==================== block 1
### src/rtl/univ_shift_register.sv
// Universal shift register: hold / shift up / shift down / parallel load,
// serial in and out at both ends, plus a counted burst-shift engine.
// A burst loads pdata, then shifts it nbits places (clamped to WIDTH) on its
// own, with busy high while shifting and a one-cycle done pulse at the end.
// Optional macro USR_ROTATE_EN: burst shifts rotate instead of taking
// sin_lo/sin_hi. Manual modes behave the same either way.

// Per-bit next-state select: hold, take the up-neighbour, the down-neighbour,
// or the load bit.
module usr_bit_cell (
  input  logic [1:0] i_op,
  input  logic       i_q,
  input  logic       i_up,
  input  logic       i_dn,
  input  logic       i_ld,
  output logic       o_d
);
  // 4:1 mux on the operation code
  always_comb begin
    o_d = i_q;
    case (i_op)
      2'b01:   o_d = i_up;
      2'b10:   o_d = i_dn;
      2'b11:   o_d = i_ld;
      default: o_d = i_q;
    endcase
  end
endmodule

module univ_shift_register #(
  parameter int WIDTH = 4,
  parameter int NB_W  = $clog2(WIDTH+1)
) (
  input  logic             CLK,
  input  logic             RST,
  input  logic [1:0]       mode,
  input  logic             sin_lo,
  input  logic             sin_hi,
  input  logic [WIDTH-1:0] pdata,
  input  logic             start,
  input  logic             dir,
  input  logic [NB_W-1:0]  nbits,
  output logic [WIDTH-1:0] q,
  output logic             sout_hi,
  output logic             sout_lo,
  output logic             busy,
  output logic             done
);

  localparam logic [1:0] OP_HOLD = 2'b00;
  localparam logic [1:0] OP_UP   = 2'b01;
  localparam logic [1:0] OP_DN   = 2'b10;
  localparam logic [1:0] OP_LD   = 2'b11;

  localparam logic [NB_W-1:0] CNT_MAX = NB_W'(WIDTH);
  localparam logic [NB_W-1:0] CNT_ONE = NB_W'(1);

  typedef enum logic [1:0] {S_IDLE, S_SHIFT, S_DONE} state_t;

  state_t           r_state, w_state_nx;
  logic [WIDTH-1:0] r_q, w_q_nx, w_up_src, w_dn_src;
  logic [NB_W-1:0]  r_cnt, w_cnt_nx, w_nbits_clamp;
  logic             r_dir, w_dir_nx;
  logic [1:0]       w_op;
  logic             w_in_lo, w_in_hi;

  // Clamp is applied once, at capture, so cnt never exceeds WIDTH.
  assign w_nbits_clamp = (nbits > CNT_MAX) ? CNT_MAX : nbits;

  // Bits entering the ends on a shift. Rotation only applies inside a burst.
`ifdef USR_ROTATE_EN
  assign w_in_lo = (r_state == S_SHIFT) ? r_q[WIDTH-1] : sin_lo;
  assign w_in_hi = (r_state == S_SHIFT) ? r_q[0]       : sin_hi;
`else
  assign w_in_lo = sin_lo;
  assign w_in_hi = sin_hi;
`endif

  assign w_up_src = {r_q[WIDTH-2:0], w_in_lo};
  assign w_dn_src = {w_in_hi, r_q[WIDTH-1:1]};

  // Next-state and register operation select
  always_comb begin
    w_state_nx = r_state;
    w_cnt_nx   = r_cnt;
    w_dir_nx   = r_dir;
    w_op       = OP_HOLD;
    case (r_state)
      S_IDLE: begin
        if (start) begin
          // start overrides mode for this edge
          w_op       = OP_LD;
          w_dir_nx   = dir;
          w_cnt_nx   = w_nbits_clamp;
          w_state_nx = (w_nbits_clamp != '0) ? S_SHIFT : S_DONE;
        end else begin
          w_op = mode;
        end
      end
      S_SHIFT: begin
        w_op = r_dir ? OP_DN : OP_UP;
        if (r_cnt > CNT_ONE) begin
          w_cnt_nx = r_cnt - CNT_ONE;
        end else begin
          // last shift; saturate at zero rather than wrap
          w_cnt_nx   = '0;
          w_state_nx = S_DONE;
        end
      end
      S_DONE:  w_state_nx = S_IDLE;
      default: w_state_nx = S_IDLE;
    endcase
  end

  // Bit-slice datapath
  for (genvar g = 0; g < WIDTH; g++) begin : g_bit
    usr_bit_cell u_cell (
      .i_op (w_op),
      .i_q  (r_q[g]),
      .i_up (w_up_src[g]),
      .i_dn (w_dn_src[g]),
      .i_ld (pdata[g]),
      .o_d  (w_q_nx[g])
    );
  end

  // State, count, direction and data registers
  always_ff @(posedge CLK or negedge RST) begin
    if (!RST) begin
      r_state <= S_IDLE;
      r_cnt   <= '0;
      r_dir   <= 1'b0;
      r_q     <= '0;
    end else begin
      r_state <= w_state_nx;
      r_cnt   <= w_cnt_nx;
      r_dir   <= w_dir_nx;
      r_q     <= w_q_nx;
    end
  end

  assign q       = r_q;
  assign sout_hi = r_q[WIDTH-1];
  assign sout_lo = r_q[0];
  assign busy    = (r_state == S_SHIFT);
  assign done    = (r_state == S_DONE);

endmodule

### config.mk
export PLATFORM = sky130hd
export DESIGN_NAME = univ_shift_register
export DESIGN_NICKNAME = d
export VERILOG_FILES = /design/src/rtl/univ_shift_register.sv
export SDC_FILE = /design/constraint.sdc
export NUM_CORES = 1
export LEC_CHECK = 0
export ABC_AREA = 1
export CORE_MARGIN = 3
export CORE_UTILIZATION = 48
export CTS_CLUSTER_DIAMETER = 100
export DETAILED_ROUTE_END_ITERATION = 8
export GPL_TIMING_DRIVEN = 1
export PLACE_DENSITY = 0.94
export SLEW_MARGIN = 30
export SYNTH_ARGS = -nofsm -noshare
export SYNTH_HDL_FRONTEND = slang
export SYNTH_HIERARCHICAL = 1
export SYNTH_SLANG_ARGS = --single-unit
### constraint.sdc
create_clock -name CLK -period 5.2 [get_ports CLK]
set_clock_uncertainty 0.1 [all_clocks]
set_input_delay 1.56 -clock CLK [delete_from_list [all_inputs] [get_ports CLK]]
set_output_delay 1.56 -clock CLK [all_outputs]
set_load 0.01 [all_outputs]
**Block 1: clock network drawn from the DEF**

Drawn at 12 px/um.
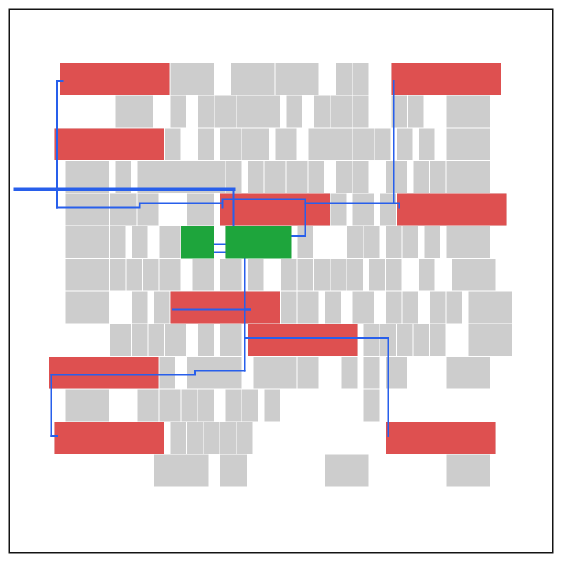
- flip-flops: red (count 10)
- clock wires: blue (length 146 um)
- clock drivers: green (count 3)
- flops lie: widely spread
clk latency late pin: 250 ps
Clk pwr share: 8.8%
Power Clock: 52.8 uW

**Block 1: supply network**

Drawn at 10 px/um. Pins as bars on the die edge.
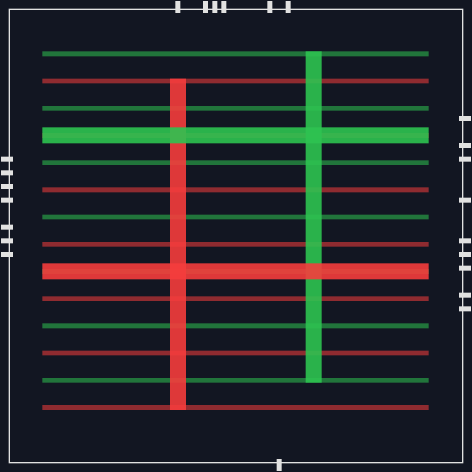
- VSS: red
- VDD: green
- signal pins: 23
- met5 straps: 2
- met1 rails: 14
- rows: 13
VDD IR max: 0.000306 V
core area: 1370 um^2
die height: 45.2 um

==> results.sh <==
# flow metrics
export IMPL_maxClockFrequency_ghz=0.320
export IMPL_buffers=22
export IMPL_start_kind="flip-flop"
export IMPL_crit_cells=2
export IMPL_layout_top_cell="nand2_1"
export IMPL_required_ps=3540
export IMPL_wl_per_cell_um=10.4
export IMPL_hold_slack_ps=430
export IMPL_grt_pass1_vias=762
export IMPL_yosysWarningCount=6
export IMPL_postLayoutCellArea_um2=983
export IMPL_maxSlewHeadroom_pct=53.0
export IMPL_ios=23
export IMPL_finalCriticalPeriod_ps=3120
export IMPL_tns_ps=0
export IMPL_status="complete, no violations"
per-layer routing:
metal  track usage [%]  vias up  part of all wire [%]
met5                 0        -                     0
li1                  -      390                     -
met4              4.09        0                  0.62
met1              21.3      354                    42
met3              3.98        2                   5.9
met2              33.3       22                    51
kinds of logic (layout without fill, tap and decap cells):
group | after synthesis | after routing | share of synthesized area (%)
AOI/OAI and AO/OA | 13 | 13 | 9.34
adders and majority gates | 2 | 2 | 3.40
and+or+nand+nor | 54 | 54 | 32.9
DFF | 10 | 10 | 34.0
buffers and inverters | 38 | 61 | 20.4

==================== block 2
**Block 2: met4 routing**

Drawn at 1 px/um.
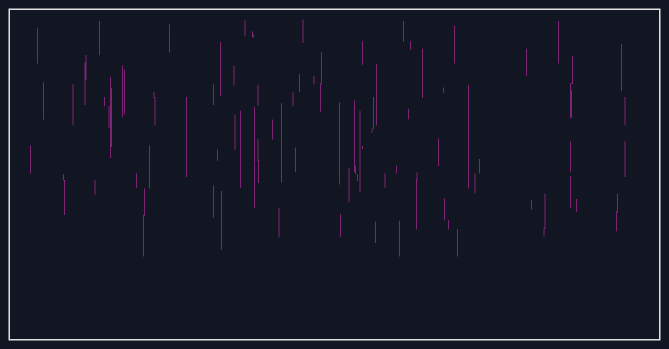
**Block 2: supply network**

Drawn at 1 px/um. Pins as bars on the die edge.
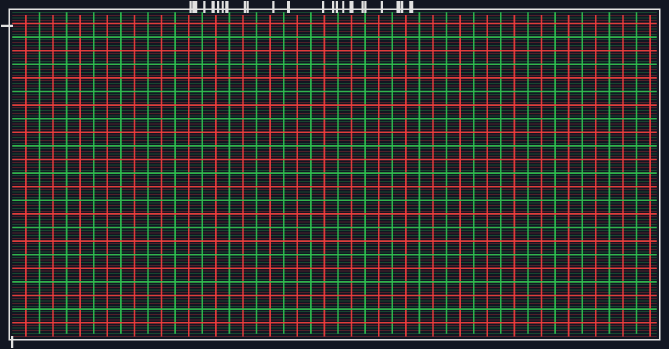
File: config.mk
export PLATFORM = sky130hd
export DESIGN_NAME = nor_flash_responder_flat
export DESIGN_NICKNAME = d
export VERILOG_FILES = /design/src/rtl/nor_flash_pkg.sv /design/src/rtl/nor_flash_responder_if.sv /design/src/rtl/nor_flash_array.sv /design/src/rtl/nor_flash_responder.sv /design/src/flat_wrapper.sv
export SDC_FILE = /design/constraint.sdc
export NUM_CORES = 2
export LEC_CHECK = 0
export CAP_MARGIN = 20
export CORE_AREA = 2 2 647 327
export CTS_CLUSTER_DIAMETER = 120
export DETAILED_ROUTE_END_ITERATION = 8
export DIE_AREA = 0 0 649 329
export REMOVE_ABC_BUFFERS = 1
export SYNTH_ARGS = -nofsm -noshare
export SYNTH_HDL_FRONTEND = slang
export SYNTH_HIERARCHICAL = 1
export SYNTH_SLANG_ARGS = --single-unit
File: constraint.sdc
create_clock -name CLK_50MHZ -period 6.1 [get_ports CLK_50MHZ]
set_clock_uncertainty 0.15 [all_clocks]
set_input_delay 1.22 -clock CLK_50MHZ [delete_from_list [all_inputs] [get_ports CLK_50MHZ]]
set_output_delay 1.22 -clock CLK_50MHZ [all_outputs]
set_load 0.01 [all_outputs]
File: src/rtl/nor_flash_pkg.sv
// Shared constants for the NOR flash responder: command bytes, status-register
// bit positions, FSM state encoding and the status-byte formatter.
package nor_flash_pkg;

  localparam logic [7:0] CMD_READ_ARRAY   = 8'hFF;
  localparam logic [7:0] CMD_READ_STATUS  = 8'h70;
  localparam logic [7:0] CMD_READ_ID      = 8'h90;
  localparam logic [7:0] CMD_CLEAR_STATUS = 8'h50;
  localparam logic [7:0] CMD_PROG         = 8'h40;
  localparam logic [7:0] CMD_PROG_ALT     = 8'h10;
  localparam logic [7:0] CMD_ERASE        = 8'h20;
  localparam logic [7:0] CMD_CONFIRM      = 8'hD0;

  localparam logic [7:0] MFR_ID = 8'h89;

  localparam int SR_READY   = 7;
  localparam int SR_ERASE   = 5;
  localparam int SR_PROG    = 4;
  localparam int SR_PROTECT = 1;

  localparam logic [2:0] ST_READ_ARRAY  = 3'd0;
  localparam logic [2:0] ST_READ_STATUS = 3'd1;
  localparam logic [2:0] ST_READ_ID     = 3'd2;
  localparam logic [2:0] ST_PROG_SETUP  = 3'd3;
  localparam logic [2:0] ST_ERASE_SETUP = 3'd4;
  localparam logic [2:0] ST_PROG_BUSY   = 3'd5;
  localparam logic [2:0] ST_ERASE_BUSY  = 3'd6;

  typedef struct packed {
    logic sr5;
    logic sr4;
    logic sr1;
  } sr_t;

  function automatic logic [7:0] status_byte(input logic ready, input sr_t sr);
    logic [7:0] b;
    b             = 8'h00;
    b[SR_READY]   = ready;
    b[SR_ERASE]   = sr.sr5;
    b[SR_PROG]    = sr.sr4;
    b[SR_PROTECT] = sr.sr1;
    return b;
  endfunction

endpackage

File: src/rtl/nor_flash_responder_if.sv
// 8-bit parallel NOR flash bus: the bridge is the master, the responder the slave.
interface nor_flash_responder_if #(
  parameter int ADDR_W = 8
) ();

  logic              NF_CE;
  logic              NF_OE;
  logic              NF_WE;
  logic              NF_RP;
  logic              NF_WP;
  logic              NF_BYTE;
  logic [ADDR_W-1:0] NF_A;
  logic [7:0]        NF_D_I;
  logic [7:0]        NF_D_O;
  logic              NF_D_OE;
  logic              NF_STS;

  modport master (
    output NF_CE, NF_OE, NF_WE, NF_RP, NF_WP, NF_BYTE, NF_A, NF_D_I,
    input  NF_D_O, NF_D_OE, NF_STS
  );

  modport slave (
    input  NF_CE, NF_OE, NF_WE, NF_RP, NF_WP, NF_BYTE, NF_A, NF_D_I,
    output NF_D_O, NF_D_OE, NF_STS
  );

endinterface

File: src/rtl/nor_flash_array.sv
// Single-port 2^ADDR_W x 8 block RAM, erased (0xFF) at configuration,
// one-cycle read latency, read-before-write on a shared address.
module nor_flash_array #(
  parameter int ADDR_W = 8
) (
  input  logic              CLK_50MHZ,
  input  logic [ADDR_W-1:0] addr,
  input  logic              we,
  input  logic [7:0]        wdata,
  output logic [7:0]        rdata
);

  logic [7:0] mem [2**ADDR_W] = '{default: 8'hFF};

  // NOTE: the storage array has no reset; a reset loop would stop it mapping onto block RAM.
  always_ff @(posedge CLK_50MHZ) begin
    if (we) begin
      mem[addr] <= wdata;
    end
    rdata <= mem[addr];
  end

endmodule

File: src/rtl/nor_flash_responder.sv
// Device end of the NOR flash CE/OE/WE strobe protocol: synchronises the strobes,
// decodes the StrataFlash command subset and emulates program/erase busy time.
module nor_flash_responder
  import nor_flash_pkg::*;
#(
  parameter int         ADDR_W       = 8,
  parameter int         PROG_CYCLES  = 500,
  parameter int         ERASE_CYCLES = 50000,
  parameter logic [7:0] DEVICE_ID    = 8'h16
) (
  input logic RST,
  input logic CLK_50MHZ,
  nor_flash_responder_if.slave bus
);

  localparam int CNT_MAX = (ERASE_CYCLES > PROG_CYCLES) ? ERASE_CYCLES : PROG_CYCLES;
  localparam int CNT_W   = $clog2(CNT_MAX + 1);
  localparam logic [CNT_W-1:0] PROG_LAST  = CNT_W'(PROG_CYCLES - 1);
  localparam logic [CNT_W-1:0] ERASE_LAST = CNT_W'(ERASE_CYCLES - 1);
  localparam logic [CNT_W-1:0] SWEEP_END  = CNT_W'(2**ADDR_W);

  logic [1:0] ce_sync, oe_sync, we_sync, rp_sync, wp_sync;
  logic       ce_s, oe_s, we_s, rp_s, wp_s;

  // NOTE: sequential state uses <= so every flop samples pre-edge values.
  always_ff @(posedge CLK_50MHZ or posedge RST) begin
    if (RST) begin
      ce_sync <= 2'b11;
      oe_sync <= 2'b11;
      we_sync <= 2'b11;
      rp_sync <= 2'b11;
      wp_sync <= 2'b11;
    end else begin
      ce_sync <= {ce_sync[0], bus.NF_CE};
      oe_sync <= {oe_sync[0], bus.NF_OE};
      we_sync <= {we_sync[0], bus.NF_WE};
      rp_sync <= {rp_sync[0], bus.NF_RP};
      wp_sync <= {wp_sync[0], bus.NF_WP};
    end
  end

  assign ce_s = ce_sync[1];
  assign oe_s = oe_sync[1];
  assign we_s = we_sync[1];
  assign rp_s = rp_sync[1];
  assign wp_s = wp_sync[1];

  logic [ADDR_W-1:0] a_q, a_reg, a_reg2;
  logic [7:0]        d_q;
  logic              we_d;
  logic              wr_evt;

  // a_q/d_q hold the bus while a write strobe is low; a_reg/a_reg2 pipeline the read address.
  always_ff @(posedge CLK_50MHZ or posedge RST) begin
    if (RST) begin
      a_q    <= '0;
      d_q    <= '0;
      we_d   <= 1'b1;
      a_reg  <= '0;
      a_reg2 <= '0;
    end else begin
      we_d   <= we_s;
      a_reg  <= bus.NF_A;
      a_reg2 <= a_reg;
      if (!ce_s && !we_s) begin
        a_q <= bus.NF_A;
        d_q <= bus.NF_D_I;
      end
    end
  end

  assign wr_evt = we_s & ~we_d & ~ce_s;

  logic [2:0]        state;
  sr_t               sr;
  logic [CNT_W-1:0]  cnt;
  logic [ADDR_W-1:0] prog_a;
  logic [7:0]        prog_d;
  logic              busy;
  logic              protected_addr;
  logic [ADDR_W-1:0] ram_addr;
  logic              ram_we;
  logic [7:0]        ram_wdata;
  logic [7:0]        ram_q;
  logic              prog_fail;

  assign busy           = (state == ST_PROG_BUSY) || (state == ST_ERASE_BUSY);
  assign protected_addr = (a_q < ADDR_W'(16)) && !wp_s;
  assign prog_fail      = (ram_q & prog_d) != prog_d;

  always_ff @(posedge CLK_50MHZ or posedge RST) begin
    if (RST) begin
      state  <= ST_READ_ARRAY;
      sr     <= '0;
      cnt    <= '0;
      prog_a <= '0;
      prog_d <= '0;
    end else if (!rp_s) begin
      state <= ST_READ_ARRAY;
      sr    <= '0;
      cnt   <= '0;
    end else begin
      case (state)
        ST_PROG_SETUP: begin
          if (wr_evt) begin
            prog_a <= a_q;
            prog_d <= d_q;
            if (protected_addr) begin
              sr.sr1 <= 1'b1;
              sr.sr4 <= 1'b1;
              state  <= ST_READ_STATUS;
            end else begin
              cnt   <= '0;
              state <= ST_PROG_BUSY;
            end
          end
        end
        ST_ERASE_SETUP: begin
          if (wr_evt) begin
            state <= ST_READ_STATUS;
            if (d_q != CMD_CONFIRM) begin
              sr.sr4 <= 1'b1;
              sr.sr5 <= 1'b1;
            end else if (!wp_s) begin
              sr.sr1 <= 1'b1;
              sr.sr5 <= 1'b1;
            end else begin
              cnt   <= '0;
              state <= ST_ERASE_BUSY;
            end
          end
        end
        ST_PROG_BUSY: begin
          // ram_q holds the old byte during busy cycle 0, when the AND-write lands.
          if (cnt == '0 && prog_fail) begin
            sr.sr4 <= 1'b1;
          end
          if (cnt == PROG_LAST) begin
            state <= ST_READ_STATUS;
          end
          cnt <= cnt + CNT_W'(1);
        end
        ST_ERASE_BUSY: begin
          if (cnt == ERASE_LAST) begin
            state <= ST_READ_STATUS;
          end
          cnt <= cnt + CNT_W'(1);
        end
        default: begin
          if (wr_evt) begin
            case (d_q)
              CMD_READ_ARRAY:          state <= ST_READ_ARRAY;
              CMD_READ_STATUS:         state <= ST_READ_STATUS;
              CMD_READ_ID:             state <= ST_READ_ID;
              CMD_CLEAR_STATUS:        sr    <= '0;
              CMD_PROG, CMD_PROG_ALT:  state <= ST_PROG_SETUP;
              CMD_ERASE:               state <= ST_ERASE_SETUP;
              default: ;
            endcase
          end
        end
      endcase
    end
  end

  // NOTE: every always_comb output gets a default first so no latch is inferred.
  always_comb begin
    ram_addr  = a_reg;
    ram_we    = 1'b0;
    ram_wdata = ram_q & prog_d;
    case (state)
      ST_PROG_SETUP: ram_addr = a_q;
      ST_PROG_BUSY: begin
        ram_addr = prog_a;
        ram_we   = (cnt == '0) && rp_s;
      end
      ST_ERASE_BUSY: begin
        ram_addr  = cnt[ADDR_W-1:0];
        ram_we    = (cnt < SWEEP_END) && rp_s;
        ram_wdata = 8'hFF;
      end
      default: ;
    endcase
  end

  nor_flash_array #(.ADDR_W(ADDR_W)) u_array (
    .CLK_50MHZ (CLK_50MHZ),
    .addr      (ram_addr),
    .we        (ram_we),
    .wdata     (ram_wdata),
    .rdata     (ram_q)
  );

  logic [7:0] read_mux;
  logic [7:0] d_o;
  logic       d_oe;

  always_comb begin
    read_mux = status_byte(~busy, sr);
    case (state)
      ST_READ_ARRAY: read_mux = ram_q;
      ST_READ_ID: begin
        if (a_reg2 == ADDR_W'(0)) begin
          read_mux = MFR_ID;
        end else if (a_reg2 == ADDR_W'(1)) begin
          read_mux = DEVICE_ID;
        end else begin
          read_mux = 8'h00;
        end
      end
      default: ;
    endcase
  end

  always_ff @(posedge CLK_50MHZ or posedge RST) begin
    if (RST) begin
      d_o  <= 8'h00;
      d_oe <= 1'b0;
    end else if (!rp_s) begin
      d_o  <= 8'h00;
      d_oe <= 1'b0;
    end else begin
      d_o  <= read_mux;
      d_oe <= ~ce_s & ~oe_s & we_s;
    end
  end

  assign bus.NF_D_O  = d_o;
  assign bus.NF_D_OE = d_oe;
  assign bus.NF_STS  = ~busy;

  // Byte-mode strap is fixed to 8-bit operation and otherwise has no effect.
  logic unused_byte;
  assign unused_byte = bus.NF_BYTE;

endmodule

File: src/flat_wrapper.sv
// flat-port wrapper written by rule: the top's interface ports become plain ports
module nor_flash_responder_flat import nor_flash_pkg::*;
#(
  parameter int         ADDR_W       = 8,
  parameter int         PROG_CYCLES  = 500,
  parameter int         ERASE_CYCLES = 50000,
  parameter logic [7:0] DEVICE_ID    = 8'h16
)
  (RST, CLK_50MHZ, bus_NF_CE, bus_NF_OE, bus_NF_WE, bus_NF_RP, bus_NF_WP, bus_NF_BYTE, bus_NF_A, bus_NF_D_I, bus_NF_D_O, bus_NF_D_OE, bus_NF_STS);
  nor_flash_responder_if #(.ADDR_W(ADDR_W)) bus_i ();
  input logic RST;
  input logic CLK_50MHZ;
  input wire logic [$bits(bus_i.NF_CE)-1:0] bus_NF_CE;
  input wire logic [$bits(bus_i.NF_OE)-1:0] bus_NF_OE;
  input wire logic [$bits(bus_i.NF_WE)-1:0] bus_NF_WE;
  input wire logic [$bits(bus_i.NF_RP)-1:0] bus_NF_RP;
  input wire logic [$bits(bus_i.NF_WP)-1:0] bus_NF_WP;
  input wire logic [$bits(bus_i.NF_BYTE)-1:0] bus_NF_BYTE;
  input wire logic [$bits(bus_i.NF_A)-1:0] bus_NF_A;
  input wire logic [$bits(bus_i.NF_D_I)-1:0] bus_NF_D_I;
  output wire logic [$bits(bus_i.NF_D_O)-1:0] bus_NF_D_O;
  output wire logic [$bits(bus_i.NF_D_OE)-1:0] bus_NF_D_OE;
  output wire logic [$bits(bus_i.NF_STS)-1:0] bus_NF_STS;
  assign bus_i.NF_CE = bus_NF_CE;
  assign bus_i.NF_OE = bus_NF_OE;
  assign bus_i.NF_WE = bus_NF_WE;
  assign bus_i.NF_RP = bus_NF_RP;
  assign bus_i.NF_WP = bus_NF_WP;
  assign bus_i.NF_BYTE = bus_NF_BYTE;
  assign bus_i.NF_A = bus_NF_A;
  assign bus_i.NF_D_I = bus_NF_D_I;
  assign bus_NF_D_O = bus_i.NF_D_O;
  assign bus_NF_D_OE = bus_i.NF_D_OE;
  assign bus_NF_STS = bus_i.NF_STS;
  nor_flash_responder #(.ADDR_W(ADDR_W), .PROG_CYCLES(PROG_CYCLES), .ERASE_CYCLES(ERASE_CYCLES), .DEVICE_ID(DEVICE_ID)) u_core (.RST(RST), .CLK_50MHZ(CLK_50MHZ), .bus(bus_i));
endmodule
==> results.sh <==
# flow metrics
export IMPL_p_clk_uw=11400
export IMPL_n_all_inverters=25
export IMPL_buffers=317
export IMPL_port_buffer_count=32
export IMPL_clk_pin_slew_ps=70
export IMPL_yosys_stat_cells=3974
export IMPL_synth_edff_count=2048
export IMPL_worstSetupEndpointType="flip-flop"
export IMPL_critPathMaxStageDelay_ps=1020
export IMPL_comb_cells=1547
export IMPL_rsz0062_at_grt="no"
export IMPL_drc=0
export IMPL_first_iter_violations=6230
export IMPL_yosysWarningCount=6
export IMPL_crit_cells=14
export IMPL_diodes=0
export IMPL_status="complete, no violations"
export IMPL_syn_area_per_cell_um2=20.9
export IMPL_yosysUniqueCellTypes=70
export IMPL_top_logic_kind="multiplexers"
export IMPL_fin_util_pct=44.9
export IMPL_syn_instance_count=3974
export IMPL_place_congestion=0.883
export IMPL_p_comb_share_pct=3.0
## Picture notes: 'met4 routing' of block 2
- nets with wire on the layer: 45
- main direction: vertical
- longest straight run: 103 um
Post-Route WL: 213000 um
vias: 42200

## Picture notes: 'supply network' of block 2
- VSS: red
- VDD: green
- met5 straps: 23
- met4 straps: 47
- signal pins: 34
- rows: 119
- met1 rails: 120
die width: 649 um
VDD IR max: 0.000207 V
core area: 209000 um^2
die height: 329 um

[cells in the final DEF, fill, tap and decap left out, types with 35 or more instances in the layout]
cell,instances
mux4_2,512
clkbuf_16,185
buf_4,261
nor3_1,35
a21oi_1,158
dfrtp_1,79
clkinv_1,44
edfxtp_1,2048
nor2_1,265
nand2_1,64
a22oi_1,258
[layer usage]
layer  vias up  global-route usage (%)  share of wire (%)
met5         -                   0.538              0.078
met3       230                    7.08                 13
met2      2268                    24.9                 39
met1     22600                    32.2                 46
met4         2                    2.97                1.4
li1      17100                       -                  -

==================== block 3
### src/rtl/seq_mult_pkg.sv
// seq_mult_pkg
//   Shared definitions for the sequential 8x8 multiplier:
//   - state_t      : control FSM state encoding (also the state_out code)
//   - SH0/SH4/SH8  : shifter control codes
//   - SEG_*        : active-low 7-segment patterns, bit order {a,b,c,d,e,f,g}
//   - shift_product: zero-extend a 4x4 partial product and place it
//   - seg_decode   : state code to 7-segment pattern
package seq_mult_pkg;

    typedef enum logic [2:0] {
        IDLE      = 3'd0,
        LSB       = 3'd1,
        MID       = 3'd2,
        MSB       = 3'd3,
        CALC_DONE = 3'd4,
        ERR       = 3'd5
    } state_t;

    localparam logic [1:0] SH0 = 2'b00;
    localparam logic [1:0] SH4 = 2'b01;
    localparam logic [1:0] SH8 = 2'b10;

    localparam logic [6:0] SEG_0 = 7'b0000001;
    localparam logic [6:0] SEG_1 = 7'b1001111;
    localparam logic [6:0] SEG_2 = 7'b0010010;
    localparam logic [6:0] SEG_3 = 7'b0000110;
    localparam logic [6:0] SEG_E = 7'b0110000;

    // Code 2'b11 is not used by the FSM and falls through to no shift.
    function automatic logic [15:0] shift_product(input logic [7:0] p,
                                                  input logic [1:0] code);
        logic [15:0] ext;
        logic [15:0] res;
        ext = {8'd0, p};
        case (code)
            SH4:     res = ext << 4;
            SH8:     res = ext << 8;
            default: res = ext;
        endcase
        return res;
    endfunction

    function automatic logic [6:0] seg_decode(input logic [2:0] code);
        logic [6:0] seg;
        case (code)
            3'd0:    seg = SEG_0;
            3'd1:    seg = SEG_1;
            3'd2:    seg = SEG_2;
            3'd3:    seg = SEG_3;
            default: seg = SEG_E;
        endcase
        return seg;
    endfunction

endpackage

### src/rtl/seq_mult8x8_if.sv
// seq_mult8x8_if
//   Operand / result bundle of the sequential multiplier.
//   dataa, datab    : 8-bit unsigned operands, held stable start..done
//   start           : level request, operation runs after it falls
//   done_flag       : one-cycle completion pulse
//   product8by8_out : 16-bit accumulator / product
//   master = requester side, slave = multiplier side.
interface seq_mult8x8_if;
    logic [7:0]  dataa;
    logic [7:0]  datab;
    logic        start;
    logic        done_flag;
    logic [15:0] product8by8_out;

    modport master (
        output dataa,
        output datab,
        output start,
        input  done_flag,
        input  product8by8_out
    );

    modport slave (
        input  dataa,
        input  datab,
        input  start,
        output done_flag,
        output product8by8_out
    );
endinterface

### src/rtl/seq_mult_ctrl.sv
// seq_mult_ctrl
//   Control FSM plus 2-bit cycle counter that sequence the four
//   nibble partial products through the shared 4x4 multiplier.
//   Ports:
//     clk, aclr_n : clock, asynchronous active-low reset
//     start       : level request from the user
//     state       : current FSM state (Moore)
//     sel         : nibble select {a_hi, b_hi}
//     shift       : shifter code (SH0/SH4/SH8)
//     clk_ena     : accumulator load enable
//     sclr_n      : accumulator synchronous clear, active-low
//     done_flag   : high during CALC_DONE
module seq_mult_ctrl
    import seq_mult_pkg::*;
(
    input  logic       clk,
    input  logic       aclr_n,
    input  logic       start,
    output state_t     state,
    output logic [1:0] sel,
    output logic [1:0] shift,
    output logic       clk_ena,
    output logic       sclr_n,
    output logic       done_flag
);

    state_t     state_q;
    state_t     state_d;
    logic [1:0] count;

    always_ff @(posedge clk or negedge aclr_n) begin
        if (!aclr_n) begin
            state_q <= IDLE;
        end else begin
            state_q <= state_d;
        end
    end

    // Counter free-runs once start falls; it lines up with the FSM so that
    // LSB sees 0, MID sees 1 and 2, MSB sees 3.
    always_ff @(posedge clk or negedge aclr_n) begin
        if (!aclr_n) begin
            count <= 2'd0;
        end else if (start) begin
            count <= 2'd0;
        end else begin
            count <= count + 2'd1;
        end
    end

    always_comb begin
        state_d   = state_q;
        sel       = 2'b00;
        shift     = SH0;
        clk_ena   = 1'b0;
        sclr_n    = 1'b1;
        done_flag = 1'b0;
        case (state_q)
            IDLE: begin
                if (start) begin
                    sclr_n  = 1'b0;
                    state_d = LSB;
                end
            end
            LSB: begin
                if (start) begin
                    sclr_n = 1'b0;
                end else if (count == 2'd0) begin
                    sel     = 2'b00;
                    shift   = SH0;
                    clk_ena = 1'b1;
                    state_d = MID;
                end else begin
                    state_d = ERR;
                end
            end
            MID: begin
                if (start) begin
                    state_d = ERR;
                end else if (count == 2'd1) begin
                    sel     = 2'b01;
                    shift   = SH4;
                    clk_ena = 1'b1;
                end else if (count == 2'd2) begin
                    sel     = 2'b10;
                    shift   = SH4;
                    clk_ena = 1'b1;
                    state_d = MSB;
                end else begin
                    state_d = ERR;
                end
            end
            MSB: begin
                if (start) begin
                    state_d = ERR;
                end else if (count == 2'd3) begin
                    sel     = 2'b11;
                    shift   = SH8;
                    clk_ena = 1'b1;
                    state_d = CALC_DONE;
                end else begin
                    state_d = ERR;
                end
            end
            CALC_DONE: begin
                done_flag = 1'b1;
                state_d   = IDLE;
            end
            ERR: begin
                if (start) begin
                    sclr_n  = 1'b0;
                    state_d = LSB;
                end
            end
            default: begin
                state_d = ERR;
            end
        endcase
    end

    assign state = state_q;

endmodule

### src/rtl/seq_mult8x8.sv
// seq_mult8x8
//   Sequential 8x8 unsigned multiplier: one 4x4 multiplier reused over
//   four accumulate cycles, with the FSM state shown on a 7-segment digit.
//   Ports:
//     clk, aclr_n   : clock, asynchronous active-low reset
//     bus (slave)   : dataa, datab, start in; done_flag, product8by8_out out
//     state_out     : FSM state code
//     seg_a..seg_g  : active-low segment drive of state_out
module seq_mult8x8
    import seq_mult_pkg::*;
(
    input  logic                clk,
    input  logic                aclr_n,
    seq_mult8x8_if.slave        bus,
    output logic [2:0]          state_out,
    output logic                seg_a,
    output logic                seg_b,
    output logic                seg_c,
    output logic                seg_d,
    output logic                seg_e,
    output logic                seg_f,
    output logic                seg_g
);

    state_t      state;
    logic [1:0]  sel;
    logic [1:0]  shift;
    logic        clk_ena;
    logic        sclr_n;
    logic [3:0]  nib_a;
    logic [3:0]  nib_b;
    logic [7:0]  mult_out;
    logic [15:0] shift_out;
    logic [15:0] sum;
    logic [15:0] acc;
    logic [6:0]  seg;

    seq_mult_ctrl u_ctrl (
        .clk       (clk),
        .aclr_n    (aclr_n),
        .start     (bus.start),
        .state     (state),
        .sel       (sel),
        .shift     (shift),
        .clk_ena   (clk_ena),
        .sclr_n    (sclr_n),
        .done_flag (bus.done_flag)
    );

    assign nib_a     = sel[1] ? bus.dataa[7:4] : bus.dataa[3:0];
    assign nib_b     = sel[0] ? bus.datab[7:4] : bus.datab[3:0];
    assign mult_out  = {4'd0, nib_a} * {4'd0, nib_b};
    assign shift_out = shift_product(mult_out, shift);
    // The full product never exceeds 0xFE01, so the carry out is dropped.
    assign sum       = shift_out + acc;

    always_ff @(posedge clk or negedge aclr_n) begin
        if (!aclr_n) begin
            acc <= 16'd0;
        end else if (!sclr_n) begin
            acc <= 16'd0;
        end else if (clk_ena) begin
            acc <= sum;
        end
    end

    assign bus.product8by8_out = acc;
    assign state_out           = state;
    assign seg                 = seg_decode(state_out);
    assign {seg_a, seg_b, seg_c, seg_d, seg_e, seg_f, seg_g} = seg;

endmodule

### src/flat_wrapper.sv
// flat-port wrapper written by rule: the top's interface ports become plain ports
module seq_mult8x8_flat import seq_mult_pkg::*;
  (clk, aclr_n, state_out, seg_a, seg_b, seg_c, seg_d, seg_e, seg_f, seg_g, bus_dataa, bus_datab, bus_start, bus_done_flag, bus_product8by8_out);
  seq_mult8x8_if bus_i ();
  input  logic clk;
  input  logic aclr_n;
  output logic [2:0] state_out;
  output logic seg_a;
  output logic seg_b;
  output logic seg_c;
  output logic seg_d;
  output logic seg_e;
  output logic seg_f;
  output logic seg_g;
  input wire logic [$bits(bus_i.dataa)-1:0] bus_dataa;
  input wire logic [$bits(bus_i.datab)-1:0] bus_datab;
  input wire logic [$bits(bus_i.start)-1:0] bus_start;
  output wire logic [$bits(bus_i.done_flag)-1:0] bus_done_flag;
  output wire logic [$bits(bus_i.product8by8_out)-1:0] bus_product8by8_out;
  assign bus_i.dataa = bus_dataa;
  assign bus_i.datab = bus_datab;
  assign bus_i.start = bus_start;
  assign bus_done_flag = bus_i.done_flag;
  assign bus_product8by8_out = bus_i.product8by8_out;
  seq_mult8x8 u_core (.clk(clk), .aclr_n(aclr_n), .bus(bus_i), .state_out(state_out), .seg_a(seg_a), .seg_b(seg_b), .seg_c(seg_c), .seg_d(seg_d), .seg_e(seg_e), .seg_f(seg_f), .seg_g(seg_g));
endmodule
### config.mk
export PLATFORM = sky130hd
export DESIGN_NAME = seq_mult8x8_flat
export DESIGN_NICKNAME = d
export VERILOG_FILES = /design/src/rtl/seq_mult_pkg.sv /design/src/rtl/seq_mult8x8_if.sv /design/src/rtl/seq_mult_ctrl.sv /design/src/rtl/seq_mult8x8.sv /design/src/flat_wrapper.sv
export SDC_FILE = /design/constraint.sdc
export NUM_CORES = 1
export LEC_CHECK = 0
export CAP_MARGIN = 20
export CELL_PAD_IN_SITES_DETAIL_PLACEMENT = 0
export CELL_PAD_IN_SITES_GLOBAL_PLACEMENT = 1
export CORE_MARGIN = 2
export CORE_UTILIZATION = 45
export CTS_CLUSTER_DIAMETER = 200
export DETAILED_ROUTE_END_ITERATION = 7
export DONT_BUFFER_PORTS = 1
export GPL_TIMING_DRIVEN = 1
export PLACE_DENSITY_LB_ADDON = 0.1
export SLEW_MARGIN = 20
export SYNTH_ARGS = -nofsm -noshare
export SYNTH_HDL_FRONTEND = slang
export SYNTH_SLANG_ARGS = --single-unit
### constraint.sdc
create_clock -name clk -period 14.1 [get_ports clk]
set_input_delay 4.23 -clock clk [delete_from_list [all_inputs] [get_ports clk]]
set_output_delay 4.23 -clock clk [all_outputs]
set_load 0.01 [all_outputs]
**Block 3: routing congestion map**

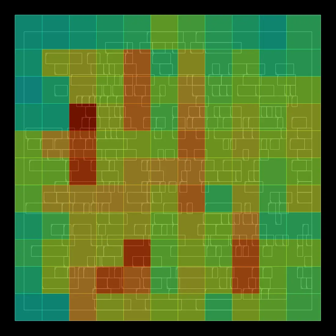
final cell utilization of the core: 48.7%
Most Crowded Layer GR: met2
GR met3 Demand/Resource: 0.930%
Global Route met1 Usage: 27.8%
Wirelength per Cell: 16.5 um

**Block 3: local utilization**

Drawn at 4 px/um. 8 x 8 tiles, from white (low) to dark blue (high), 0 to 100% covered.
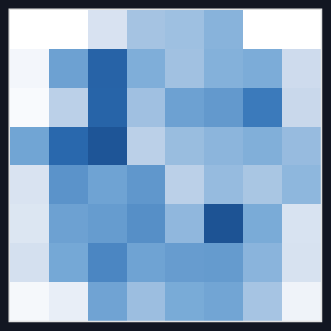
- mean over tiles: 40%
- emptiest ninth of the die: upper left
- nearly empty tiles: 6.2%
- tiles over 75% full: 7.8%
- fullest tile: 86%
Starting Density: 47.2%
core area: 5170 um^2

**Block 3: clock network drawn from the DEF**

Drawn at 8 px/um.
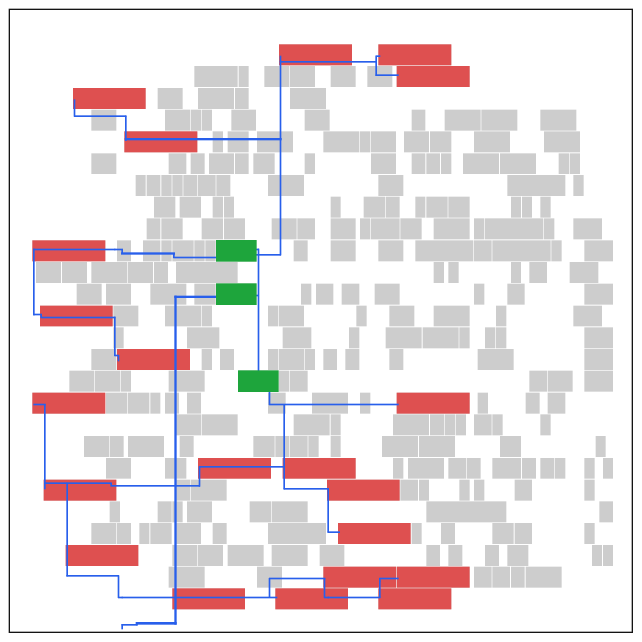
- clock drivers: green (count 3)
- clock wires: blue (length 359 um)
- flip-flops: red (count 21)
- routed clock nets: 4
clk latency late pin: 270 ps
Setup Skew: 3.22 ps
Power Clock: 42.8 uW
Clk pwr share: 13.8%

routing by layer:
layer | track usage, % | up-vias
met5 | 0 | -
met4 | 5.18 | 0
met3 | 0.930 | 2
met2 | 34.5 | 48
met1 | 27.8 | 936
li1 | - | 1009
power by group through the flow:
stage | clock network [uW] | registers (uW) | logic (uW)
finish | 42.8 | 103 | 164
global placement | 0 | 104 | 163
detailed placement | 0 | 104 | 164
global route | 48.3 | 106 | 187
floorplan | 0 | 87.8 | 152
CTS | 44.2 | 103 | 165
==> results.sh <==
# flow metrics
export IMPL_cts_root_buf="clkbuf_8"
export IMPL_vias=1995
export IMPL_synth_largest_area_cell="dfrtp_1"
export IMPL_num_rows=26
export IMPL_switchingPower_uw=152
export IMPL_status="complete, no violations"
export IMPL_hold_end="u_core.u_ctrl.count[0]"
export IMPL_ys_chip_area_um2=2440
export IMPL_port_buffer_count=0
export IMPL_p_total_uw=309
export IMPL_grt_pass1_vias=2083
export IMPL_r2r_end="u_core.bus.product8by8_out[15]"
export IMPL_grt_max_degree=22
export IMPL_maxSlewHeadroom_pct=28.1
export IMPL_r2r_setup_slack_ps=7920
export IMPL_synth_seq_share_pct=21.5
export IMPL_crit_buf_inv=3
export IMPL_critical_path_class="in2reg"
export IMPL_tool_warnings=30
export IMPL_cp_max_fo=11
export IMPL_comb_cells=233
export IMPL_syn_instance_count=285
export IMPL_hold_viol_final=0

==================== block 4
**Block 4: local utilization**

Drawn at 1 px/um. 26 x 26 tiles, from white (low) to dark blue (high), 0 to 100% covered.
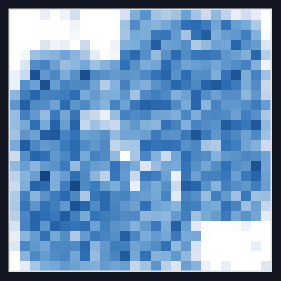
**Block 4: met4 routing**

Drawn at 1.5 px/um.
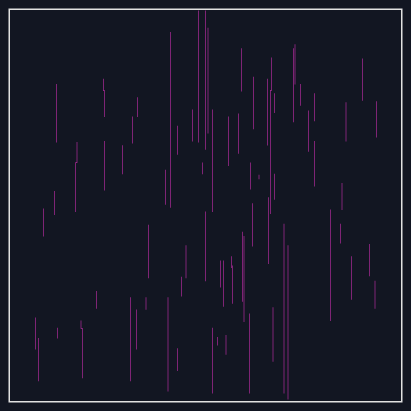
**Block 4: routing congestion map**

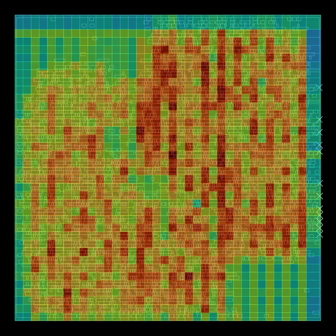
### src/rtl/warp_fetch_scheduler_if.sv
// Handshake bundle between the warp fetch scheduler and its start, fetch,
// dispatcher and decoder neighbours.
interface warp_fetch_scheduler_if #(
  parameter int unsigned NumWarps   = 8,
  parameter int unsigned PcWidth    = 32,
  parameter int unsigned WarpWidth  = 32,
  parameter int unsigned FetchWidth = 1
);
  localparam int unsigned WidWidth = (NumWarps > 1) ? $clog2(NumWarps) : 1;

  logic                           start_valid_i;
  logic                           start_ready_o;
  logic [PcWidth-1:0]             start_pc_i;
  logic [WarpWidth-1:0]           start_act_mask_i;
  logic [WidWidth-1:0]            start_wid_o;

  logic [NumWarps*FetchWidth-1:0] ib_space_available_i;
  logic [NumWarps-1:0]            ib_all_instr_finished_i;

  logic                           fe_ready_i;
  logic                           fe_valid_o;
  logic [WidWidth-1:0]            fe_warp_id_o;
  logic [PcWidth-1:0]             fe_pc_o;
  logic [WarpWidth-1:0]           fe_act_mask_o;

  logic                           dec_update_valid_i;
  logic [WidWidth-1:0]            dec_update_wid_i;
  logic [PcWidth-1:0]             dec_update_pc_i;
  logic                           dec_update_stop_i;

  logic                           warp_done_o;
  logic [WidWidth-1:0]            warp_done_wid_o;

  // Scheduler side.
  modport master (
    input  start_valid_i, start_pc_i, start_act_mask_i,
    input  ib_space_available_i, ib_all_instr_finished_i,
    input  fe_ready_i,
    input  dec_update_valid_i, dec_update_wid_i, dec_update_pc_i, dec_update_stop_i,
    output start_ready_o, start_wid_o,
    output fe_valid_o, fe_warp_id_o, fe_pc_o, fe_act_mask_o,
    output warp_done_o, warp_done_wid_o
  );

  // Environment side (launcher, fetcher, dispatchers, decoder).
  modport slave (
    output start_valid_i, start_pc_i, start_act_mask_i,
    output ib_space_available_i, ib_all_instr_finished_i,
    output fe_ready_i,
    output dec_update_valid_i, dec_update_wid_i, dec_update_pc_i, dec_update_stop_i,
    input  start_ready_o, start_wid_o,
    input  fe_valid_o, fe_warp_id_o, fe_pc_o, fe_act_mask_o,
    input  warp_done_o, warp_done_wid_o
  );
endinterface

### src/rtl/warp_fetch_scheduler.sv
// Per-warp lifecycle/PC tracking with round-robin arbitration of eligible
// warps onto the single fetcher port.
module warp_fetch_scheduler #(
  parameter int unsigned NumWarps   = 8,
  parameter int unsigned PcWidth    = 32,
  parameter int unsigned WarpWidth  = 32,
  parameter int unsigned FetchWidth = 1
) (
  input logic                   clk_i,
  input logic                   rst_ni,
  warp_fetch_scheduler_if.master bus
);
  localparam int unsigned WidWidth = (NumWarps > 1) ? $clog2(NumWarps) : 1;

  typedef enum logic [1:0] {
    IDLE     = 2'd0,
    READY    = 2'd1,
    WAIT_DEC = 2'd2,
    DRAIN    = 2'd3
  } warp_state_e;

  warp_state_e          state_q [NumWarps];
  warp_state_e          state_d [NumWarps];
  logic [PcWidth-1:0]   pc_q    [NumWarps];
  logic [PcWidth-1:0]   pc_d    [NumWarps];
  logic [WarpWidth-1:0] mask_q  [NumWarps];
  logic [WarpWidth-1:0] mask_d  [NumWarps];
  logic [WidWidth-1:0]  rr_ptr_q, rr_ptr_d;
  logic                 done_q, done_d;
  logic [WidWidth-1:0]  done_wid_q, done_wid_d;

  logic [NumWarps-1:0]  idle_c, eligible_c, retire_req_c;
  logic [WidWidth-1:0]  start_wid_c, retire_wid_c, win_wid_c;
  logic                 win_valid_c;
  logic [WidWidth:0]    cand_c;
  logic                 start_fire_c, fe_fire_c;

  // Per-warp status vectors and lowest-index pickers for start and retire.
  always_comb begin
    idle_c       = '0;
    eligible_c   = '0;
    retire_req_c = '0;
    start_wid_c  = '0;
    retire_wid_c = '0;
    for (int unsigned w = 0; w < NumWarps; w++) begin
      idle_c[w]       = (state_q[w] == IDLE);
      eligible_c[w]   = (state_q[w] == READY) && bus.ib_space_available_i[w*FetchWidth];
      retire_req_c[w] = (state_q[w] == DRAIN) && bus.ib_all_instr_finished_i[w];
    end
    for (int i = int'(NumWarps) - 1; i >= 0; i--) begin
      if (idle_c[i])       start_wid_c  = WidWidth'(i);
      if (retire_req_c[i]) retire_wid_c = WidWidth'(i);
    end
  end

  // Round-robin search starting at rr_ptr, wrapping modulo NumWarps.
  always_comb begin
    win_valid_c = 1'b0;
    win_wid_c   = '0;
    cand_c      = '0;
    for (int unsigned i = 0; i < NumWarps; i++) begin
      cand_c = {1'b0, rr_ptr_q} + (WidWidth+1)'(i);
      if (cand_c >= (WidWidth+1)'(NumWarps)) cand_c = cand_c - (WidWidth+1)'(NumWarps);
      if (!win_valid_c && eligible_c[cand_c[WidWidth-1:0]]) begin
        win_valid_c = 1'b1;
        win_wid_c   = cand_c[WidWidth-1:0];
      end
    end
  end

  assign start_fire_c = bus.start_valid_i && (|idle_c);
  assign fe_fire_c    = win_valid_c && bus.fe_ready_i;

  // Next-state for every warp slot plus arbiter pointer and retire pulse.
  always_comb begin
    state_d    = state_q;
    pc_d       = pc_q;
    mask_d     = mask_q;
    rr_ptr_d   = rr_ptr_q;
    done_d     = |retire_req_c;
    done_wid_d = retire_wid_c;

    if (fe_fire_c) begin
      rr_ptr_d = (win_wid_c == WidWidth'(NumWarps - 1)) ? '0 : win_wid_c + WidWidth'(1);
    end

    for (int unsigned w = 0; w < NumWarps; w++) begin
      case (state_q[w])
        IDLE: begin
          if (start_fire_c && (start_wid_c == WidWidth'(w))) begin
            state_d[w] = READY;
            pc_d[w]    = bus.start_pc_i;
            mask_d[w]  = bus.start_act_mask_i;
          end
        end
        READY: begin
          if (fe_fire_c && (win_wid_c == WidWidth'(w))) state_d[w] = WAIT_DEC;
        end
        WAIT_DEC: begin
          if (bus.dec_update_valid_i && (bus.dec_update_wid_i == WidWidth'(w))) begin
            if (bus.dec_update_stop_i) begin
              state_d[w] = DRAIN;
            end else begin
              state_d[w] = READY;
              pc_d[w]    = bus.dec_update_pc_i;
            end
          end
        end
        DRAIN: begin
          if (retire_req_c[w] && (retire_wid_c == WidWidth'(w))) state_d[w] = IDLE;
        end
        default: state_d[w] = IDLE;
      endcase
    end
  end

  always_ff @(posedge clk_i or negedge rst_ni) begin
    if (!rst_ni) begin
      for (int unsigned w = 0; w < NumWarps; w++) begin
        state_q[w] <= IDLE;
        pc_q[w]    <= '0;
        mask_q[w]  <= '0;
      end
      rr_ptr_q   <= '0;
      done_q     <= 1'b0;
      done_wid_q <= '0;
    end else begin
      state_q    <= state_d;
      pc_q       <= pc_d;
      mask_q     <= mask_d;
      rr_ptr_q   <= rr_ptr_d;
      done_q     <= done_d;
      done_wid_q <= done_wid_d;
    end
  end

  // Fetch and start outputs depend only on state and buffer space.
  assign bus.start_ready_o   = |idle_c;
  assign bus.start_wid_o     = start_wid_c;
  assign bus.fe_valid_o      = win_valid_c;
  assign bus.fe_warp_id_o    = win_valid_c ? win_wid_c : '0;
  assign bus.fe_pc_o         = win_valid_c ? pc_q[win_wid_c] : '0;
  assign bus.fe_act_mask_o   = win_valid_c ? mask_q[win_wid_c] : '0;
  assign bus.warp_done_o     = done_q;
  assign bus.warp_done_wid_o = done_wid_q;

  // Decoder updates must target a warp that is waiting on the decoder.
  a_dec_update_target: assert property (
    @(posedge clk_i) disable iff (!rst_ni)
    bus.dec_update_valid_i |->
      ((32'(bus.dec_update_wid_i) < NumWarps) && (state_q[bus.dec_update_wid_i] == WAIT_DEC))
  );
endmodule

### src/flat_wrapper.sv
// flat-port wrapper written by rule: the top's interface ports become plain ports
module warp_fetch_scheduler_flat 
#(
  parameter int unsigned NumWarps   = 8,
  parameter int unsigned PcWidth    = 32,
  parameter int unsigned WarpWidth  = 32,
  parameter int unsigned FetchWidth = 1
)
  (clk_i, rst_ni, bus_start_valid_i, bus_start_pc_i, bus_start_act_mask_i, bus_ib_space_available_i, bus_ib_all_instr_finished_i, bus_fe_ready_i, bus_dec_update_valid_i, bus_dec_update_wid_i, bus_dec_update_pc_i, bus_dec_update_stop_i, bus_start_ready_o, bus_start_wid_o, bus_fe_valid_o, bus_fe_warp_id_o, bus_fe_pc_o, bus_fe_act_mask_o, bus_warp_done_o, bus_warp_done_wid_o);
  warp_fetch_scheduler_if #(.NumWarps(NumWarps), .PcWidth(PcWidth), .WarpWidth(WarpWidth), .FetchWidth(FetchWidth)) bus_i ();
  input logic clk_i;
  input logic rst_ni;
  input wire logic [$bits(bus_i.start_valid_i)-1:0] bus_start_valid_i;
  input wire logic [$bits(bus_i.start_pc_i)-1:0] bus_start_pc_i;
  input wire logic [$bits(bus_i.start_act_mask_i)-1:0] bus_start_act_mask_i;
  input wire logic [$bits(bus_i.ib_space_available_i)-1:0] bus_ib_space_available_i;
  input wire logic [$bits(bus_i.ib_all_instr_finished_i)-1:0] bus_ib_all_instr_finished_i;
  input wire logic [$bits(bus_i.fe_ready_i)-1:0] bus_fe_ready_i;
  input wire logic [$bits(bus_i.dec_update_valid_i)-1:0] bus_dec_update_valid_i;
  input wire logic [$bits(bus_i.dec_update_wid_i)-1:0] bus_dec_update_wid_i;
  input wire logic [$bits(bus_i.dec_update_pc_i)-1:0] bus_dec_update_pc_i;
  input wire logic [$bits(bus_i.dec_update_stop_i)-1:0] bus_dec_update_stop_i;
  output wire logic [$bits(bus_i.start_ready_o)-1:0] bus_start_ready_o;
  output wire logic [$bits(bus_i.start_wid_o)-1:0] bus_start_wid_o;
  output wire logic [$bits(bus_i.fe_valid_o)-1:0] bus_fe_valid_o;
  output wire logic [$bits(bus_i.fe_warp_id_o)-1:0] bus_fe_warp_id_o;
  output wire logic [$bits(bus_i.fe_pc_o)-1:0] bus_fe_pc_o;
  output wire logic [$bits(bus_i.fe_act_mask_o)-1:0] bus_fe_act_mask_o;
  output wire logic [$bits(bus_i.warp_done_o)-1:0] bus_warp_done_o;
  output wire logic [$bits(bus_i.warp_done_wid_o)-1:0] bus_warp_done_wid_o;
  assign bus_i.start_valid_i = bus_start_valid_i;
  assign bus_i.start_pc_i = bus_start_pc_i;
  assign bus_i.start_act_mask_i = bus_start_act_mask_i;
  assign bus_i.ib_space_available_i = bus_ib_space_available_i;
  assign bus_i.ib_all_instr_finished_i = bus_ib_all_instr_finished_i;
  assign bus_i.fe_ready_i = bus_fe_ready_i;
  assign bus_i.dec_update_valid_i = bus_dec_update_valid_i;
  assign bus_i.dec_update_wid_i = bus_dec_update_wid_i;
  assign bus_i.dec_update_pc_i = bus_dec_update_pc_i;
  assign bus_i.dec_update_stop_i = bus_dec_update_stop_i;
  assign bus_start_ready_o = bus_i.start_ready_o;
  assign bus_start_wid_o = bus_i.start_wid_o;
  assign bus_fe_valid_o = bus_i.fe_valid_o;
  assign bus_fe_warp_id_o = bus_i.fe_warp_id_o;
  assign bus_fe_pc_o = bus_i.fe_pc_o;
  assign bus_fe_act_mask_o = bus_i.fe_act_mask_o;
  assign bus_warp_done_o = bus_i.warp_done_o;
  assign bus_warp_done_wid_o = bus_i.warp_done_wid_o;
  warp_fetch_scheduler #(.NumWarps(NumWarps), .PcWidth(PcWidth), .WarpWidth(WarpWidth), .FetchWidth(FetchWidth)) u_core (.clk_i(clk_i), .rst_ni(rst_ni), .bus(bus_i));
endmodule
### config.mk
export PLATFORM = sky130hd
export DESIGN_NAME = warp_fetch_scheduler_flat
export DESIGN_NICKNAME = d
export VERILOG_FILES = /design/src/rtl/warp_fetch_scheduler_if.sv /design/src/rtl/warp_fetch_scheduler.sv /design/src/flat_wrapper.sv
export SDC_FILE = /design/constraint.sdc
export NUM_CORES = 1
export LEC_CHECK = 0
export ABC_AREA = 1
export CORE_UTILIZATION = 45
export CTS_CLUSTER_DIAMETER = 60
export DETAILED_ROUTE_END_ITERATION = 6
export HOLD_SLACK_MARGIN = 0.05
export PLACE_DENSITY = 0.68
export SYNTH_ARGS = -nofsm -noshare
export SYNTH_HDL_FRONTEND = slang
export SYNTH_SLANG_ARGS = --single-unit
### constraint.sdc
create_clock -name clk_i -period 9.5 [get_ports clk_i]
set_input_delay 0.95 -clock clk_i [delete_from_list [all_inputs] [get_ports clk_i]]
set_output_delay 0.95 -clock clk_i [all_outputs]
set_load 0.01 [all_outputs]
==> results.sh <==
# flow metrics
export IMPL_clock_buffers=92
export IMPL_tightestPinTransition_ps=1180
export IMPL_hold_slack_ps=395
export IMPL_cts_buffers_inserted=67
export IMPL_grt_max_degree=150
export IMPL_fin_skew_ps=24.6
export IMPL_violations="DRC"
export IMPL_crit_slowest_cell="nand2_8"
export IMPL_rsz0062_at_grt="no"
export IMPL_synth_async_reset_ratio_pct=100
export IMPL_syn_instance_count=4201
export IMPL_critPathCapture="bus_fe_act_mask_o[31]"
export IMPL_cts_root_buf="clkbuf_16"
export IMPL_worstSetupEndpointType="primary output"
export IMPL_status="finished with violations"
export IMPL_critPathTopFamily="simple AND/OR/NAND/NOR gates"
export IMPL_chipArea_um2=67900
export IMPL_drc=24
export IMPL_tool_warnings=40
export IMPL_grt_util_all_layers_pct=26.9
Notes on 'local utilization' of block 4 above:
- mean over tiles: 49%
- fullest tile: 93%
- nearly empty tiles: 10%
final cell utilization of the core: 52.1%
Starting Density: 45.6%

Notes on 'met4 routing' of block 4 above:
- share of all routed wire: 2.8%
- longest straight run: 117 um
- wire length on this layer: 2490 um
vias: 27600
Post-Route WL: 90300 um

Notes on 'routing congestion map' of block 4 above:
Wirelength per Cell: 17.7 um
GR met3 Demand/Resource: 3.61%
met2 usage: 44.6%

metal layers:
metal	global-route usage (%)	share of wire, %	wire length (um)
met5	0	0.0078	7
met4	8.69	2.8	2490
met3	3.61	6.3	5700
met2	44.6	47	42400
met1	36.4	44	39700
state kept, by name (all words and copies together), names as in the netlist:
register / flops
u_core.mask_q: 256
u_core.pc_q: 256
u_core.state_q: 16
u_core.bus.warp_done_wid_o: 3
u_core.rr_ptr_q: 3
u_core.bus.warp_done_o: 1

==================== block 5
$ cat src/rtl/sim_harness_seq.sv
// sim_harness_seq: staggered channel reset release, heartbeat watchdog and run status (optional SIM_HARNESS_WATCHDOG_EN)
module sim_harness_seq #(
    parameter int NUM_CH      = 4,
    parameter int HOLD_CYC    = 8,
    parameter int STAGGER_CYC = 4,
    parameter int TIMEOUT_CYC = 1000,
    parameter int CNT_W       = 16
) (
    input  logic                      clk,
    input  logic                      rst,
    input  logic                      start,
    input  logic                      stop,
    input  logic [NUM_CH-1:0]         ch_en,
    input  logic [NUM_CH-1:0]         activity,
    output logic [NUM_CH-1:0]         ch_rst,
    output logic                      running,
    output logic                      done,
    output logic                      fail,
    output logic [$clog2(NUM_CH):0]   fail_ch
);
    localparam int IW = NUM_CH > 1 ? $clog2(NUM_CH) : 1;
    localparam int FW = $clog2(NUM_CH) + 1;

    typedef enum logic [2:0] {S_IDLE, S_HOLD, S_REL, S_RUN, S_DONE, S_FAIL} state_t;

    state_t            state_q, state_d;
    logic [CNT_W-1:0]  cnt_q, cnt_d;
    logic [IW-1:0]     idx_q, idx_d;
    logic [NUM_CH-1:0] en_q, en_d;
    logic [NUM_CH-1:0] ch_rst_q, ch_rst_d;
    logic [FW-1:0]     fail_ch_q, fail_ch_d;
    logic              timeout;
    logic [FW-1:0]     hit_ch;

`ifdef SIM_HARNESS_WATCHDOG_EN
    logic [NUM_CH-1:0][CNT_W-1:0] idle_q, idle_d;
    logic [NUM_CH-1:0]            hit;

    // per-channel idle counters; a hit flags the cycle a counter would reach the timeout
    always_comb begin
        idle_d = idle_q;
        hit    = '0;
        hit_ch = '0;
        for (int k = 0; k < NUM_CH; k++) begin
            hit[k] = state_q == S_RUN && en_q[k] && !activity[k] && idle_q[k] == CNT_W'(TIMEOUT_CYC - 1);
            if (start && (state_q == S_IDLE || state_q == S_DONE || state_q == S_FAIL))
                idle_d[k] = '0;
            else if (state_q == S_RUN && en_q[k])
                idle_d[k] = activity[k] ? '0 : (idle_q[k] == CNT_W'(TIMEOUT_CYC) ? idle_q[k] : idle_q[k] + 1'b1);
        end
        for (int k = NUM_CH - 1; k >= 0; k--)
            if (hit[k]) hit_ch = FW'(k + 1);
    end

    assign timeout = |hit;

    // idle counter registers
    always_ff @(posedge clk or posedge rst)
        if (rst) idle_q <= '0;
        else     idle_q <= idle_d;
`else
    logic unused_activity;
    assign unused_activity = ^activity;
    assign timeout         = 1'b0;
    assign hit_ch          = '0;
`endif

    // sequencer next state: hold, staggered release walk, run supervision, terminal states
    always_comb begin
        state_d   = state_q;
        cnt_d     = cnt_q;
        idx_d     = idx_q;
        en_d      = en_q;
        ch_rst_d  = ch_rst_q;
        fail_ch_d = fail_ch_q;
        case (state_q)
            S_IDLE, S_DONE, S_FAIL:
                if (start) begin
                    state_d   = S_HOLD;
                    en_d      = ch_en;
                    cnt_d     = '0;
                    idx_d     = '0;
                    fail_ch_d = '0;
                    ch_rst_d  = '1;
                end
            S_HOLD:
                if (cnt_q == CNT_W'(HOLD_CYC - 1)) begin
                    state_d     = S_REL;
                    cnt_d       = '0;
                    idx_d       = '0;
                    ch_rst_d[0] = !en_q[0];
                end else begin
                    cnt_d = cnt_q + 1'b1;
                end
            S_REL:
                if (cnt_q == CNT_W'(STAGGER_CYC - 1)) begin
                    cnt_d = '0;
                    if (idx_q == IW'(NUM_CH - 1)) begin
                        state_d = S_RUN;
                    end else begin
                        idx_d           = idx_q + 1'b1;
                        ch_rst_d[idx_d] = !en_q[idx_d];
                    end
                end else begin
                    cnt_d = cnt_q + 1'b1;
                end
            S_RUN:
                if (timeout) begin
                    state_d   = S_FAIL;
                    fail_ch_d = hit_ch;
                    ch_rst_d  = '1;
                end else if (stop) begin
                    state_d  = S_DONE;
                    ch_rst_d = '1;
                end
            default: state_d = S_IDLE;
        endcase
    end

    // sequencer registers
    always_ff @(posedge clk or posedge rst)
        if (rst) begin
            state_q   <= S_IDLE;
            cnt_q     <= '0;
            idx_q     <= '0;
            en_q      <= '0;
            ch_rst_q  <= '1;
            fail_ch_q <= '0;
        end else begin
            state_q   <= state_d;
            cnt_q     <= cnt_d;
            idx_q     <= idx_d;
            en_q      <= en_d;
            ch_rst_q  <= ch_rst_d;
            fail_ch_q <= fail_ch_d;
        end

    assign ch_rst  = ch_rst_q;
    assign running = state_q == S_RUN;
    assign done    = state_q == S_DONE;
    assign fail    = state_q == S_FAIL;
    assign fail_ch = fail_ch_q;
endmodule

$ cat config.mk
export PLATFORM = sky130hd
export DESIGN_NAME = sim_harness_seq
export DESIGN_NICKNAME = d
export VERILOG_FILES = /design/src/rtl/sim_harness_seq.sv
export SDC_FILE = /design/constraint.sdc
export NUM_CORES = 1
export LEC_CHECK = 0
export ABC_AREA = 1
export CAP_MARGIN = 20
export CORE_MARGIN = 3
export CORE_UTILIZATION = 25
export DETAILED_ROUTE_END_ITERATION = 16
export PLACE_DENSITY = 0.54
export SYNTH_ARGS = -nofsm -noshare
export SYNTH_HDL_FRONTEND = slang
export SYNTH_SLANG_ARGS = --single-unit
$ cat constraint.sdc
create_clock -name clk -period 2.6 [get_ports clk]
set_clock_uncertainty 0.1 [all_clocks]
set_input_delay 0.52 -clock clk [delete_from_list [all_inputs] [get_ports clk]]
set_output_delay 0.52 -clock clk [all_outputs]
set_load 0.05 [all_outputs]
==> results.sh <==
# flow metrics
export IMPL_r2r_setup_slack_ps=730
export IMPL_setup_viol=0
export IMPL_synth_top_cells_by_count="nand2_1 (78), nor2_1 (30), dfrtp_1 (25)"
export IMPL_yosys_top_cells_area="dfrtp_1 (32%), nand2_1 (15%), nor2_1 (5.8%), dfstp_2 (5.4%), nand3_1 (5.4%)"
export IMPL_layout_setup_ws_ps=152
export IMPL_p_clk_uw=356
export IMPL_dr_pass1_iters=4
export IMPL_num_rows=31
export IMPL_critPathCapture="fail"
export IMPL_n_all_inverters=28
export IMPL_comb_area_share_pct=47.3
export IMPL_critical_path_startpoint="state_q[0]"
export IMPL_r2r_end="cnt_q[6]"
export IMPL_seqPwrFrac_pct=29.5
export IMPL_powerComb_uw=1360
export IMPL_critical_path_class="reg2out"
export IMPL_largest_register="cnt_q"
export IMPL_crit_buf_inv=2
export IMPL_switching_share_pct=49.2
export IMPL_port_buffer_count=14
export IMPL_cts_resized=0
export IMPL_syn_cell_area_um2=1950
export IMPL_status="complete, no violations"
export IMPL_ys_chip_area_um2=1950
export IMPL_final_cell_mix="nand2_1 (78), nor2_1 (30), dfrtp_1 (25), inv_1 (21), nand3_1 (21)"
-- per-layer routing --
layer | track usage (%) | vias to the layer above
li1 | - | 881
met1 | 15.3 | 751
met2 | 16.1 | 22
met3 | 2.64 | 2
met4 | 3.61 | 0
met5 | 0 | -
-- cells by family after synthesis --
logic type,count (synthesis),synth area share (%)
muxes,4,2.31
and+or+nand+nor,167,41.6
DFF,29,37.5
buffers and inverters,34,7.89
adders and majority gates,6,3.85
AOI/OAI and AO/OA,20,5.78
other,1,0.192
xor gates and xnor gates,2,0.899
**Block 5: routed metal, one color a layer**

Drawn at 6 px/um. Two of the layers only.
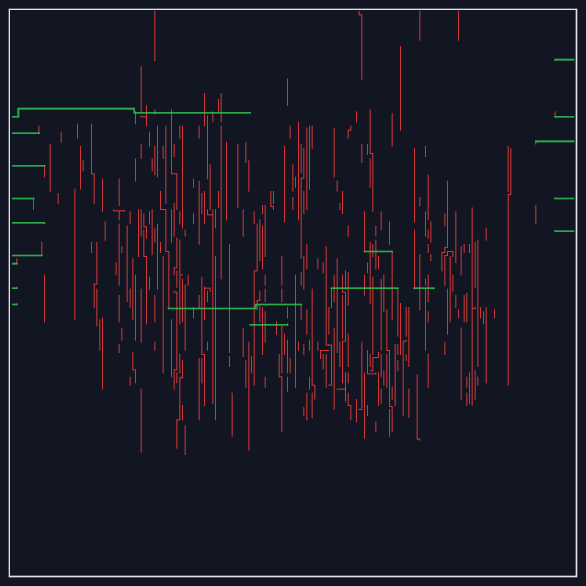
- metal 2: red (wire length 1910 um)
- metal 3: green (wire length 133 um)
Post-Route WL: 4320 um
Wirelength per Cell: 11.3 um
Total GRT Usage: 10.8%


==================== block 6
**Block 6: clock network drawn from the DEF**

Drawn at 8 px/um.
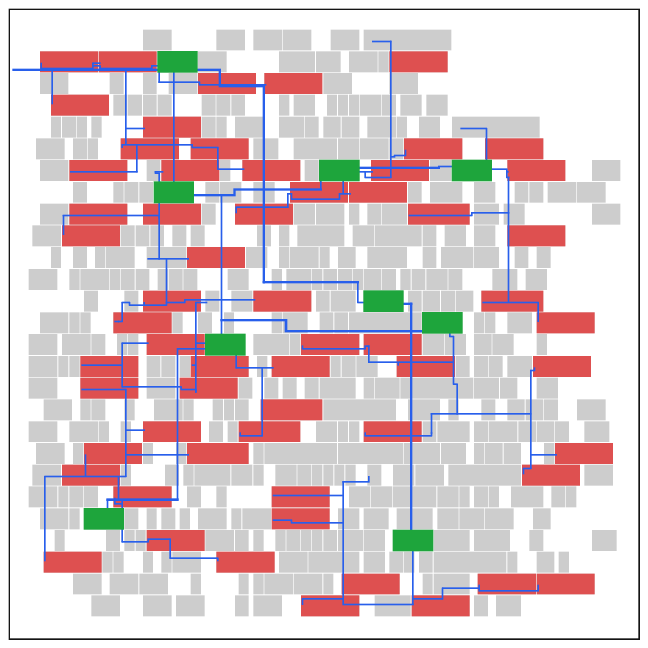
**Block 6: routing congestion map**

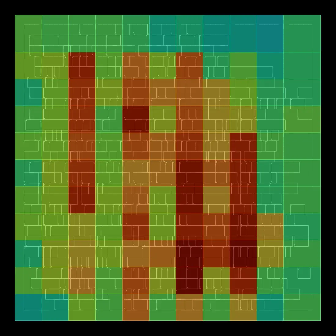
**Block 6: met4 routing**

Drawn at 4 px/um.
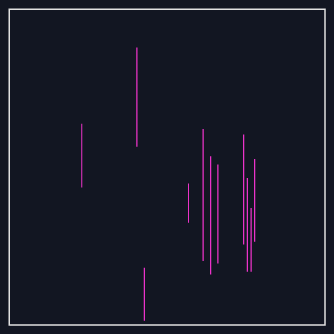
File: src/rtl/ppu_oam_dma_fsm_if.sv
// OAM DMA bus bundle: CPU start strobe, CPU memory read port, SPRAM write port, status.
// master = DMA engine, slave = the CPU/memory/SPRAM side.
interface ppu_oam_dma_fsm_if;
    logic        dma_start;
    logic [7:0]  dma_page;
    logic [7:0]  oam_addr;
    logic [15:0] cpu_mem_addr;
    logic [7:0]  cpu_mem_data;
    logic [7:0]  spram_write_addr;
    logic [7:0]  spram_write_data;
    logic        spram_write_en;
    logic        dma_busy;
    logic        dma_done;

    modport master (
        input  dma_start, dma_page, oam_addr, cpu_mem_data,
        output cpu_mem_addr, spram_write_addr, spram_write_data,
        output spram_write_en, dma_busy, dma_done
    );

    modport slave (
        output dma_start, dma_page, oam_addr, cpu_mem_data,
        input  cpu_mem_addr, spram_write_addr, spram_write_data,
        input  spram_write_en, dma_busy, dma_done
    );
endinterface

File: src/rtl/ppu_oam_dma_fsm.sv
// OAM DMA: copies a 256-byte CPU page into SPRAM at OAMADDR, 513/514 halted cycles.
// One byte per READ/WRITE pair; no backpressure, dma_start ignored unless idle.
module ppu_oam_dma_fsm (
    input  logic                  clk,
    input  logic                  rst,
    ppu_oam_dma_fsm_if.master     bus
);
    typedef enum logic [2:0] {
        S_IDLE, S_HALT, S_ALIGN, S_READ, S_WRITE, S_DONE
    } state_e;

    state_e      state_q, state_d;
    logic        par_q;
    logic [7:0]  page_q, page_d;
    logic [7:0]  base_q, base_d;
    logic [7:0]  idx_q, idx_d;
    logic [15:0] rd_addr_q, rd_addr_d;
    logic [7:0]  wr_addr_q, wr_addr_d;
    logic [7:0]  wr_dat_q, wr_dat_d;

    logic [7:0]  idx_inc;
    logic [7:0]  dst_addr;
    logic        busy, done, wr_en;
    logic [7:0]  wr_addr_out, wr_dat_out;

    assign idx_inc  = idx_q + 8'd1;
    assign dst_addr = base_q + idx_q;

    always_ff @(posedge clk) begin
        if (rst) begin
            state_q   <= S_IDLE;
            par_q     <= 1'b0;
            page_q    <= 8'h00;
            base_q    <= 8'h00;
            idx_q     <= 8'h00;
            rd_addr_q <= 16'h0000;
            wr_addr_q <= 8'h00;
            wr_dat_q  <= 8'h00;
        end else begin
            state_q   <= state_d;
            par_q     <= ~par_q;
            page_q    <= page_d;
            base_q    <= base_d;
            idx_q     <= idx_d;
            rd_addr_q <= rd_addr_d;
            wr_addr_q <= wr_addr_d;
            wr_dat_q  <= wr_dat_d;
        end
    end

    always_comb begin
        state_d     = state_q;
        page_d      = page_q;
        base_d      = base_q;
        idx_d       = idx_q;
        rd_addr_d   = rd_addr_q;
        wr_addr_d   = wr_addr_q;
        wr_dat_d    = wr_dat_q;
        busy        = 1'b0;
        done        = 1'b0;
        wr_en       = 1'b0;
        wr_addr_out = wr_addr_q;
        wr_dat_out  = wr_dat_q;

        case (state_q)
            S_IDLE: begin
                if (bus.dma_start) begin
                    page_d  = bus.dma_page;
                    base_d  = bus.oam_addr;
                    idx_d   = 8'h00;
                    state_d = S_HALT;
                end
            end
            S_HALT: begin
                busy = 1'b1;
                // Odd-cycle starts burn one extra cycle to align reads to even cycles.
                if (par_q) begin
                    state_d = S_ALIGN;
                end else begin
                    state_d   = S_READ;
                    rd_addr_d = {page_q, idx_q};
                end
            end
            S_ALIGN: begin
                busy      = 1'b1;
                state_d   = S_READ;
                rd_addr_d = {page_q, idx_q};
            end
            S_READ: begin
                busy    = 1'b1;
                state_d = S_WRITE;
            end
            S_WRITE: begin
                busy        = 1'b1;
                wr_en       = 1'b1;
                wr_addr_out = dst_addr;
                wr_dat_out  = bus.cpu_mem_data;
                wr_addr_d   = dst_addr;
                wr_dat_d    = bus.cpu_mem_data;
                idx_d       = idx_inc;
                if (idx_q == 8'hFF) begin
                    state_d = S_DONE;
                end else begin
                    state_d   = S_READ;
                    rd_addr_d = {page_q, idx_inc};
                end
            end
            S_DONE: begin
                done    = 1'b1;
                state_d = S_IDLE;
            end
            default: state_d = S_IDLE;
        endcase
    end

    assign bus.cpu_mem_addr     = rd_addr_q;
    assign bus.spram_write_addr = wr_addr_out;
    assign bus.spram_write_data = wr_dat_out;
    assign bus.spram_write_en   = wr_en;
    assign bus.dma_busy         = busy;
    assign bus.dma_done         = done;
endmodule

File: src/flat_wrapper.sv
// flat-port wrapper written by rule: the top's interface ports become plain ports
module ppu_oam_dma_fsm_flat 
  (clk, rst, bus_dma_start, bus_dma_page, bus_oam_addr, bus_cpu_mem_data, bus_cpu_mem_addr, bus_spram_write_addr, bus_spram_write_data, bus_spram_write_en, bus_dma_busy, bus_dma_done);
  ppu_oam_dma_fsm_if bus_i ();
  input  logic clk;
  input  logic rst;
  input wire logic [$bits(bus_i.dma_start)-1:0] bus_dma_start;
  input wire logic [$bits(bus_i.dma_page)-1:0] bus_dma_page;
  input wire logic [$bits(bus_i.oam_addr)-1:0] bus_oam_addr;
  input wire logic [$bits(bus_i.cpu_mem_data)-1:0] bus_cpu_mem_data;
  output wire logic [$bits(bus_i.cpu_mem_addr)-1:0] bus_cpu_mem_addr;
  output wire logic [$bits(bus_i.spram_write_addr)-1:0] bus_spram_write_addr;
  output wire logic [$bits(bus_i.spram_write_data)-1:0] bus_spram_write_data;
  output wire logic [$bits(bus_i.spram_write_en)-1:0] bus_spram_write_en;
  output wire logic [$bits(bus_i.dma_busy)-1:0] bus_dma_busy;
  output wire logic [$bits(bus_i.dma_done)-1:0] bus_dma_done;
  assign bus_i.dma_start = bus_dma_start;
  assign bus_i.dma_page = bus_dma_page;
  assign bus_i.oam_addr = bus_oam_addr;
  assign bus_i.cpu_mem_data = bus_cpu_mem_data;
  assign bus_cpu_mem_addr = bus_i.cpu_mem_addr;
  assign bus_spram_write_addr = bus_i.spram_write_addr;
  assign bus_spram_write_data = bus_i.spram_write_data;
  assign bus_spram_write_en = bus_i.spram_write_en;
  assign bus_dma_busy = bus_i.dma_busy;
  assign bus_dma_done = bus_i.dma_done;
  ppu_oam_dma_fsm u_core (.clk(clk), .rst(rst), .bus(bus_i));
endmodule
File: config.mk
export PLATFORM = sky130hd
export DESIGN_NAME = ppu_oam_dma_fsm_flat
export DESIGN_NICKNAME = d
export VERILOG_FILES = /design/src/rtl/ppu_oam_dma_fsm_if.sv /design/src/rtl/ppu_oam_dma_fsm.sv /design/src/flat_wrapper.sv
export SDC_FILE = /design/constraint.sdc
export NUM_CORES = 1
export LEC_CHECK = 0
export CORE_MARGIN = 2
export CORE_UTILIZATION = 50
export CTS_BUF_LIST = sky130_fd_sc_hd__clkbuf_8 sky130_fd_sc_hd__clkbuf_16
export CTS_CLUSTER_DIAMETER = 100
export DETAILED_ROUTE_END_ITERATION = 10
export PLACE_DENSITY = 0.79
export SYNTH_ARGS = -nofsm -noshare
export SYNTH_HDL_FRONTEND = slang
export SYNTH_SLANG_ARGS = --single-unit
File: constraint.sdc
create_clock -name clk -period 2.7 [get_ports clk]
set_clock_uncertainty 0.05 [all_clocks]
set_input_delay 0.54 -clock clk [delete_from_list [all_inputs] [get_ports clk]]
set_output_delay 0.54 -clock clk [all_outputs]
set_load 0.005 [all_outputs]
==> results.sh <==
# flow metrics
export IMPL_aoi_share_pct=22.2
export IMPL_final_cell_mix="nand2_1 (76), dfxtp_1 (55), clkdlybuf4s50_1 (53), a21oi_1 (52), buf_4 (20)"
export IMPL_grt_max_degree=33
export IMPL_internal_power_uw=1680
export IMPL_routed_top_layer="met4"
export IMPL_layout_drive_gt1_share_pct=17.1
export IMPL_status="complete, no violations"
export IMPL_synth_edff_count=0
export IMPL_initial_utilization_pct=51.1
export IMPL_buffers=84
export IMPL_ff_type="dfxtp_1"
export IMPL_tritoncts="yes"
export IMPL_power_share_clock_pct=39.3
export IMPL_yosysUniqueCellTypes=44
export IMPL_grt_pass1_wl_um=11600
export IMPL_yosys_cell_count_top_type="nand2_1"
export IMPL_antenna_found_initial=0
export IMPL_place_congestion=0.820
export IMPL_chipArea_um2=6170
export IMPL_num_rows=27
export IMPL_buffer_area_share_pct=20.0
export IMPL_cts_root_buf="clkbuf_8"
export IMPL_top_power_group="registers"
export IMPL_finalNetCount=453
export IMPL_synth_largest_area_cell="dfxtp_1"
export IMPL_crit_cells=9
## Picture notes: 'clock network drawn from the DEF' of block 6
- flip-flops: red (count 60)
- clock wires: blue (length 793 um)
- clock drivers: green (count 9)
- flops lie: widely spread
clk latency late pin: 340 ps
Power Clock: 887 uW

## Picture notes: 'routing congestion map' of block 6
Total GRT Usage: 24.1%
GR met3 Demand/Resource: 8.62%
Most Crowded Layer GR: met2
Global Route met1 Usage: 28.5%
final cell utilization of the core: 72.1%

## Picture notes: 'met4 routing' of block 6
- share of all routed wire: 3.2%
- wire length on this layer: 235 um
- longest straight run: 32.6 um
- main direction: vertical
- nets with wire on the layer: 11
Post-Route WL: 7370 um
vias: 2808

per-stage QoR:
step / hold slack (ps) / area (um^2) / instances / TNS, ps
after floorplan: 363 / 2780 / 345 / 0
after global placement: 382 / 3490 / 471 / 0
after detailed placement: 385 / 3490 / 471 / 0
after CTS: 400 / 3810 / 489 / -71.6
after global routing: 419 / 3920 / 493 / -92.0
final: 401 / 3920 / 493 / 0
registers in the layout, summed over array words and instances (netlist names):
name,count
u_core.bus.cpu_mem_addr,16
u_core.base_q,8
u_core.idx_q,8
u_core.page_q,8
u_core.wr_addr_q,8
u_core.wr_dat_q,8
u_core.state_q,3
u_core.par_q,1

==================== block 7
**Block 7: supply network**

Drawn at 6 px/um. Pins as bars on the die edge.
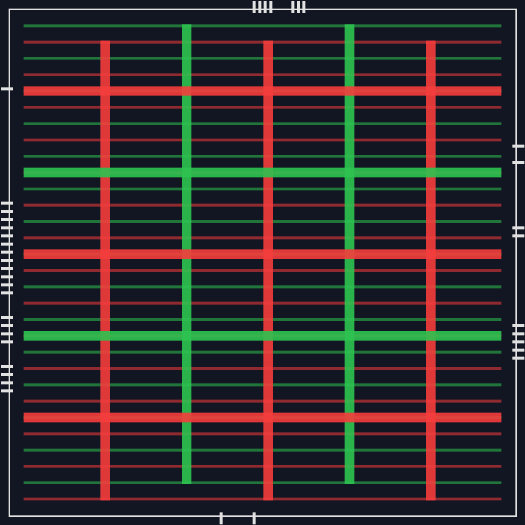
**Block 7: met4 routing**

Drawn at 4 px/um.
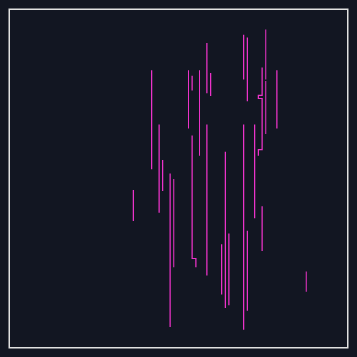
--- config.mk ---
export PLATFORM = sky130hd
export DESIGN_NAME = tx_comma_scheduler
export DESIGN_NICKNAME = d
export VERILOG_FILES = /design/src/rtl/phy_types_pkg.sv /design/src/rtl/tx_comma_scheduler_sat_req_counter.sv /design/src/rtl/tx_comma_scheduler.sv
export SDC_FILE = /design/constraint.sdc
export NUM_CORES = 1
export LEC_CHECK = 0
export ABC_AREA = 1
export CORE_MARGIN = 2
export CORE_UTILIZATION = 50
export DETAILED_ROUTE_END_ITERATION = 16
export PLACE_DENSITY = 0.86
export SLEW_MARGIN = 15
export SYNTH_ARGS = -nofsm -noshare
export SYNTH_HDL_FRONTEND = slang
export SYNTH_SLANG_ARGS = --single-unit
--- constraint.sdc ---
create_clock -name CLK -period 2.4 [get_ports CLK]
set_input_delay 0.48 -clock CLK [delete_from_list [all_inputs] [get_ports CLK]]
set_output_delay 0.48 -clock CLK [all_outputs]
set_load 0.005 [all_outputs]
--- src/rtl/phy_types_pkg.sv ---
// ============================================================================
//  phy_types_pkg : shared comma-class type and class-index constants
//  Revision      : 1.0
// ============================================================================
`default_nettype none

package phy_types_pkg;

  typedef enum logic [2:0] {
    COMMA_NONE = 3'd0,
    ACK        = 3'd1,
    NACK       = 3'd2,
    RS0        = 3'd3,
    RS1        = 3'd4,
    RS2        = 3'd5,
    RS3        = 3'd6,
    DATA       = 3'd7
  } comma_sel_t;

  localparam int NUM_CLASSES = 7;

  // Index order doubles as grant priority (lowest index wins)
  localparam logic [2:0] IDX_ACK  = 3'd0;
  localparam logic [2:0] IDX_NACK = 3'd1;
  localparam logic [2:0] IDX_RS0  = 3'd2;
  localparam logic [2:0] IDX_RS1  = 3'd3;
  localparam logic [2:0] IDX_RS2  = 3'd4;
  localparam logic [2:0] IDX_RS3  = 3'd5;
  localparam logic [2:0] IDX_DATA = 3'd6;

  function automatic comma_sel_t idx_to_sel(input logic [2:0] idx);
    return comma_sel_t'(idx + 3'd1);
  endfunction

endpackage

`default_nettype wire

--- src/rtl/tx_comma_scheduler_sat_req_counter.sv ---
// ============================================================================
//  sat_req_counter : saturating pending-request counter (drops inc when full)
//  Revision        : 1.0
// ============================================================================
`default_nettype none

module sat_req_counter #(
  parameter int WIDTH = 4
) (
  input  logic             CLK,
  input  logic             RST,
  input  logic             inc,
  input  logic             dec,
  output logic [WIDTH-1:0] count,
  output logic             full
);

  localparam logic [WIDTH-1:0] MAX_COUNT = '1;

  logic [WIDTH-1:0] count_q, count_d;
  logic             inc_eff;

  always_comb begin
    inc_eff = inc && (count_q != MAX_COUNT);
    count_d = count_q;
    if (inc_eff && !dec) begin
      count_d = count_q + 1'b1;
    end else if (dec && !inc_eff && (count_q != '0)) begin
      count_d = count_q - 1'b1;
    end
  end

  always_ff @(posedge CLK) begin
    if (RST) begin
      count_q <= '0;
    end else begin
      count_q <= count_d;
    end
  end

  assign count = count_q;
  assign full  = (count_q == MAX_COUNT);

endmodule

`default_nettype wire

--- src/rtl/tx_comma_scheduler.sv ---
// ============================================================================
//  tx_comma_scheduler : priority scheduler granting queued commas / data packets
//  Optional macro     : TX_SCHED_AGING_EN (forces a data grant after AGE_LIMIT
//                       consecutive comma grants while data is pending)
//  Revision           : 1.0
// ============================================================================
`default_nettype none

module tx_comma_scheduler
  import phy_types_pkg::*;
#(
  parameter int COUNTER_SIZE = 4,
  parameter int AGE_LIMIT    = 8
) (
  input  logic       CLK,
  input  logic       RST,
  input  logic       ack_write,
  input  logic       nack_write,
  input  logic [3:0] rs_write,
  input  logic       data_write,
  input  logic [7:0] rx_header,
  input  logic       done,
  input  logic       packet_done,
  output logic [6:0] cnt_full,
  output logic       start,
  output logic       get_data,
  output comma_sel_t comma_sel,
  output logic [7:0] comma_header_out
);

  typedef enum logic [1:0] {
    ST_IDLE      = 2'd0,
    ST_START     = 2'd1,
    ST_WAIT_DONE = 2'd2,
    ST_WAIT_PKT  = 2'd3
  } state_t;

  state_t                  state_q, state_d;
  comma_sel_t              sel_q, sel_d;
  logic [7:0]              hdr_smp_q, hdr_smp_d;
  logic [7:0]              hdr_out_q, hdr_out_d;
  logic [NUM_CLASSES-1:0]  wr;
  logic [NUM_CLASSES-1:0]  dec;
  logic [NUM_CLASSES-1:0]  pend;
  logic [NUM_CLASSES-1:0]  full;
  logic [COUNTER_SIZE-1:0] cnt [NUM_CLASSES];
  logic                    grant_vld;
  logic [2:0]              grant_idx;

  assign wr = {data_write, rs_write, nack_write, ack_write};

  generate
    for (genvar i = 0; i < NUM_CLASSES; i++) begin : g_cnt
      sat_req_counter #(
        .WIDTH (COUNTER_SIZE)
      ) u_cnt (
        .CLK   (CLK),
        .RST   (RST),
        .inc   (wr[i]),
        .dec   (dec[i]),
        .count (cnt[i]),
        .full  (full[i])
      );
      assign pend[i] = |cnt[i];
    end
  endgenerate

`ifdef TX_SCHED_AGING_EN
  localparam int AGE_W = (AGE_LIMIT < 1) ? 1 : $clog2(AGE_LIMIT + 1);

  logic [AGE_W-1:0] age_q, age_d;
  logic             age_expired;

  assign age_expired = (age_q >= AGE_W'(AGE_LIMIT));

  // Age tracks comma grants that bypassed waiting data; a data grant resets it
  always_comb begin
    age_d = age_q;
    if ((state_q == ST_IDLE) && grant_vld) begin
      if (grant_idx == IDX_DATA) begin
        age_d = '0;
      end else if (pend[IDX_DATA] && !age_expired) begin
        age_d = age_q + 1'b1;
      end
    end
  end

  always_ff @(posedge CLK) begin
    if (RST) begin
      age_q <= '0;
    end else begin
      age_q <= age_d;
    end
  end
`endif

  always_comb begin
    grant_vld = |pend;
    grant_idx = IDX_DATA;
    for (int i = NUM_CLASSES - 1; i >= 0; i--) begin
      if (pend[i]) begin
        grant_idx = 3'(i);
      end
    end
`ifdef TX_SCHED_AGING_EN
    if (age_expired && pend[IDX_DATA]) begin
      grant_idx = IDX_DATA;
    end
`endif
  end

  always_comb begin
    state_d   = state_q;
    sel_d     = sel_q;
    hdr_smp_d = hdr_smp_q;
    hdr_out_d = hdr_out_q;
    dec       = '0;
    if (ack_write || nack_write) begin
      hdr_smp_d = rx_header;
    end
    case (state_q)
      ST_IDLE: begin
        if (grant_vld) begin
          dec     = {{(NUM_CLASSES - 1){1'b0}}, 1'b1} << grant_idx;
          sel_d   = idx_to_sel(grant_idx);
          state_d = ST_START;
          // Same-cycle header write is the latest one and must win
          if ((grant_idx == IDX_ACK) || (grant_idx == IDX_NACK)) begin
            hdr_out_d = hdr_smp_d;
          end
        end
      end
      ST_START: begin
        state_d = (sel_q == DATA) ? ST_WAIT_PKT : ST_WAIT_DONE;
      end
      ST_WAIT_DONE: begin
        if (done) begin
          state_d = ST_IDLE;
          sel_d   = COMMA_NONE;
        end
      end
      ST_WAIT_PKT: begin
        if (packet_done) begin
          state_d = ST_IDLE;
          sel_d   = COMMA_NONE;
        end
      end
      default: begin
        state_d = ST_IDLE;
        sel_d   = COMMA_NONE;
      end
    endcase
  end

  always_ff @(posedge CLK) begin
    if (RST) begin
      state_q   <= ST_IDLE;
      sel_q     <= COMMA_NONE;
      hdr_smp_q <= 8'h00;
      hdr_out_q <= 8'h00;
    end else begin
      state_q   <= state_d;
      sel_q     <= sel_d;
      hdr_smp_q <= hdr_smp_d;
      hdr_out_q <= hdr_out_d;
    end
  end

  assign start            = (state_q == ST_START);
  assign get_data         = (state_q == ST_START) && (sel_q == DATA);
  assign comma_sel        = sel_q;
  assign comma_header_out = hdr_out_q;
  assign cnt_full         = full;

endmodule

`default_nettype wire

==> results.sh <==
# flow metrics
export IMPL_required_ps=2650
export IMPL_critPathMaxStageDelay_ps=350
export IMPL_status="finished with violations"
export IMPL_layout_setup_ws_ps=-357
export IMPL_critPathTopFamily="simple AND/OR/NAND/NOR gates"
export IMPL_violations="setup timing"
export IMPL_n_all_inverters=72
export IMPL_comb_cells=303
export IMPL_tool_warnings=32
export IMPL_min_path_type="reg2reg"
export IMPL_hold_slack_ps=483
export IMPL_dp_cells=613
export IMPL_yosys_cell_count_top_type="nand2_1"
export IMPL_setup_viol=20
export IMPL_drtAntennaViolNets=0
export IMPL_synth_async_reset_ratio_pct=0
export IMPL_synth_seq_share_pct=30.5
export IMPL_top_logic_kind="simple AND/OR/NAND/NOR gates"
export IMPL_cpMostUsedCell="nand2_1"
About 'supply network' of block 7:
- VDD: green
- VSS: red
- met1 rails: 30
- rows: 29
core area: 6280 um^2
die height: 84.2 um
VDD IR max: 0.000786 V

About 'met4 routing' of block 7:
- main direction: vertical
- longest straight run: 51.0 um
- nets with wire on the layer: 27
- share of all routed wire: 5.0%
vias: 3485
Post-Route WL: 10400 um

power breakdown:
group / internal, uW / switching [uW] / total [uW]
sequential: 1040 / 151 / 1190
combinational: 1710 / 1960 / 3670
clock: 238 / 312 / 550
total: 2980 / 2430 / 5410
per-layer routing:
layer	track usage (%)	vias to the layer above	share of wire (%)	wire (um)
met1	26.4	1650	38	3930
met4	8.65	0	5.0	517
met3	6.49	57	5.3	558
met5	0	-	0	0
li1	-	1636	-	-
met2	45.8	142	52	5420
sequential cells by signal (all words and copies together) (netlist names):
signal and count:
state_q 2, g_cnt.u_cnt.count 28, comma_sel 3, comma_header_out 8, hdr_smp_q 8

==================== block 8
`config.mk`:
```
export PLATFORM = sky130hd
export DESIGN_NAME = gate_test_sequencer
export DESIGN_NICKNAME = d
export VERILOG_FILES = /design/src/rtl/gate_test_sequencer.sv
export SDC_FILE = /design/constraint.sdc
export NUM_CORES = 1
export LEC_CHECK = 0
export CAP_MARGIN = 20
export CORE_ASPECT_RATIO = 1.5
export CORE_MARGIN = 2
export CORE_UTILIZATION = 35
export DETAILED_ROUTE_END_ITERATION = 12
export PLACE_DENSITY = 0.58
export REMOVE_ABC_BUFFERS = 1
export SLEW_MARGIN = 40
export SYNTH_ARGS = -nofsm -noshare
export SYNTH_HDL_FRONTEND = slang
export SYNTH_SLANG_ARGS = --single-unit
export TNS_END_PERCENT = 20
```
`constraint.sdc`:
```
create_clock -name clk -period 1.76 [get_ports clk]
set_input_delay 0.176 -clock clk [delete_from_list [all_inputs] [get_ports clk]]
set_output_delay 0.176 -clock clk [all_outputs]
set_load 0.01 [all_outputs]
```
`src/rtl/gate_test_sequencer.sv`:
```
// Drives all four input vectors into a 2-input gate and counts mismatches against TRUTH_TABLE.
// Optional build macro GATE_SEQ_FAIL_MASK_EN adds a per-vector fail_mask output.
module gate_test_sequencer #(
   parameter int unsigned SETTLE_CYCLES = 2,
   parameter logic [3:0]  TRUTH_TABLE   = 4'b1000
) (
   input  logic       clk,
   input  logic       rst,
   input  logic       start,
   input  logic       dut_out,
   output logic       dut_in1,
   output logic       dut_in2,
   output logic       busy,
   output logic       done,
   output logic       pass,
   output logic [2:0] err_count,
`ifdef GATE_SEQ_FAIL_MASK_EN
   output logic [1:0] vec_idx,
   output logic [3:0] fail_mask
`else
   output logic [1:0] vec_idx
`endif
);

   localparam int unsigned CNT_W = 4;
   localparam int unsigned ERR_W = 3;
   localparam int unsigned VEC_W = 2;
   localparam logic [CNT_W-1:0] SETTLE_LOAD =
      (SETTLE_CYCLES == 0) ? CNT_W'(0) : CNT_W'(SETTLE_CYCLES - 1);
   localparam logic [ERR_W-1:0] ERR_MAX = ERR_W'(4);

   typedef enum logic [2:0] {
      IDLE   = 3'd0,
      APPLY  = 3'd1,
      SETTLE = 3'd2,
      SAMPLE = 3'd3,
      DONE   = 3'd4
   } state_t;

   state_t           r_state;
   logic [CNT_W-1:0] r_cnt;
   logic [VEC_W-1:0] r_vec_idx;
   logic [ERR_W-1:0] r_err_count;
   logic             r_pass;
   logic             r_done;
   logic             r_busy;
   logic             r_dut_in1;
   logic             r_dut_in2;

   state_t           w_state_nxt;
   logic [CNT_W-1:0] w_cnt_nxt;
   logic [VEC_W-1:0] w_vec_nxt;
   logic [ERR_W-1:0] w_err_nxt;
   logic             w_pass_nxt;
   logic             w_busy_nxt;
   logic             w_mismatch;

`ifdef GATE_SEQ_FAIL_MASK_EN
   logic [3:0]       r_fail_mask;
   logic [3:0]       w_mask_nxt;
`endif

   // Next-state and next-output logic; outputs are registered from these values
   always_comb begin
      w_state_nxt = r_state;
      w_cnt_nxt   = r_cnt;
      w_vec_nxt   = r_vec_idx;
      w_err_nxt   = r_err_count;
      w_pass_nxt  = r_pass;
`ifdef GATE_SEQ_FAIL_MASK_EN
      w_mask_nxt  = r_fail_mask;
`endif
      w_mismatch  = (dut_out != TRUTH_TABLE[r_vec_idx]);

      case (r_state)
         IDLE: begin
            if (start) begin
               w_state_nxt = APPLY;
               w_vec_nxt   = '0;
               w_err_nxt   = '0;
               w_pass_nxt  = 1'b0;
`ifdef GATE_SEQ_FAIL_MASK_EN
               w_mask_nxt  = '0;
`endif
            end
         end
         APPLY: begin
            if (SETTLE_CYCLES == 0) begin
               w_state_nxt = SAMPLE;
            end else begin
               w_state_nxt = SETTLE;
               w_cnt_nxt   = SETTLE_LOAD;
            end
         end
         SETTLE: begin
            if (r_cnt == '0) w_state_nxt = SAMPLE;
            else             w_cnt_nxt   = r_cnt - CNT_W'(1);
         end
         SAMPLE: begin
            if (w_mismatch) begin
               if (r_err_count < ERR_MAX) w_err_nxt = r_err_count + ERR_W'(1);
`ifdef GATE_SEQ_FAIL_MASK_EN
               w_mask_nxt[r_vec_idx] = 1'b1;
`endif
            end
            // Pass uses the count that includes this final sample
            if (r_vec_idx == VEC_W'(3)) begin
               w_state_nxt = DONE;
               w_pass_nxt  = (w_err_nxt == '0);
            end else begin
               w_state_nxt = APPLY;
               w_vec_nxt   = r_vec_idx + VEC_W'(1);
            end
         end
         DONE:    w_state_nxt = IDLE;
         default: w_state_nxt = IDLE;
      endcase

      w_busy_nxt = (w_state_nxt == APPLY) || (w_state_nxt == SETTLE) ||
                   (w_state_nxt == SAMPLE);
   end

   always_ff @(posedge clk) begin
      if (rst) begin
         r_state     <= IDLE;
         r_cnt       <= '0;
         r_vec_idx   <= '0;
         r_err_count <= '0;
         r_pass      <= 1'b0;
         r_done      <= 1'b0;
         r_busy      <= 1'b0;
         r_dut_in1   <= 1'b0;
         r_dut_in2   <= 1'b0;
`ifdef GATE_SEQ_FAIL_MASK_EN
         r_fail_mask <= '0;
`endif
      end else begin
         r_state     <= w_state_nxt;
         r_cnt       <= w_cnt_nxt;
         r_vec_idx   <= w_vec_nxt;
         r_err_count <= w_err_nxt;
         r_pass      <= w_pass_nxt;
         r_done      <= (w_state_nxt == DONE);
         r_busy      <= w_busy_nxt;
         r_dut_in1   <= w_busy_nxt & w_vec_nxt[1];
         r_dut_in2   <= w_busy_nxt & w_vec_nxt[0];
`ifdef GATE_SEQ_FAIL_MASK_EN
         r_fail_mask <= w_mask_nxt;
`endif
      end
   end

   assign dut_in1   = r_dut_in1;
   assign dut_in2   = r_dut_in2;
   assign busy      = r_busy;
   assign done      = r_done;
   assign pass      = r_pass;
   assign err_count = r_err_count;
   assign vec_idx   = r_vec_idx;
`ifdef GATE_SEQ_FAIL_MASK_EN
   assign fail_mask = r_fail_mask;
`endif

endmodule
```
**Block 8: clock network drawn from the DEF**

Drawn at 8 px/um.
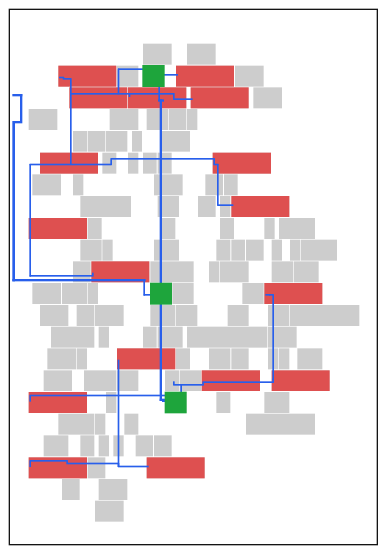
- clock drivers: green (count 3)
- flip-flops: red (count 17)
- clock wires: blue (length 256 um)
- routed clock nets: 4
Power Clock: 222 uW
clk latency late pin: 300 ps
Setup Skew: 3.37 ps
Clk pwr share: 20.1%

==> results.sh <==
# flow metrics
export IMPL_status="complete, no violations"
export IMPL_grt_pass1_wl_um=3260
export IMPL_nFillCells=240
export IMPL_synth_edff_count=0
export IMPL_mi_logic_area_um2=524
export IMPL_grt_max_degree=11
export IMPL_ir_worst_vdd_v=0.000410
export IMPL_p_total_uw=1100
export IMPL_synth_top_cells_by_count="dfxtp_1 (17), nor2_1 (10), a21oi_1 (6)"
export IMPL_r2r_cells=6
export IMPL_yosys_stat_cells=95
export IMPL_tritoncts="yes"
export IMPL_tool_warnings=26
export IMPL_tightestPinTransition_ps=417
export IMPL_wl_met2_um=1030
export IMPL_top_logic_kind="simple AND/OR/NAND/NOR gates"
==> worst max-delay path: stages (launching register included) <==
cell and delay (ps):
dfxtp_1 330, inv_1 110, ha_1 180, or3b_1 400, a21oi_1 180, o21ai_0 100, and3_1 190
==> layout make-up <==
cell class              count  area share, %
inverters                   5           1.64
clock inverters             1          0.437
multi-input cells          68           45.7
repair buffers             23           17.9
well taps                  24           2.62
clock buffers               3           1.97
flip-flops and latches     17           29.7

==================== block 9
<file path="src/rtl/mcycle_unit.sv">
// Iterative unsigned multiply (shift-add) / divide (restoring) unit with a 2xWIDTH result.
// Optional macro MCYCLE_EARLY_TERM_EN: MUL finishes once the remaining multiplier bits are zero.
module mcycle_unit #(
  parameter int unsigned WIDTH = 32
) (
  input  logic             CLK,
  input  logic             RESET,
  input  logic             Start,
  input  logic             MCycleOp,
  input  logic [WIDTH-1:0] Operand1,
  input  logic [WIDTH-1:0] Operand2,
  output logic [WIDTH-1:0] Result1,
  output logic [WIDTH-1:0] Result2,
  output logic             Busy,
  output logic             Done
);

  localparam int unsigned CW = (WIDTH > 1) ? $clog2(WIDTH) : 1;

  typedef enum logic {IDLE, COMPUTING} state_t;

  state_t             state;
  logic               op;
  logic [CW-1:0]      count;
  logic [WIDTH-1:0]   hi;
  logic [WIDTH-1:0]   lo;
  logic [WIDTH-1:0]   mplr;
  logic [2*WIDTH-1:0] mcand;

  logic [2*WIDTH-1:0] acc_next;
  logic [WIDTH:0]     rem_sh;
  logic [WIDTH:0]     diff;
  logic [WIDTH-1:0]   hi_next;
  logic [WIDTH-1:0]   lo_next;
  logic               last;

  // MUL: {hi,lo} is the running product. DIV: hi is the partial remainder, lo the dividend/quotient shifter.
  always_comb begin
    acc_next = {hi, lo};
    rem_sh   = {hi, lo[WIDTH-1]};
    diff     = rem_sh - {1'b0, mplr};
    hi_next  = hi;
    lo_next  = lo;
    if (!op) begin
      if (mplr[0]) acc_next = {hi, lo} + mcand;
      hi_next = acc_next[2*WIDTH-1:WIDTH];
      lo_next = acc_next[WIDTH-1:0];
    end else if (!diff[WIDTH]) begin
      hi_next = diff[WIDTH-1:0];
      lo_next = {lo[WIDTH-2:0], 1'b1};
    end else begin
      hi_next = rem_sh[WIDTH-1:0];
      lo_next = {lo[WIDTH-2:0], 1'b0};
    end
    last = (count == CW'(WIDTH - 1));
`ifdef MCYCLE_EARLY_TERM_EN
    if (!op && ((mplr >> 1) == '0)) last = 1'b1;
`endif
  end

  assign Busy = ((state == IDLE) && Start) || (state == COMPUTING);

  always_ff @(posedge CLK) begin
    if (RESET) begin
      state   <= IDLE;
      op      <= 1'b0;
      count   <= '0;
      hi      <= '0;
      lo      <= '0;
      mplr    <= '0;
      mcand   <= '0;
      Result1 <= '0;
      Result2 <= '0;
      Done    <= 1'b0;
    end else begin
      Done <= 1'b0;
      case (state)
        IDLE: begin
          if (Start) begin
            state <= COMPUTING;
            op    <= MCycleOp;
            count <= '0;
            hi    <= '0;
            lo    <= MCycleOp ? Operand1 : '0;
            mplr  <= Operand2;
            mcand <= {{WIDTH{1'b0}}, Operand1};
          end
        end
        COMPUTING: begin
          hi    <= hi_next;
          lo    <= lo_next;
          count <= count + CW'(1);
          if (!op) begin
            mcand <= mcand << 1;
            mplr  <= mplr >> 1;
          end
          if (last) begin
            state   <= IDLE;
            Result1 <= lo_next;
            Result2 <= hi_next;
            Done    <= 1'b1;
          end
        end
        default: state <= IDLE;
      endcase
    end
  end

endmodule

</file>
<file path="config.mk">
export PLATFORM = sky130hd
export DESIGN_NAME = mcycle_unit
export DESIGN_NICKNAME = d
export VERILOG_FILES = /design/src/rtl/mcycle_unit.sv
export SDC_FILE = /design/constraint.sdc
export NUM_CORES = 1
export LEC_CHECK = 0
export CAP_MARGIN = 10
export CELL_PAD_IN_SITES_DETAIL_PLACEMENT = 0
export CELL_PAD_IN_SITES_GLOBAL_PLACEMENT = 1
export CORE_MARGIN = 10
export CORE_UTILIZATION = 44
export CTS_BUF_LIST = sky130_fd_sc_hd__clkbuf_16
export DETAILED_ROUTE_END_ITERATION = 8
export PLACE_DENSITY_LB_ADDON = 0.3
export RECOVER_POWER = 50
export SLEW_MARGIN = 10
export SYNTH_ARGS = -nofsm -noshare
export SYNTH_HDL_FRONTEND = slang
export SYNTH_SLANG_ARGS = --single-unit
</file>
<file path="constraint.sdc">
create_clock -name CLK -period 4.55 [get_ports CLK]
set_clock_uncertainty 0.1 [all_clocks]
set_input_delay 0.455 -clock CLK [delete_from_list [all_inputs] [get_ports CLK]]
set_output_delay 0.455 -clock CLK [all_outputs]
set_load 0.005 [all_outputs]
</file>
==> results.sh <==
# flow metrics
export IMPL_crit_cells=4
export IMPL_status="finished with violations"
export IMPL_nFillCells=3496
export IMPL_regArea_um2=4650
export IMPL_grt_max_degree=94
export IMPL_cts_resized=0
export IMPL_grt_busiest_layer="met1"
export IMPL_syn_area_per_cell_um2=7.87
export IMPL_largest_register="mcand"
export IMPL_ff_type="dfxtp_1"
export IMPL_path_cells="clkbuf_1 -> a21oi_4 -> clkbuf_4 -> a22o_1"
export IMPL_cap_viol_max_count=2
export IMPL_critPathCapture="Result2[21]"
export IMPL_grt_pass1_vias=14500
export IMPL_synth_seq_share_pct=29.2
export IMPL_layout_worst_path_cycle_share_pct=89.2
export IMPL_start_kind="flip-flop"
export IMPL_tritoncts="yes"
export IMPL_r2r_cells=4
export IMPL_violations="capacitance limit, slew limit"
export IMPL_layout_drive_gt1_share_pct=5.17
export IMPL_finalNetCount=2235
export IMPL_wl_met3_um=4490
export IMPL_slew_violations=111
export IMPL_cts_root_buf="clkbuf_16"
export IMPL_met2_usage_pct=33.4
export IMPL_initial_utilization_pct=44.6
export IMPL_p_total_uw=5640
export IMPL_cp_max_fo=65
## power by group through the flow
stage | Clock (uW) | Sequential [uW] | Combinational (uW)
2_1_floorplan | 0 | 2220 | 953
3_3_place_gp | 0 | 2260 | 1280
3_5_place_dp | 0 | 2270 | 1290
4_1_cts | 2140 | 2220 | 1290
5_1_grt | 2210 | 2240 | 1440
6_report | 2100 | 2230 | 1310
## cell type report
class | instances | share of cell area, %
flip-flops and latches | 232 | 25.4
inverters | 63 | 1.29
well taps | 461 | 3.15
clock buffers | 27 | 3.69
clock inverters | 23 | 0.929
multi-input cells | 1583 | 57.2
repair buffers | 161 | 8.31
**Block 9: supply network**

Drawn at 2 px/um. Pins as bars on the die edge.
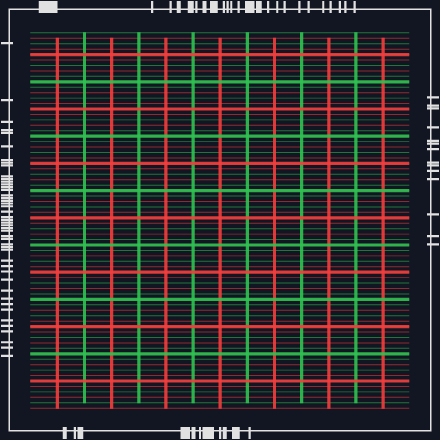
- VSS: red
- VDD: green
- rows: 69
- met4 straps: 13
core area: 35600 um^2
die width: 210 um

**Block 9: clock network drawn from the DEF**

Drawn at 3 px/um.
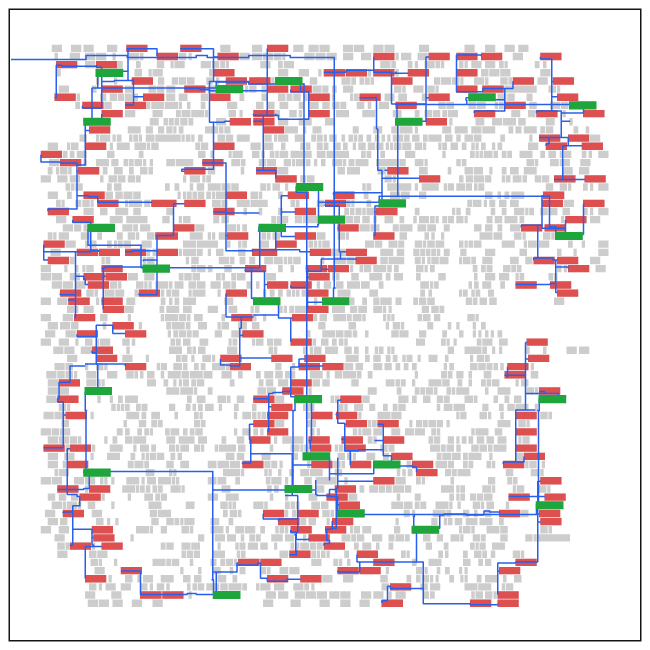
- flip-flops: red (count 232)
- clock wires: blue (length 3290 um)
- clock drivers: green (count 27)
- routed clock nets: 28
- flops lie: widely spread
Clk pwr share: 37.2%
clk latency late pin: 570 ps
Power Clock: 2100 uW


==================== block 10
## config.mk

```make
export PLATFORM = sky130hd
export DESIGN_NAME = range_sched
export DESIGN_NICKNAME = d
export VERILOG_FILES = /design/src/rtl/range_sched.sv
export SDC_FILE = /design/constraint.sdc
export NUM_CORES = 1
export LEC_CHECK = 0
export CAP_MARGIN = 10
export CORE_ASPECT_RATIO = 0.9
export CORE_MARGIN = 5
export CORE_UTILIZATION = 40
export CTS_BUF_LIST = sky130_fd_sc_hd__clkbuf_4
export CTS_CLUSTER_SIZE = 28
export DETAILED_ROUTE_END_ITERATION = 16
export DONT_BUFFER_PORTS = 1
export PLACE_DENSITY_LB_ADDON = 0.25
export RECOVER_POWER = 100
export SYNTH_ARGS = -nofsm -noshare
export SYNTH_HDL_FRONTEND = slang
export SYNTH_SLANG_ARGS = --single-unit
export TNS_END_PERCENT = 30
```

## constraint.sdc

```tcl
create_clock -name clk -period 17.7 [get_ports clk]
set_input_delay 5.31 -clock clk [delete_from_list [all_inputs] [get_ports clk]]
set_output_delay 5.31 -clock clk [all_outputs]
set_load 0.01 [all_outputs]
```

## src/rtl/range_sched.sv

```systemverilog
// Ultrasonic ranging scheduler: periodic trigger, echo-width timing, and mm conversion.
// The echo width in microseconds is scaled by 11239/65536 and clamped to 9999 mm.
module range_sched #(
  parameter int CLK_HZ     = 50_000_000,
  parameter int TRIG_US    = 10,
  parameter int PERIOD_MS  = 100,
  parameter int TIMEOUT_US = 30000
) (
  input  logic        clk,
  input  logic        rst_n,
  input  logic        enable,
  input  logic        echo,
  output logic        trig,
  output logic [13:0] distance,
  output logic        dist_valid,
  output logic        timeout,
  output logic        busy
);

  localparam int US_DIV  = (CLK_HZ / 1_000_000 < 1) ? 1 : CLK_HZ / 1_000_000;
  localparam int PER_CYC = (CLK_HZ / 1000) * PERIOD_MS;
  localparam int PER_W   = (PER_CYC > 1) ? $clog2(PER_CYC) : 1;
  localparam int PRE_W   = (US_DIV > 1) ? $clog2(US_DIV) : 1;

  localparam logic [PER_W-1:0] PER_LAST  = PER_W'(PER_CYC - 1);
  localparam logic [PRE_W-1:0] PRE_LAST  = PRE_W'(US_DIV - 1);
  localparam logic [15:0]      TRIG_LAST = 16'(TRIG_US - 1);
  localparam logic [15:0]      TMO_LAST  = 16'(TIMEOUT_US - 1);
  localparam logic [15:0]      TMO_US    = 16'(TIMEOUT_US);
  localparam logic [29:0]      K_MM      = 30'd11239;
  localparam logic [13:0]      DIST_MAX  = 14'd9999;

  typedef enum logic [2:0] {IDLE, TRIG, WAIT_RISE, MEASURE, CALC, TMO, HOLD} state_t;

  state_t             state_q, state_d;
  logic               echo_m_q, echo_s_q, echo_p_q;
  logic [PRE_W-1:0]   pre_q, pre_d;
  logic [15:0]        tmr_q, tmr_d;
  logic [PER_W-1:0]   per_q, per_d;
  logic [15:0]        echo_us_q, echo_us_d;
  logic               trig_q, trig_d;
  logic [13:0]        dist_q, dist_d;
  logic               valid_q, valid_d;
  logic               tmo_q, tmo_d;
  logic               busy_q, busy_d;

  logic               us_tick, echo_rise, echo_fall;
  logic [29:0]        prod;
  logic [13:0]        quot;

  assign us_tick   = (pre_q == PRE_LAST);
  assign echo_rise = echo_s_q & ~echo_p_q;
  assign echo_fall = ~echo_s_q & echo_p_q;
  assign prod      = 30'(echo_us_q) * K_MM;
  assign quot      = 14'(prod >> 16);

  always_comb begin
    state_d   = state_q;
    tmr_d     = tmr_q;
    echo_us_d = echo_us_q;
    dist_d    = dist_q;
    valid_d   = 1'b0;
    tmo_d     = tmo_q;
    per_d     = (per_q == PER_LAST) ? per_q : per_q + PER_W'(1);

    case (state_q)
      IDLE: begin
        if (enable) begin
          state_d = TRIG;
          per_d   = '0;
        end
      end
      TRIG: begin
        if (us_tick) begin
          if (tmr_q == TRIG_LAST) state_d = WAIT_RISE;
          else                    tmr_d   = tmr_q + 16'd1;
        end
      end
      WAIT_RISE: begin
        if (echo_rise) begin
          state_d   = MEASURE;
          echo_us_d = '0;
        end else if (us_tick) begin
          if (tmr_q == TMO_LAST) begin
            state_d = TMO;
            tmo_d   = 1'b1;
          end else begin
            tmr_d = tmr_q + 16'd1;
          end
        end
      end
      MEASURE: begin
        // Result and strobe are registered on the way into CALC so they appear in that cycle.
        if (echo_fall) begin
          state_d = CALC;
          dist_d  = (quot > DIST_MAX) ? DIST_MAX : quot;
          valid_d = 1'b1;
          tmo_d   = 1'b0;
        end else if (echo_us_q == TMO_US) begin
          state_d = TMO;
          tmo_d   = 1'b1;
        end else if (us_tick && echo_s_q) begin
          echo_us_d = echo_us_q + 16'd1;
        end
      end
      CALC:    state_d = HOLD;
      TMO:     state_d = HOLD;
      HOLD: begin
        if (per_q == PER_LAST) begin
          if (enable) begin
            state_d = TRIG;
            per_d   = '0;
          end else begin
            state_d = IDLE;
          end
        end
      end
      default: state_d = IDLE;
    endcase

    // Prescaler and state timer restart on every state change.
    if (state_d != state_q) begin
      pre_d = '0;
      tmr_d = '0;
    end else begin
      pre_d = us_tick ? '0 : pre_q + PRE_W'(1);
    end

    trig_d = (state_d == TRIG);
    busy_d = (state_d != IDLE);
  end

  always_ff @(posedge clk) begin
    if (rst_n) begin
      state_q   <= IDLE;
      echo_m_q  <= 1'b0;
      echo_s_q  <= 1'b0;
      echo_p_q  <= 1'b0;
      pre_q     <= '0;
      tmr_q     <= '0;
      per_q     <= '0;
      echo_us_q <= '0;
      trig_q    <= 1'b0;
      dist_q    <= '0;
      valid_q   <= 1'b0;
      tmo_q     <= 1'b0;
      busy_q    <= 1'b0;
    end else begin
      state_q   <= state_d;
      echo_m_q  <= echo;
      echo_s_q  <= echo_m_q;
      echo_p_q  <= echo_s_q;
      pre_q     <= pre_d;
      tmr_q     <= tmr_d;
      per_q     <= per_d;
      echo_us_q <= echo_us_d;
      trig_q    <= trig_d;
      dist_q    <= dist_d;
      valid_q   <= valid_d;
      tmo_q     <= tmo_d;
      busy_q    <= busy_d;
    end
  end

  assign trig       = trig_q;
  assign distance   = dist_q;
  assign dist_valid = valid_q;
  assign timeout    = tmo_q;
  assign busy       = busy_q;

endmodule

```

**Block 10: met4 routing**

Drawn at 2 px/um.
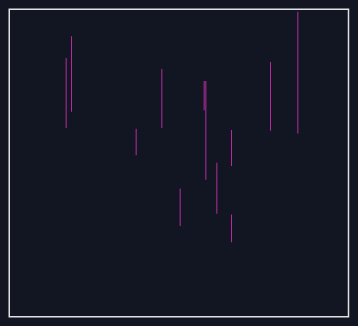
- wire length on this layer: 347 um
- longest straight run: 60.5 um
- share of all routed wire: 1.7%
- main direction: vertical
- nets with wire on the layer: 8
vias: 6680
Post-Route WL: 20600 um

==> results.sh <==
# flow metrics
export IMPL_cts_resized=0
export IMPL_critPathMaxStageDelay_ps=1020
export IMPL_slew_violations=23
export IMPL_cap_viol_max_count=1
export IMPL_leakage_uw=0.00466
export IMPL_violations="capacitance limit, slew limit"
export IMPL_drtAntennaViolNets=0
export IMPL_grt_pass1_wl_um=35000
export IMPL_tns_ps=0
export IMPL_ctsHoldBuffers=0
export IMPL_yosys_stat_cells=1030
export IMPL_status="finished with violations"
export IMPL_cts_buffers_inserted=9
export IMPL_cts_root_buf="clkbuf_4"
export IMPL_ys_chip_area_um2=9090
export IMPL_layout_setup_ws_ps=10570
export IMPL_largest_register_ffs=23
export IMPL_maxSlewHeadroom_pct=-27.4
export IMPL_use_met3_pct=3.02
export IMPL_finalCriticalPeriod_ps=7130
**Block 10: supply network**

Drawn at 3 px/um. Pins as bars on the die edge.
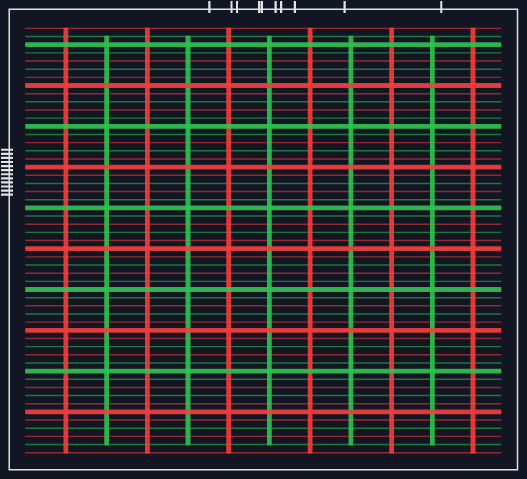
- VSS: red
- VDD: green
- met4 straps: 11
- signal pins: 22
- met5 straps: 10
- met1 rails: 53
VDD IR max: 0.0000242 V
die width: 169 um

==> worst max-delay path, delay by kind of cell (launching register included) <==
| kind | cells | cell delay [ps] |
|---|---|---|
| fa+ha+maj | 7 | 3260 |
| compound gates | 5 | 2380 |
| flops | 1 | 810 |
| buf+inv | 5 | 360 |
| simple gates | 1 | 190 |
==> worst paths after layout <==
check	end	from	slack (ps)	depth (start not counted)
max reg2reg	distance[10]	echo_us_q[7]	10570	18
max	distance[10]	echo_us_q[7]	10570	18
min reg2reg	echo_s_q	echo_m_q	450	1
min	echo_s_q	echo_m_q	450	1


==> notes/layouts.md <==
Pictures saved along the way, in no particular order.

Local utilization.
Plate I
Drawn at 3 px/um. 9 x 9 tiles, from white (low) to dark blue (high), 0 to 100% covered.
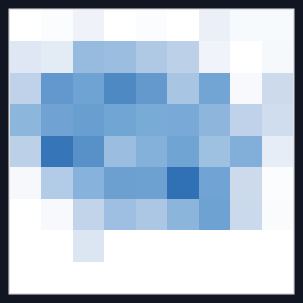
Plate II
Drawn at 6 px/um. 9 x 9 tiles, from white (low) to dark blue (high), 0 to 100% covered.
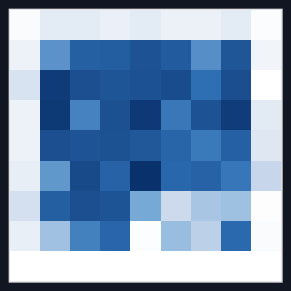
Plate III
Drawn at 1.5 px/um. 17 x 15 tiles, from white (low) to dark blue (high), 0 to 100% covered.
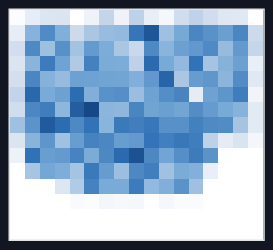
Plate IV
Drawn at 4 px/um. 5 x 7 tiles, from white (low) to dark blue (high), 0 to 100% covered.
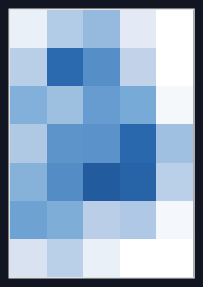
Plate V
Drawn at 0.5 px/um. 32 x 16 tiles, from white (low) to dark blue (high), 0 to 100% covered.
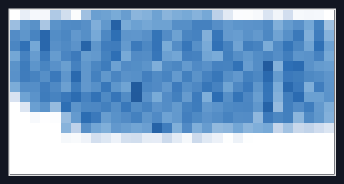
Plate VI
Drawn at 3 px/um. 8 x 8 tiles, from white (low) to dark blue (high), 0 to 100% covered.
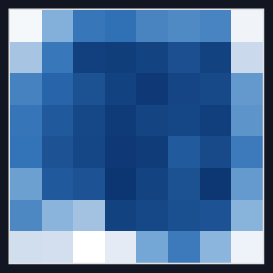
block 10: Plate III
block 8: Plate IV
block 7: Plate VI
block 1: Plate II
block 2: Plate V
block 5: Plate I
- lowest utilization: Plate I
- smallest die: Plate II


==> gallery <==
Routing congestion map.
picture 1
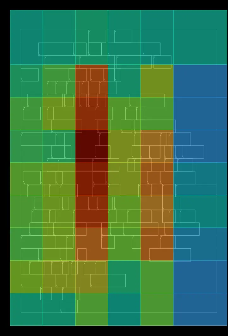
picture 2
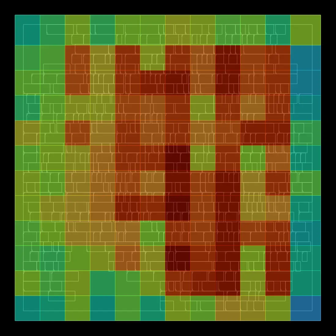
picture 3
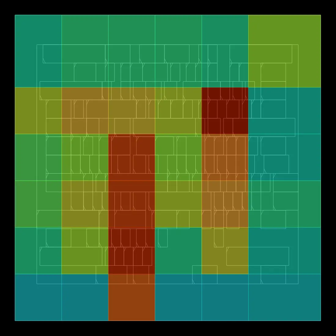
picture 4
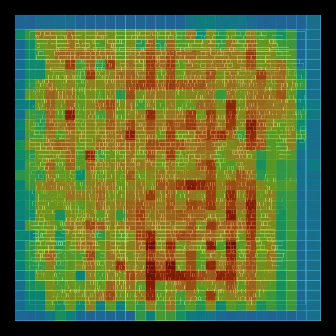
picture 5
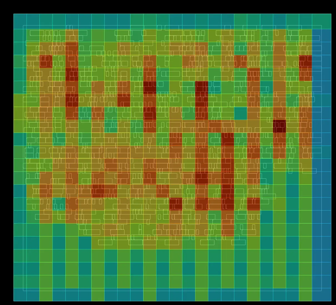
picture 6
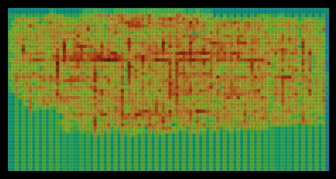
- least wire per cell: picture 3
picture 6 -> block 2
picture 1 -> block 8
picture 4 -> block 9
picture 3 -> block 1
picture 2 -> block 7
picture 5 -> block 10

Power figures rest on the tool's default switching activity, not on a simulated workload.
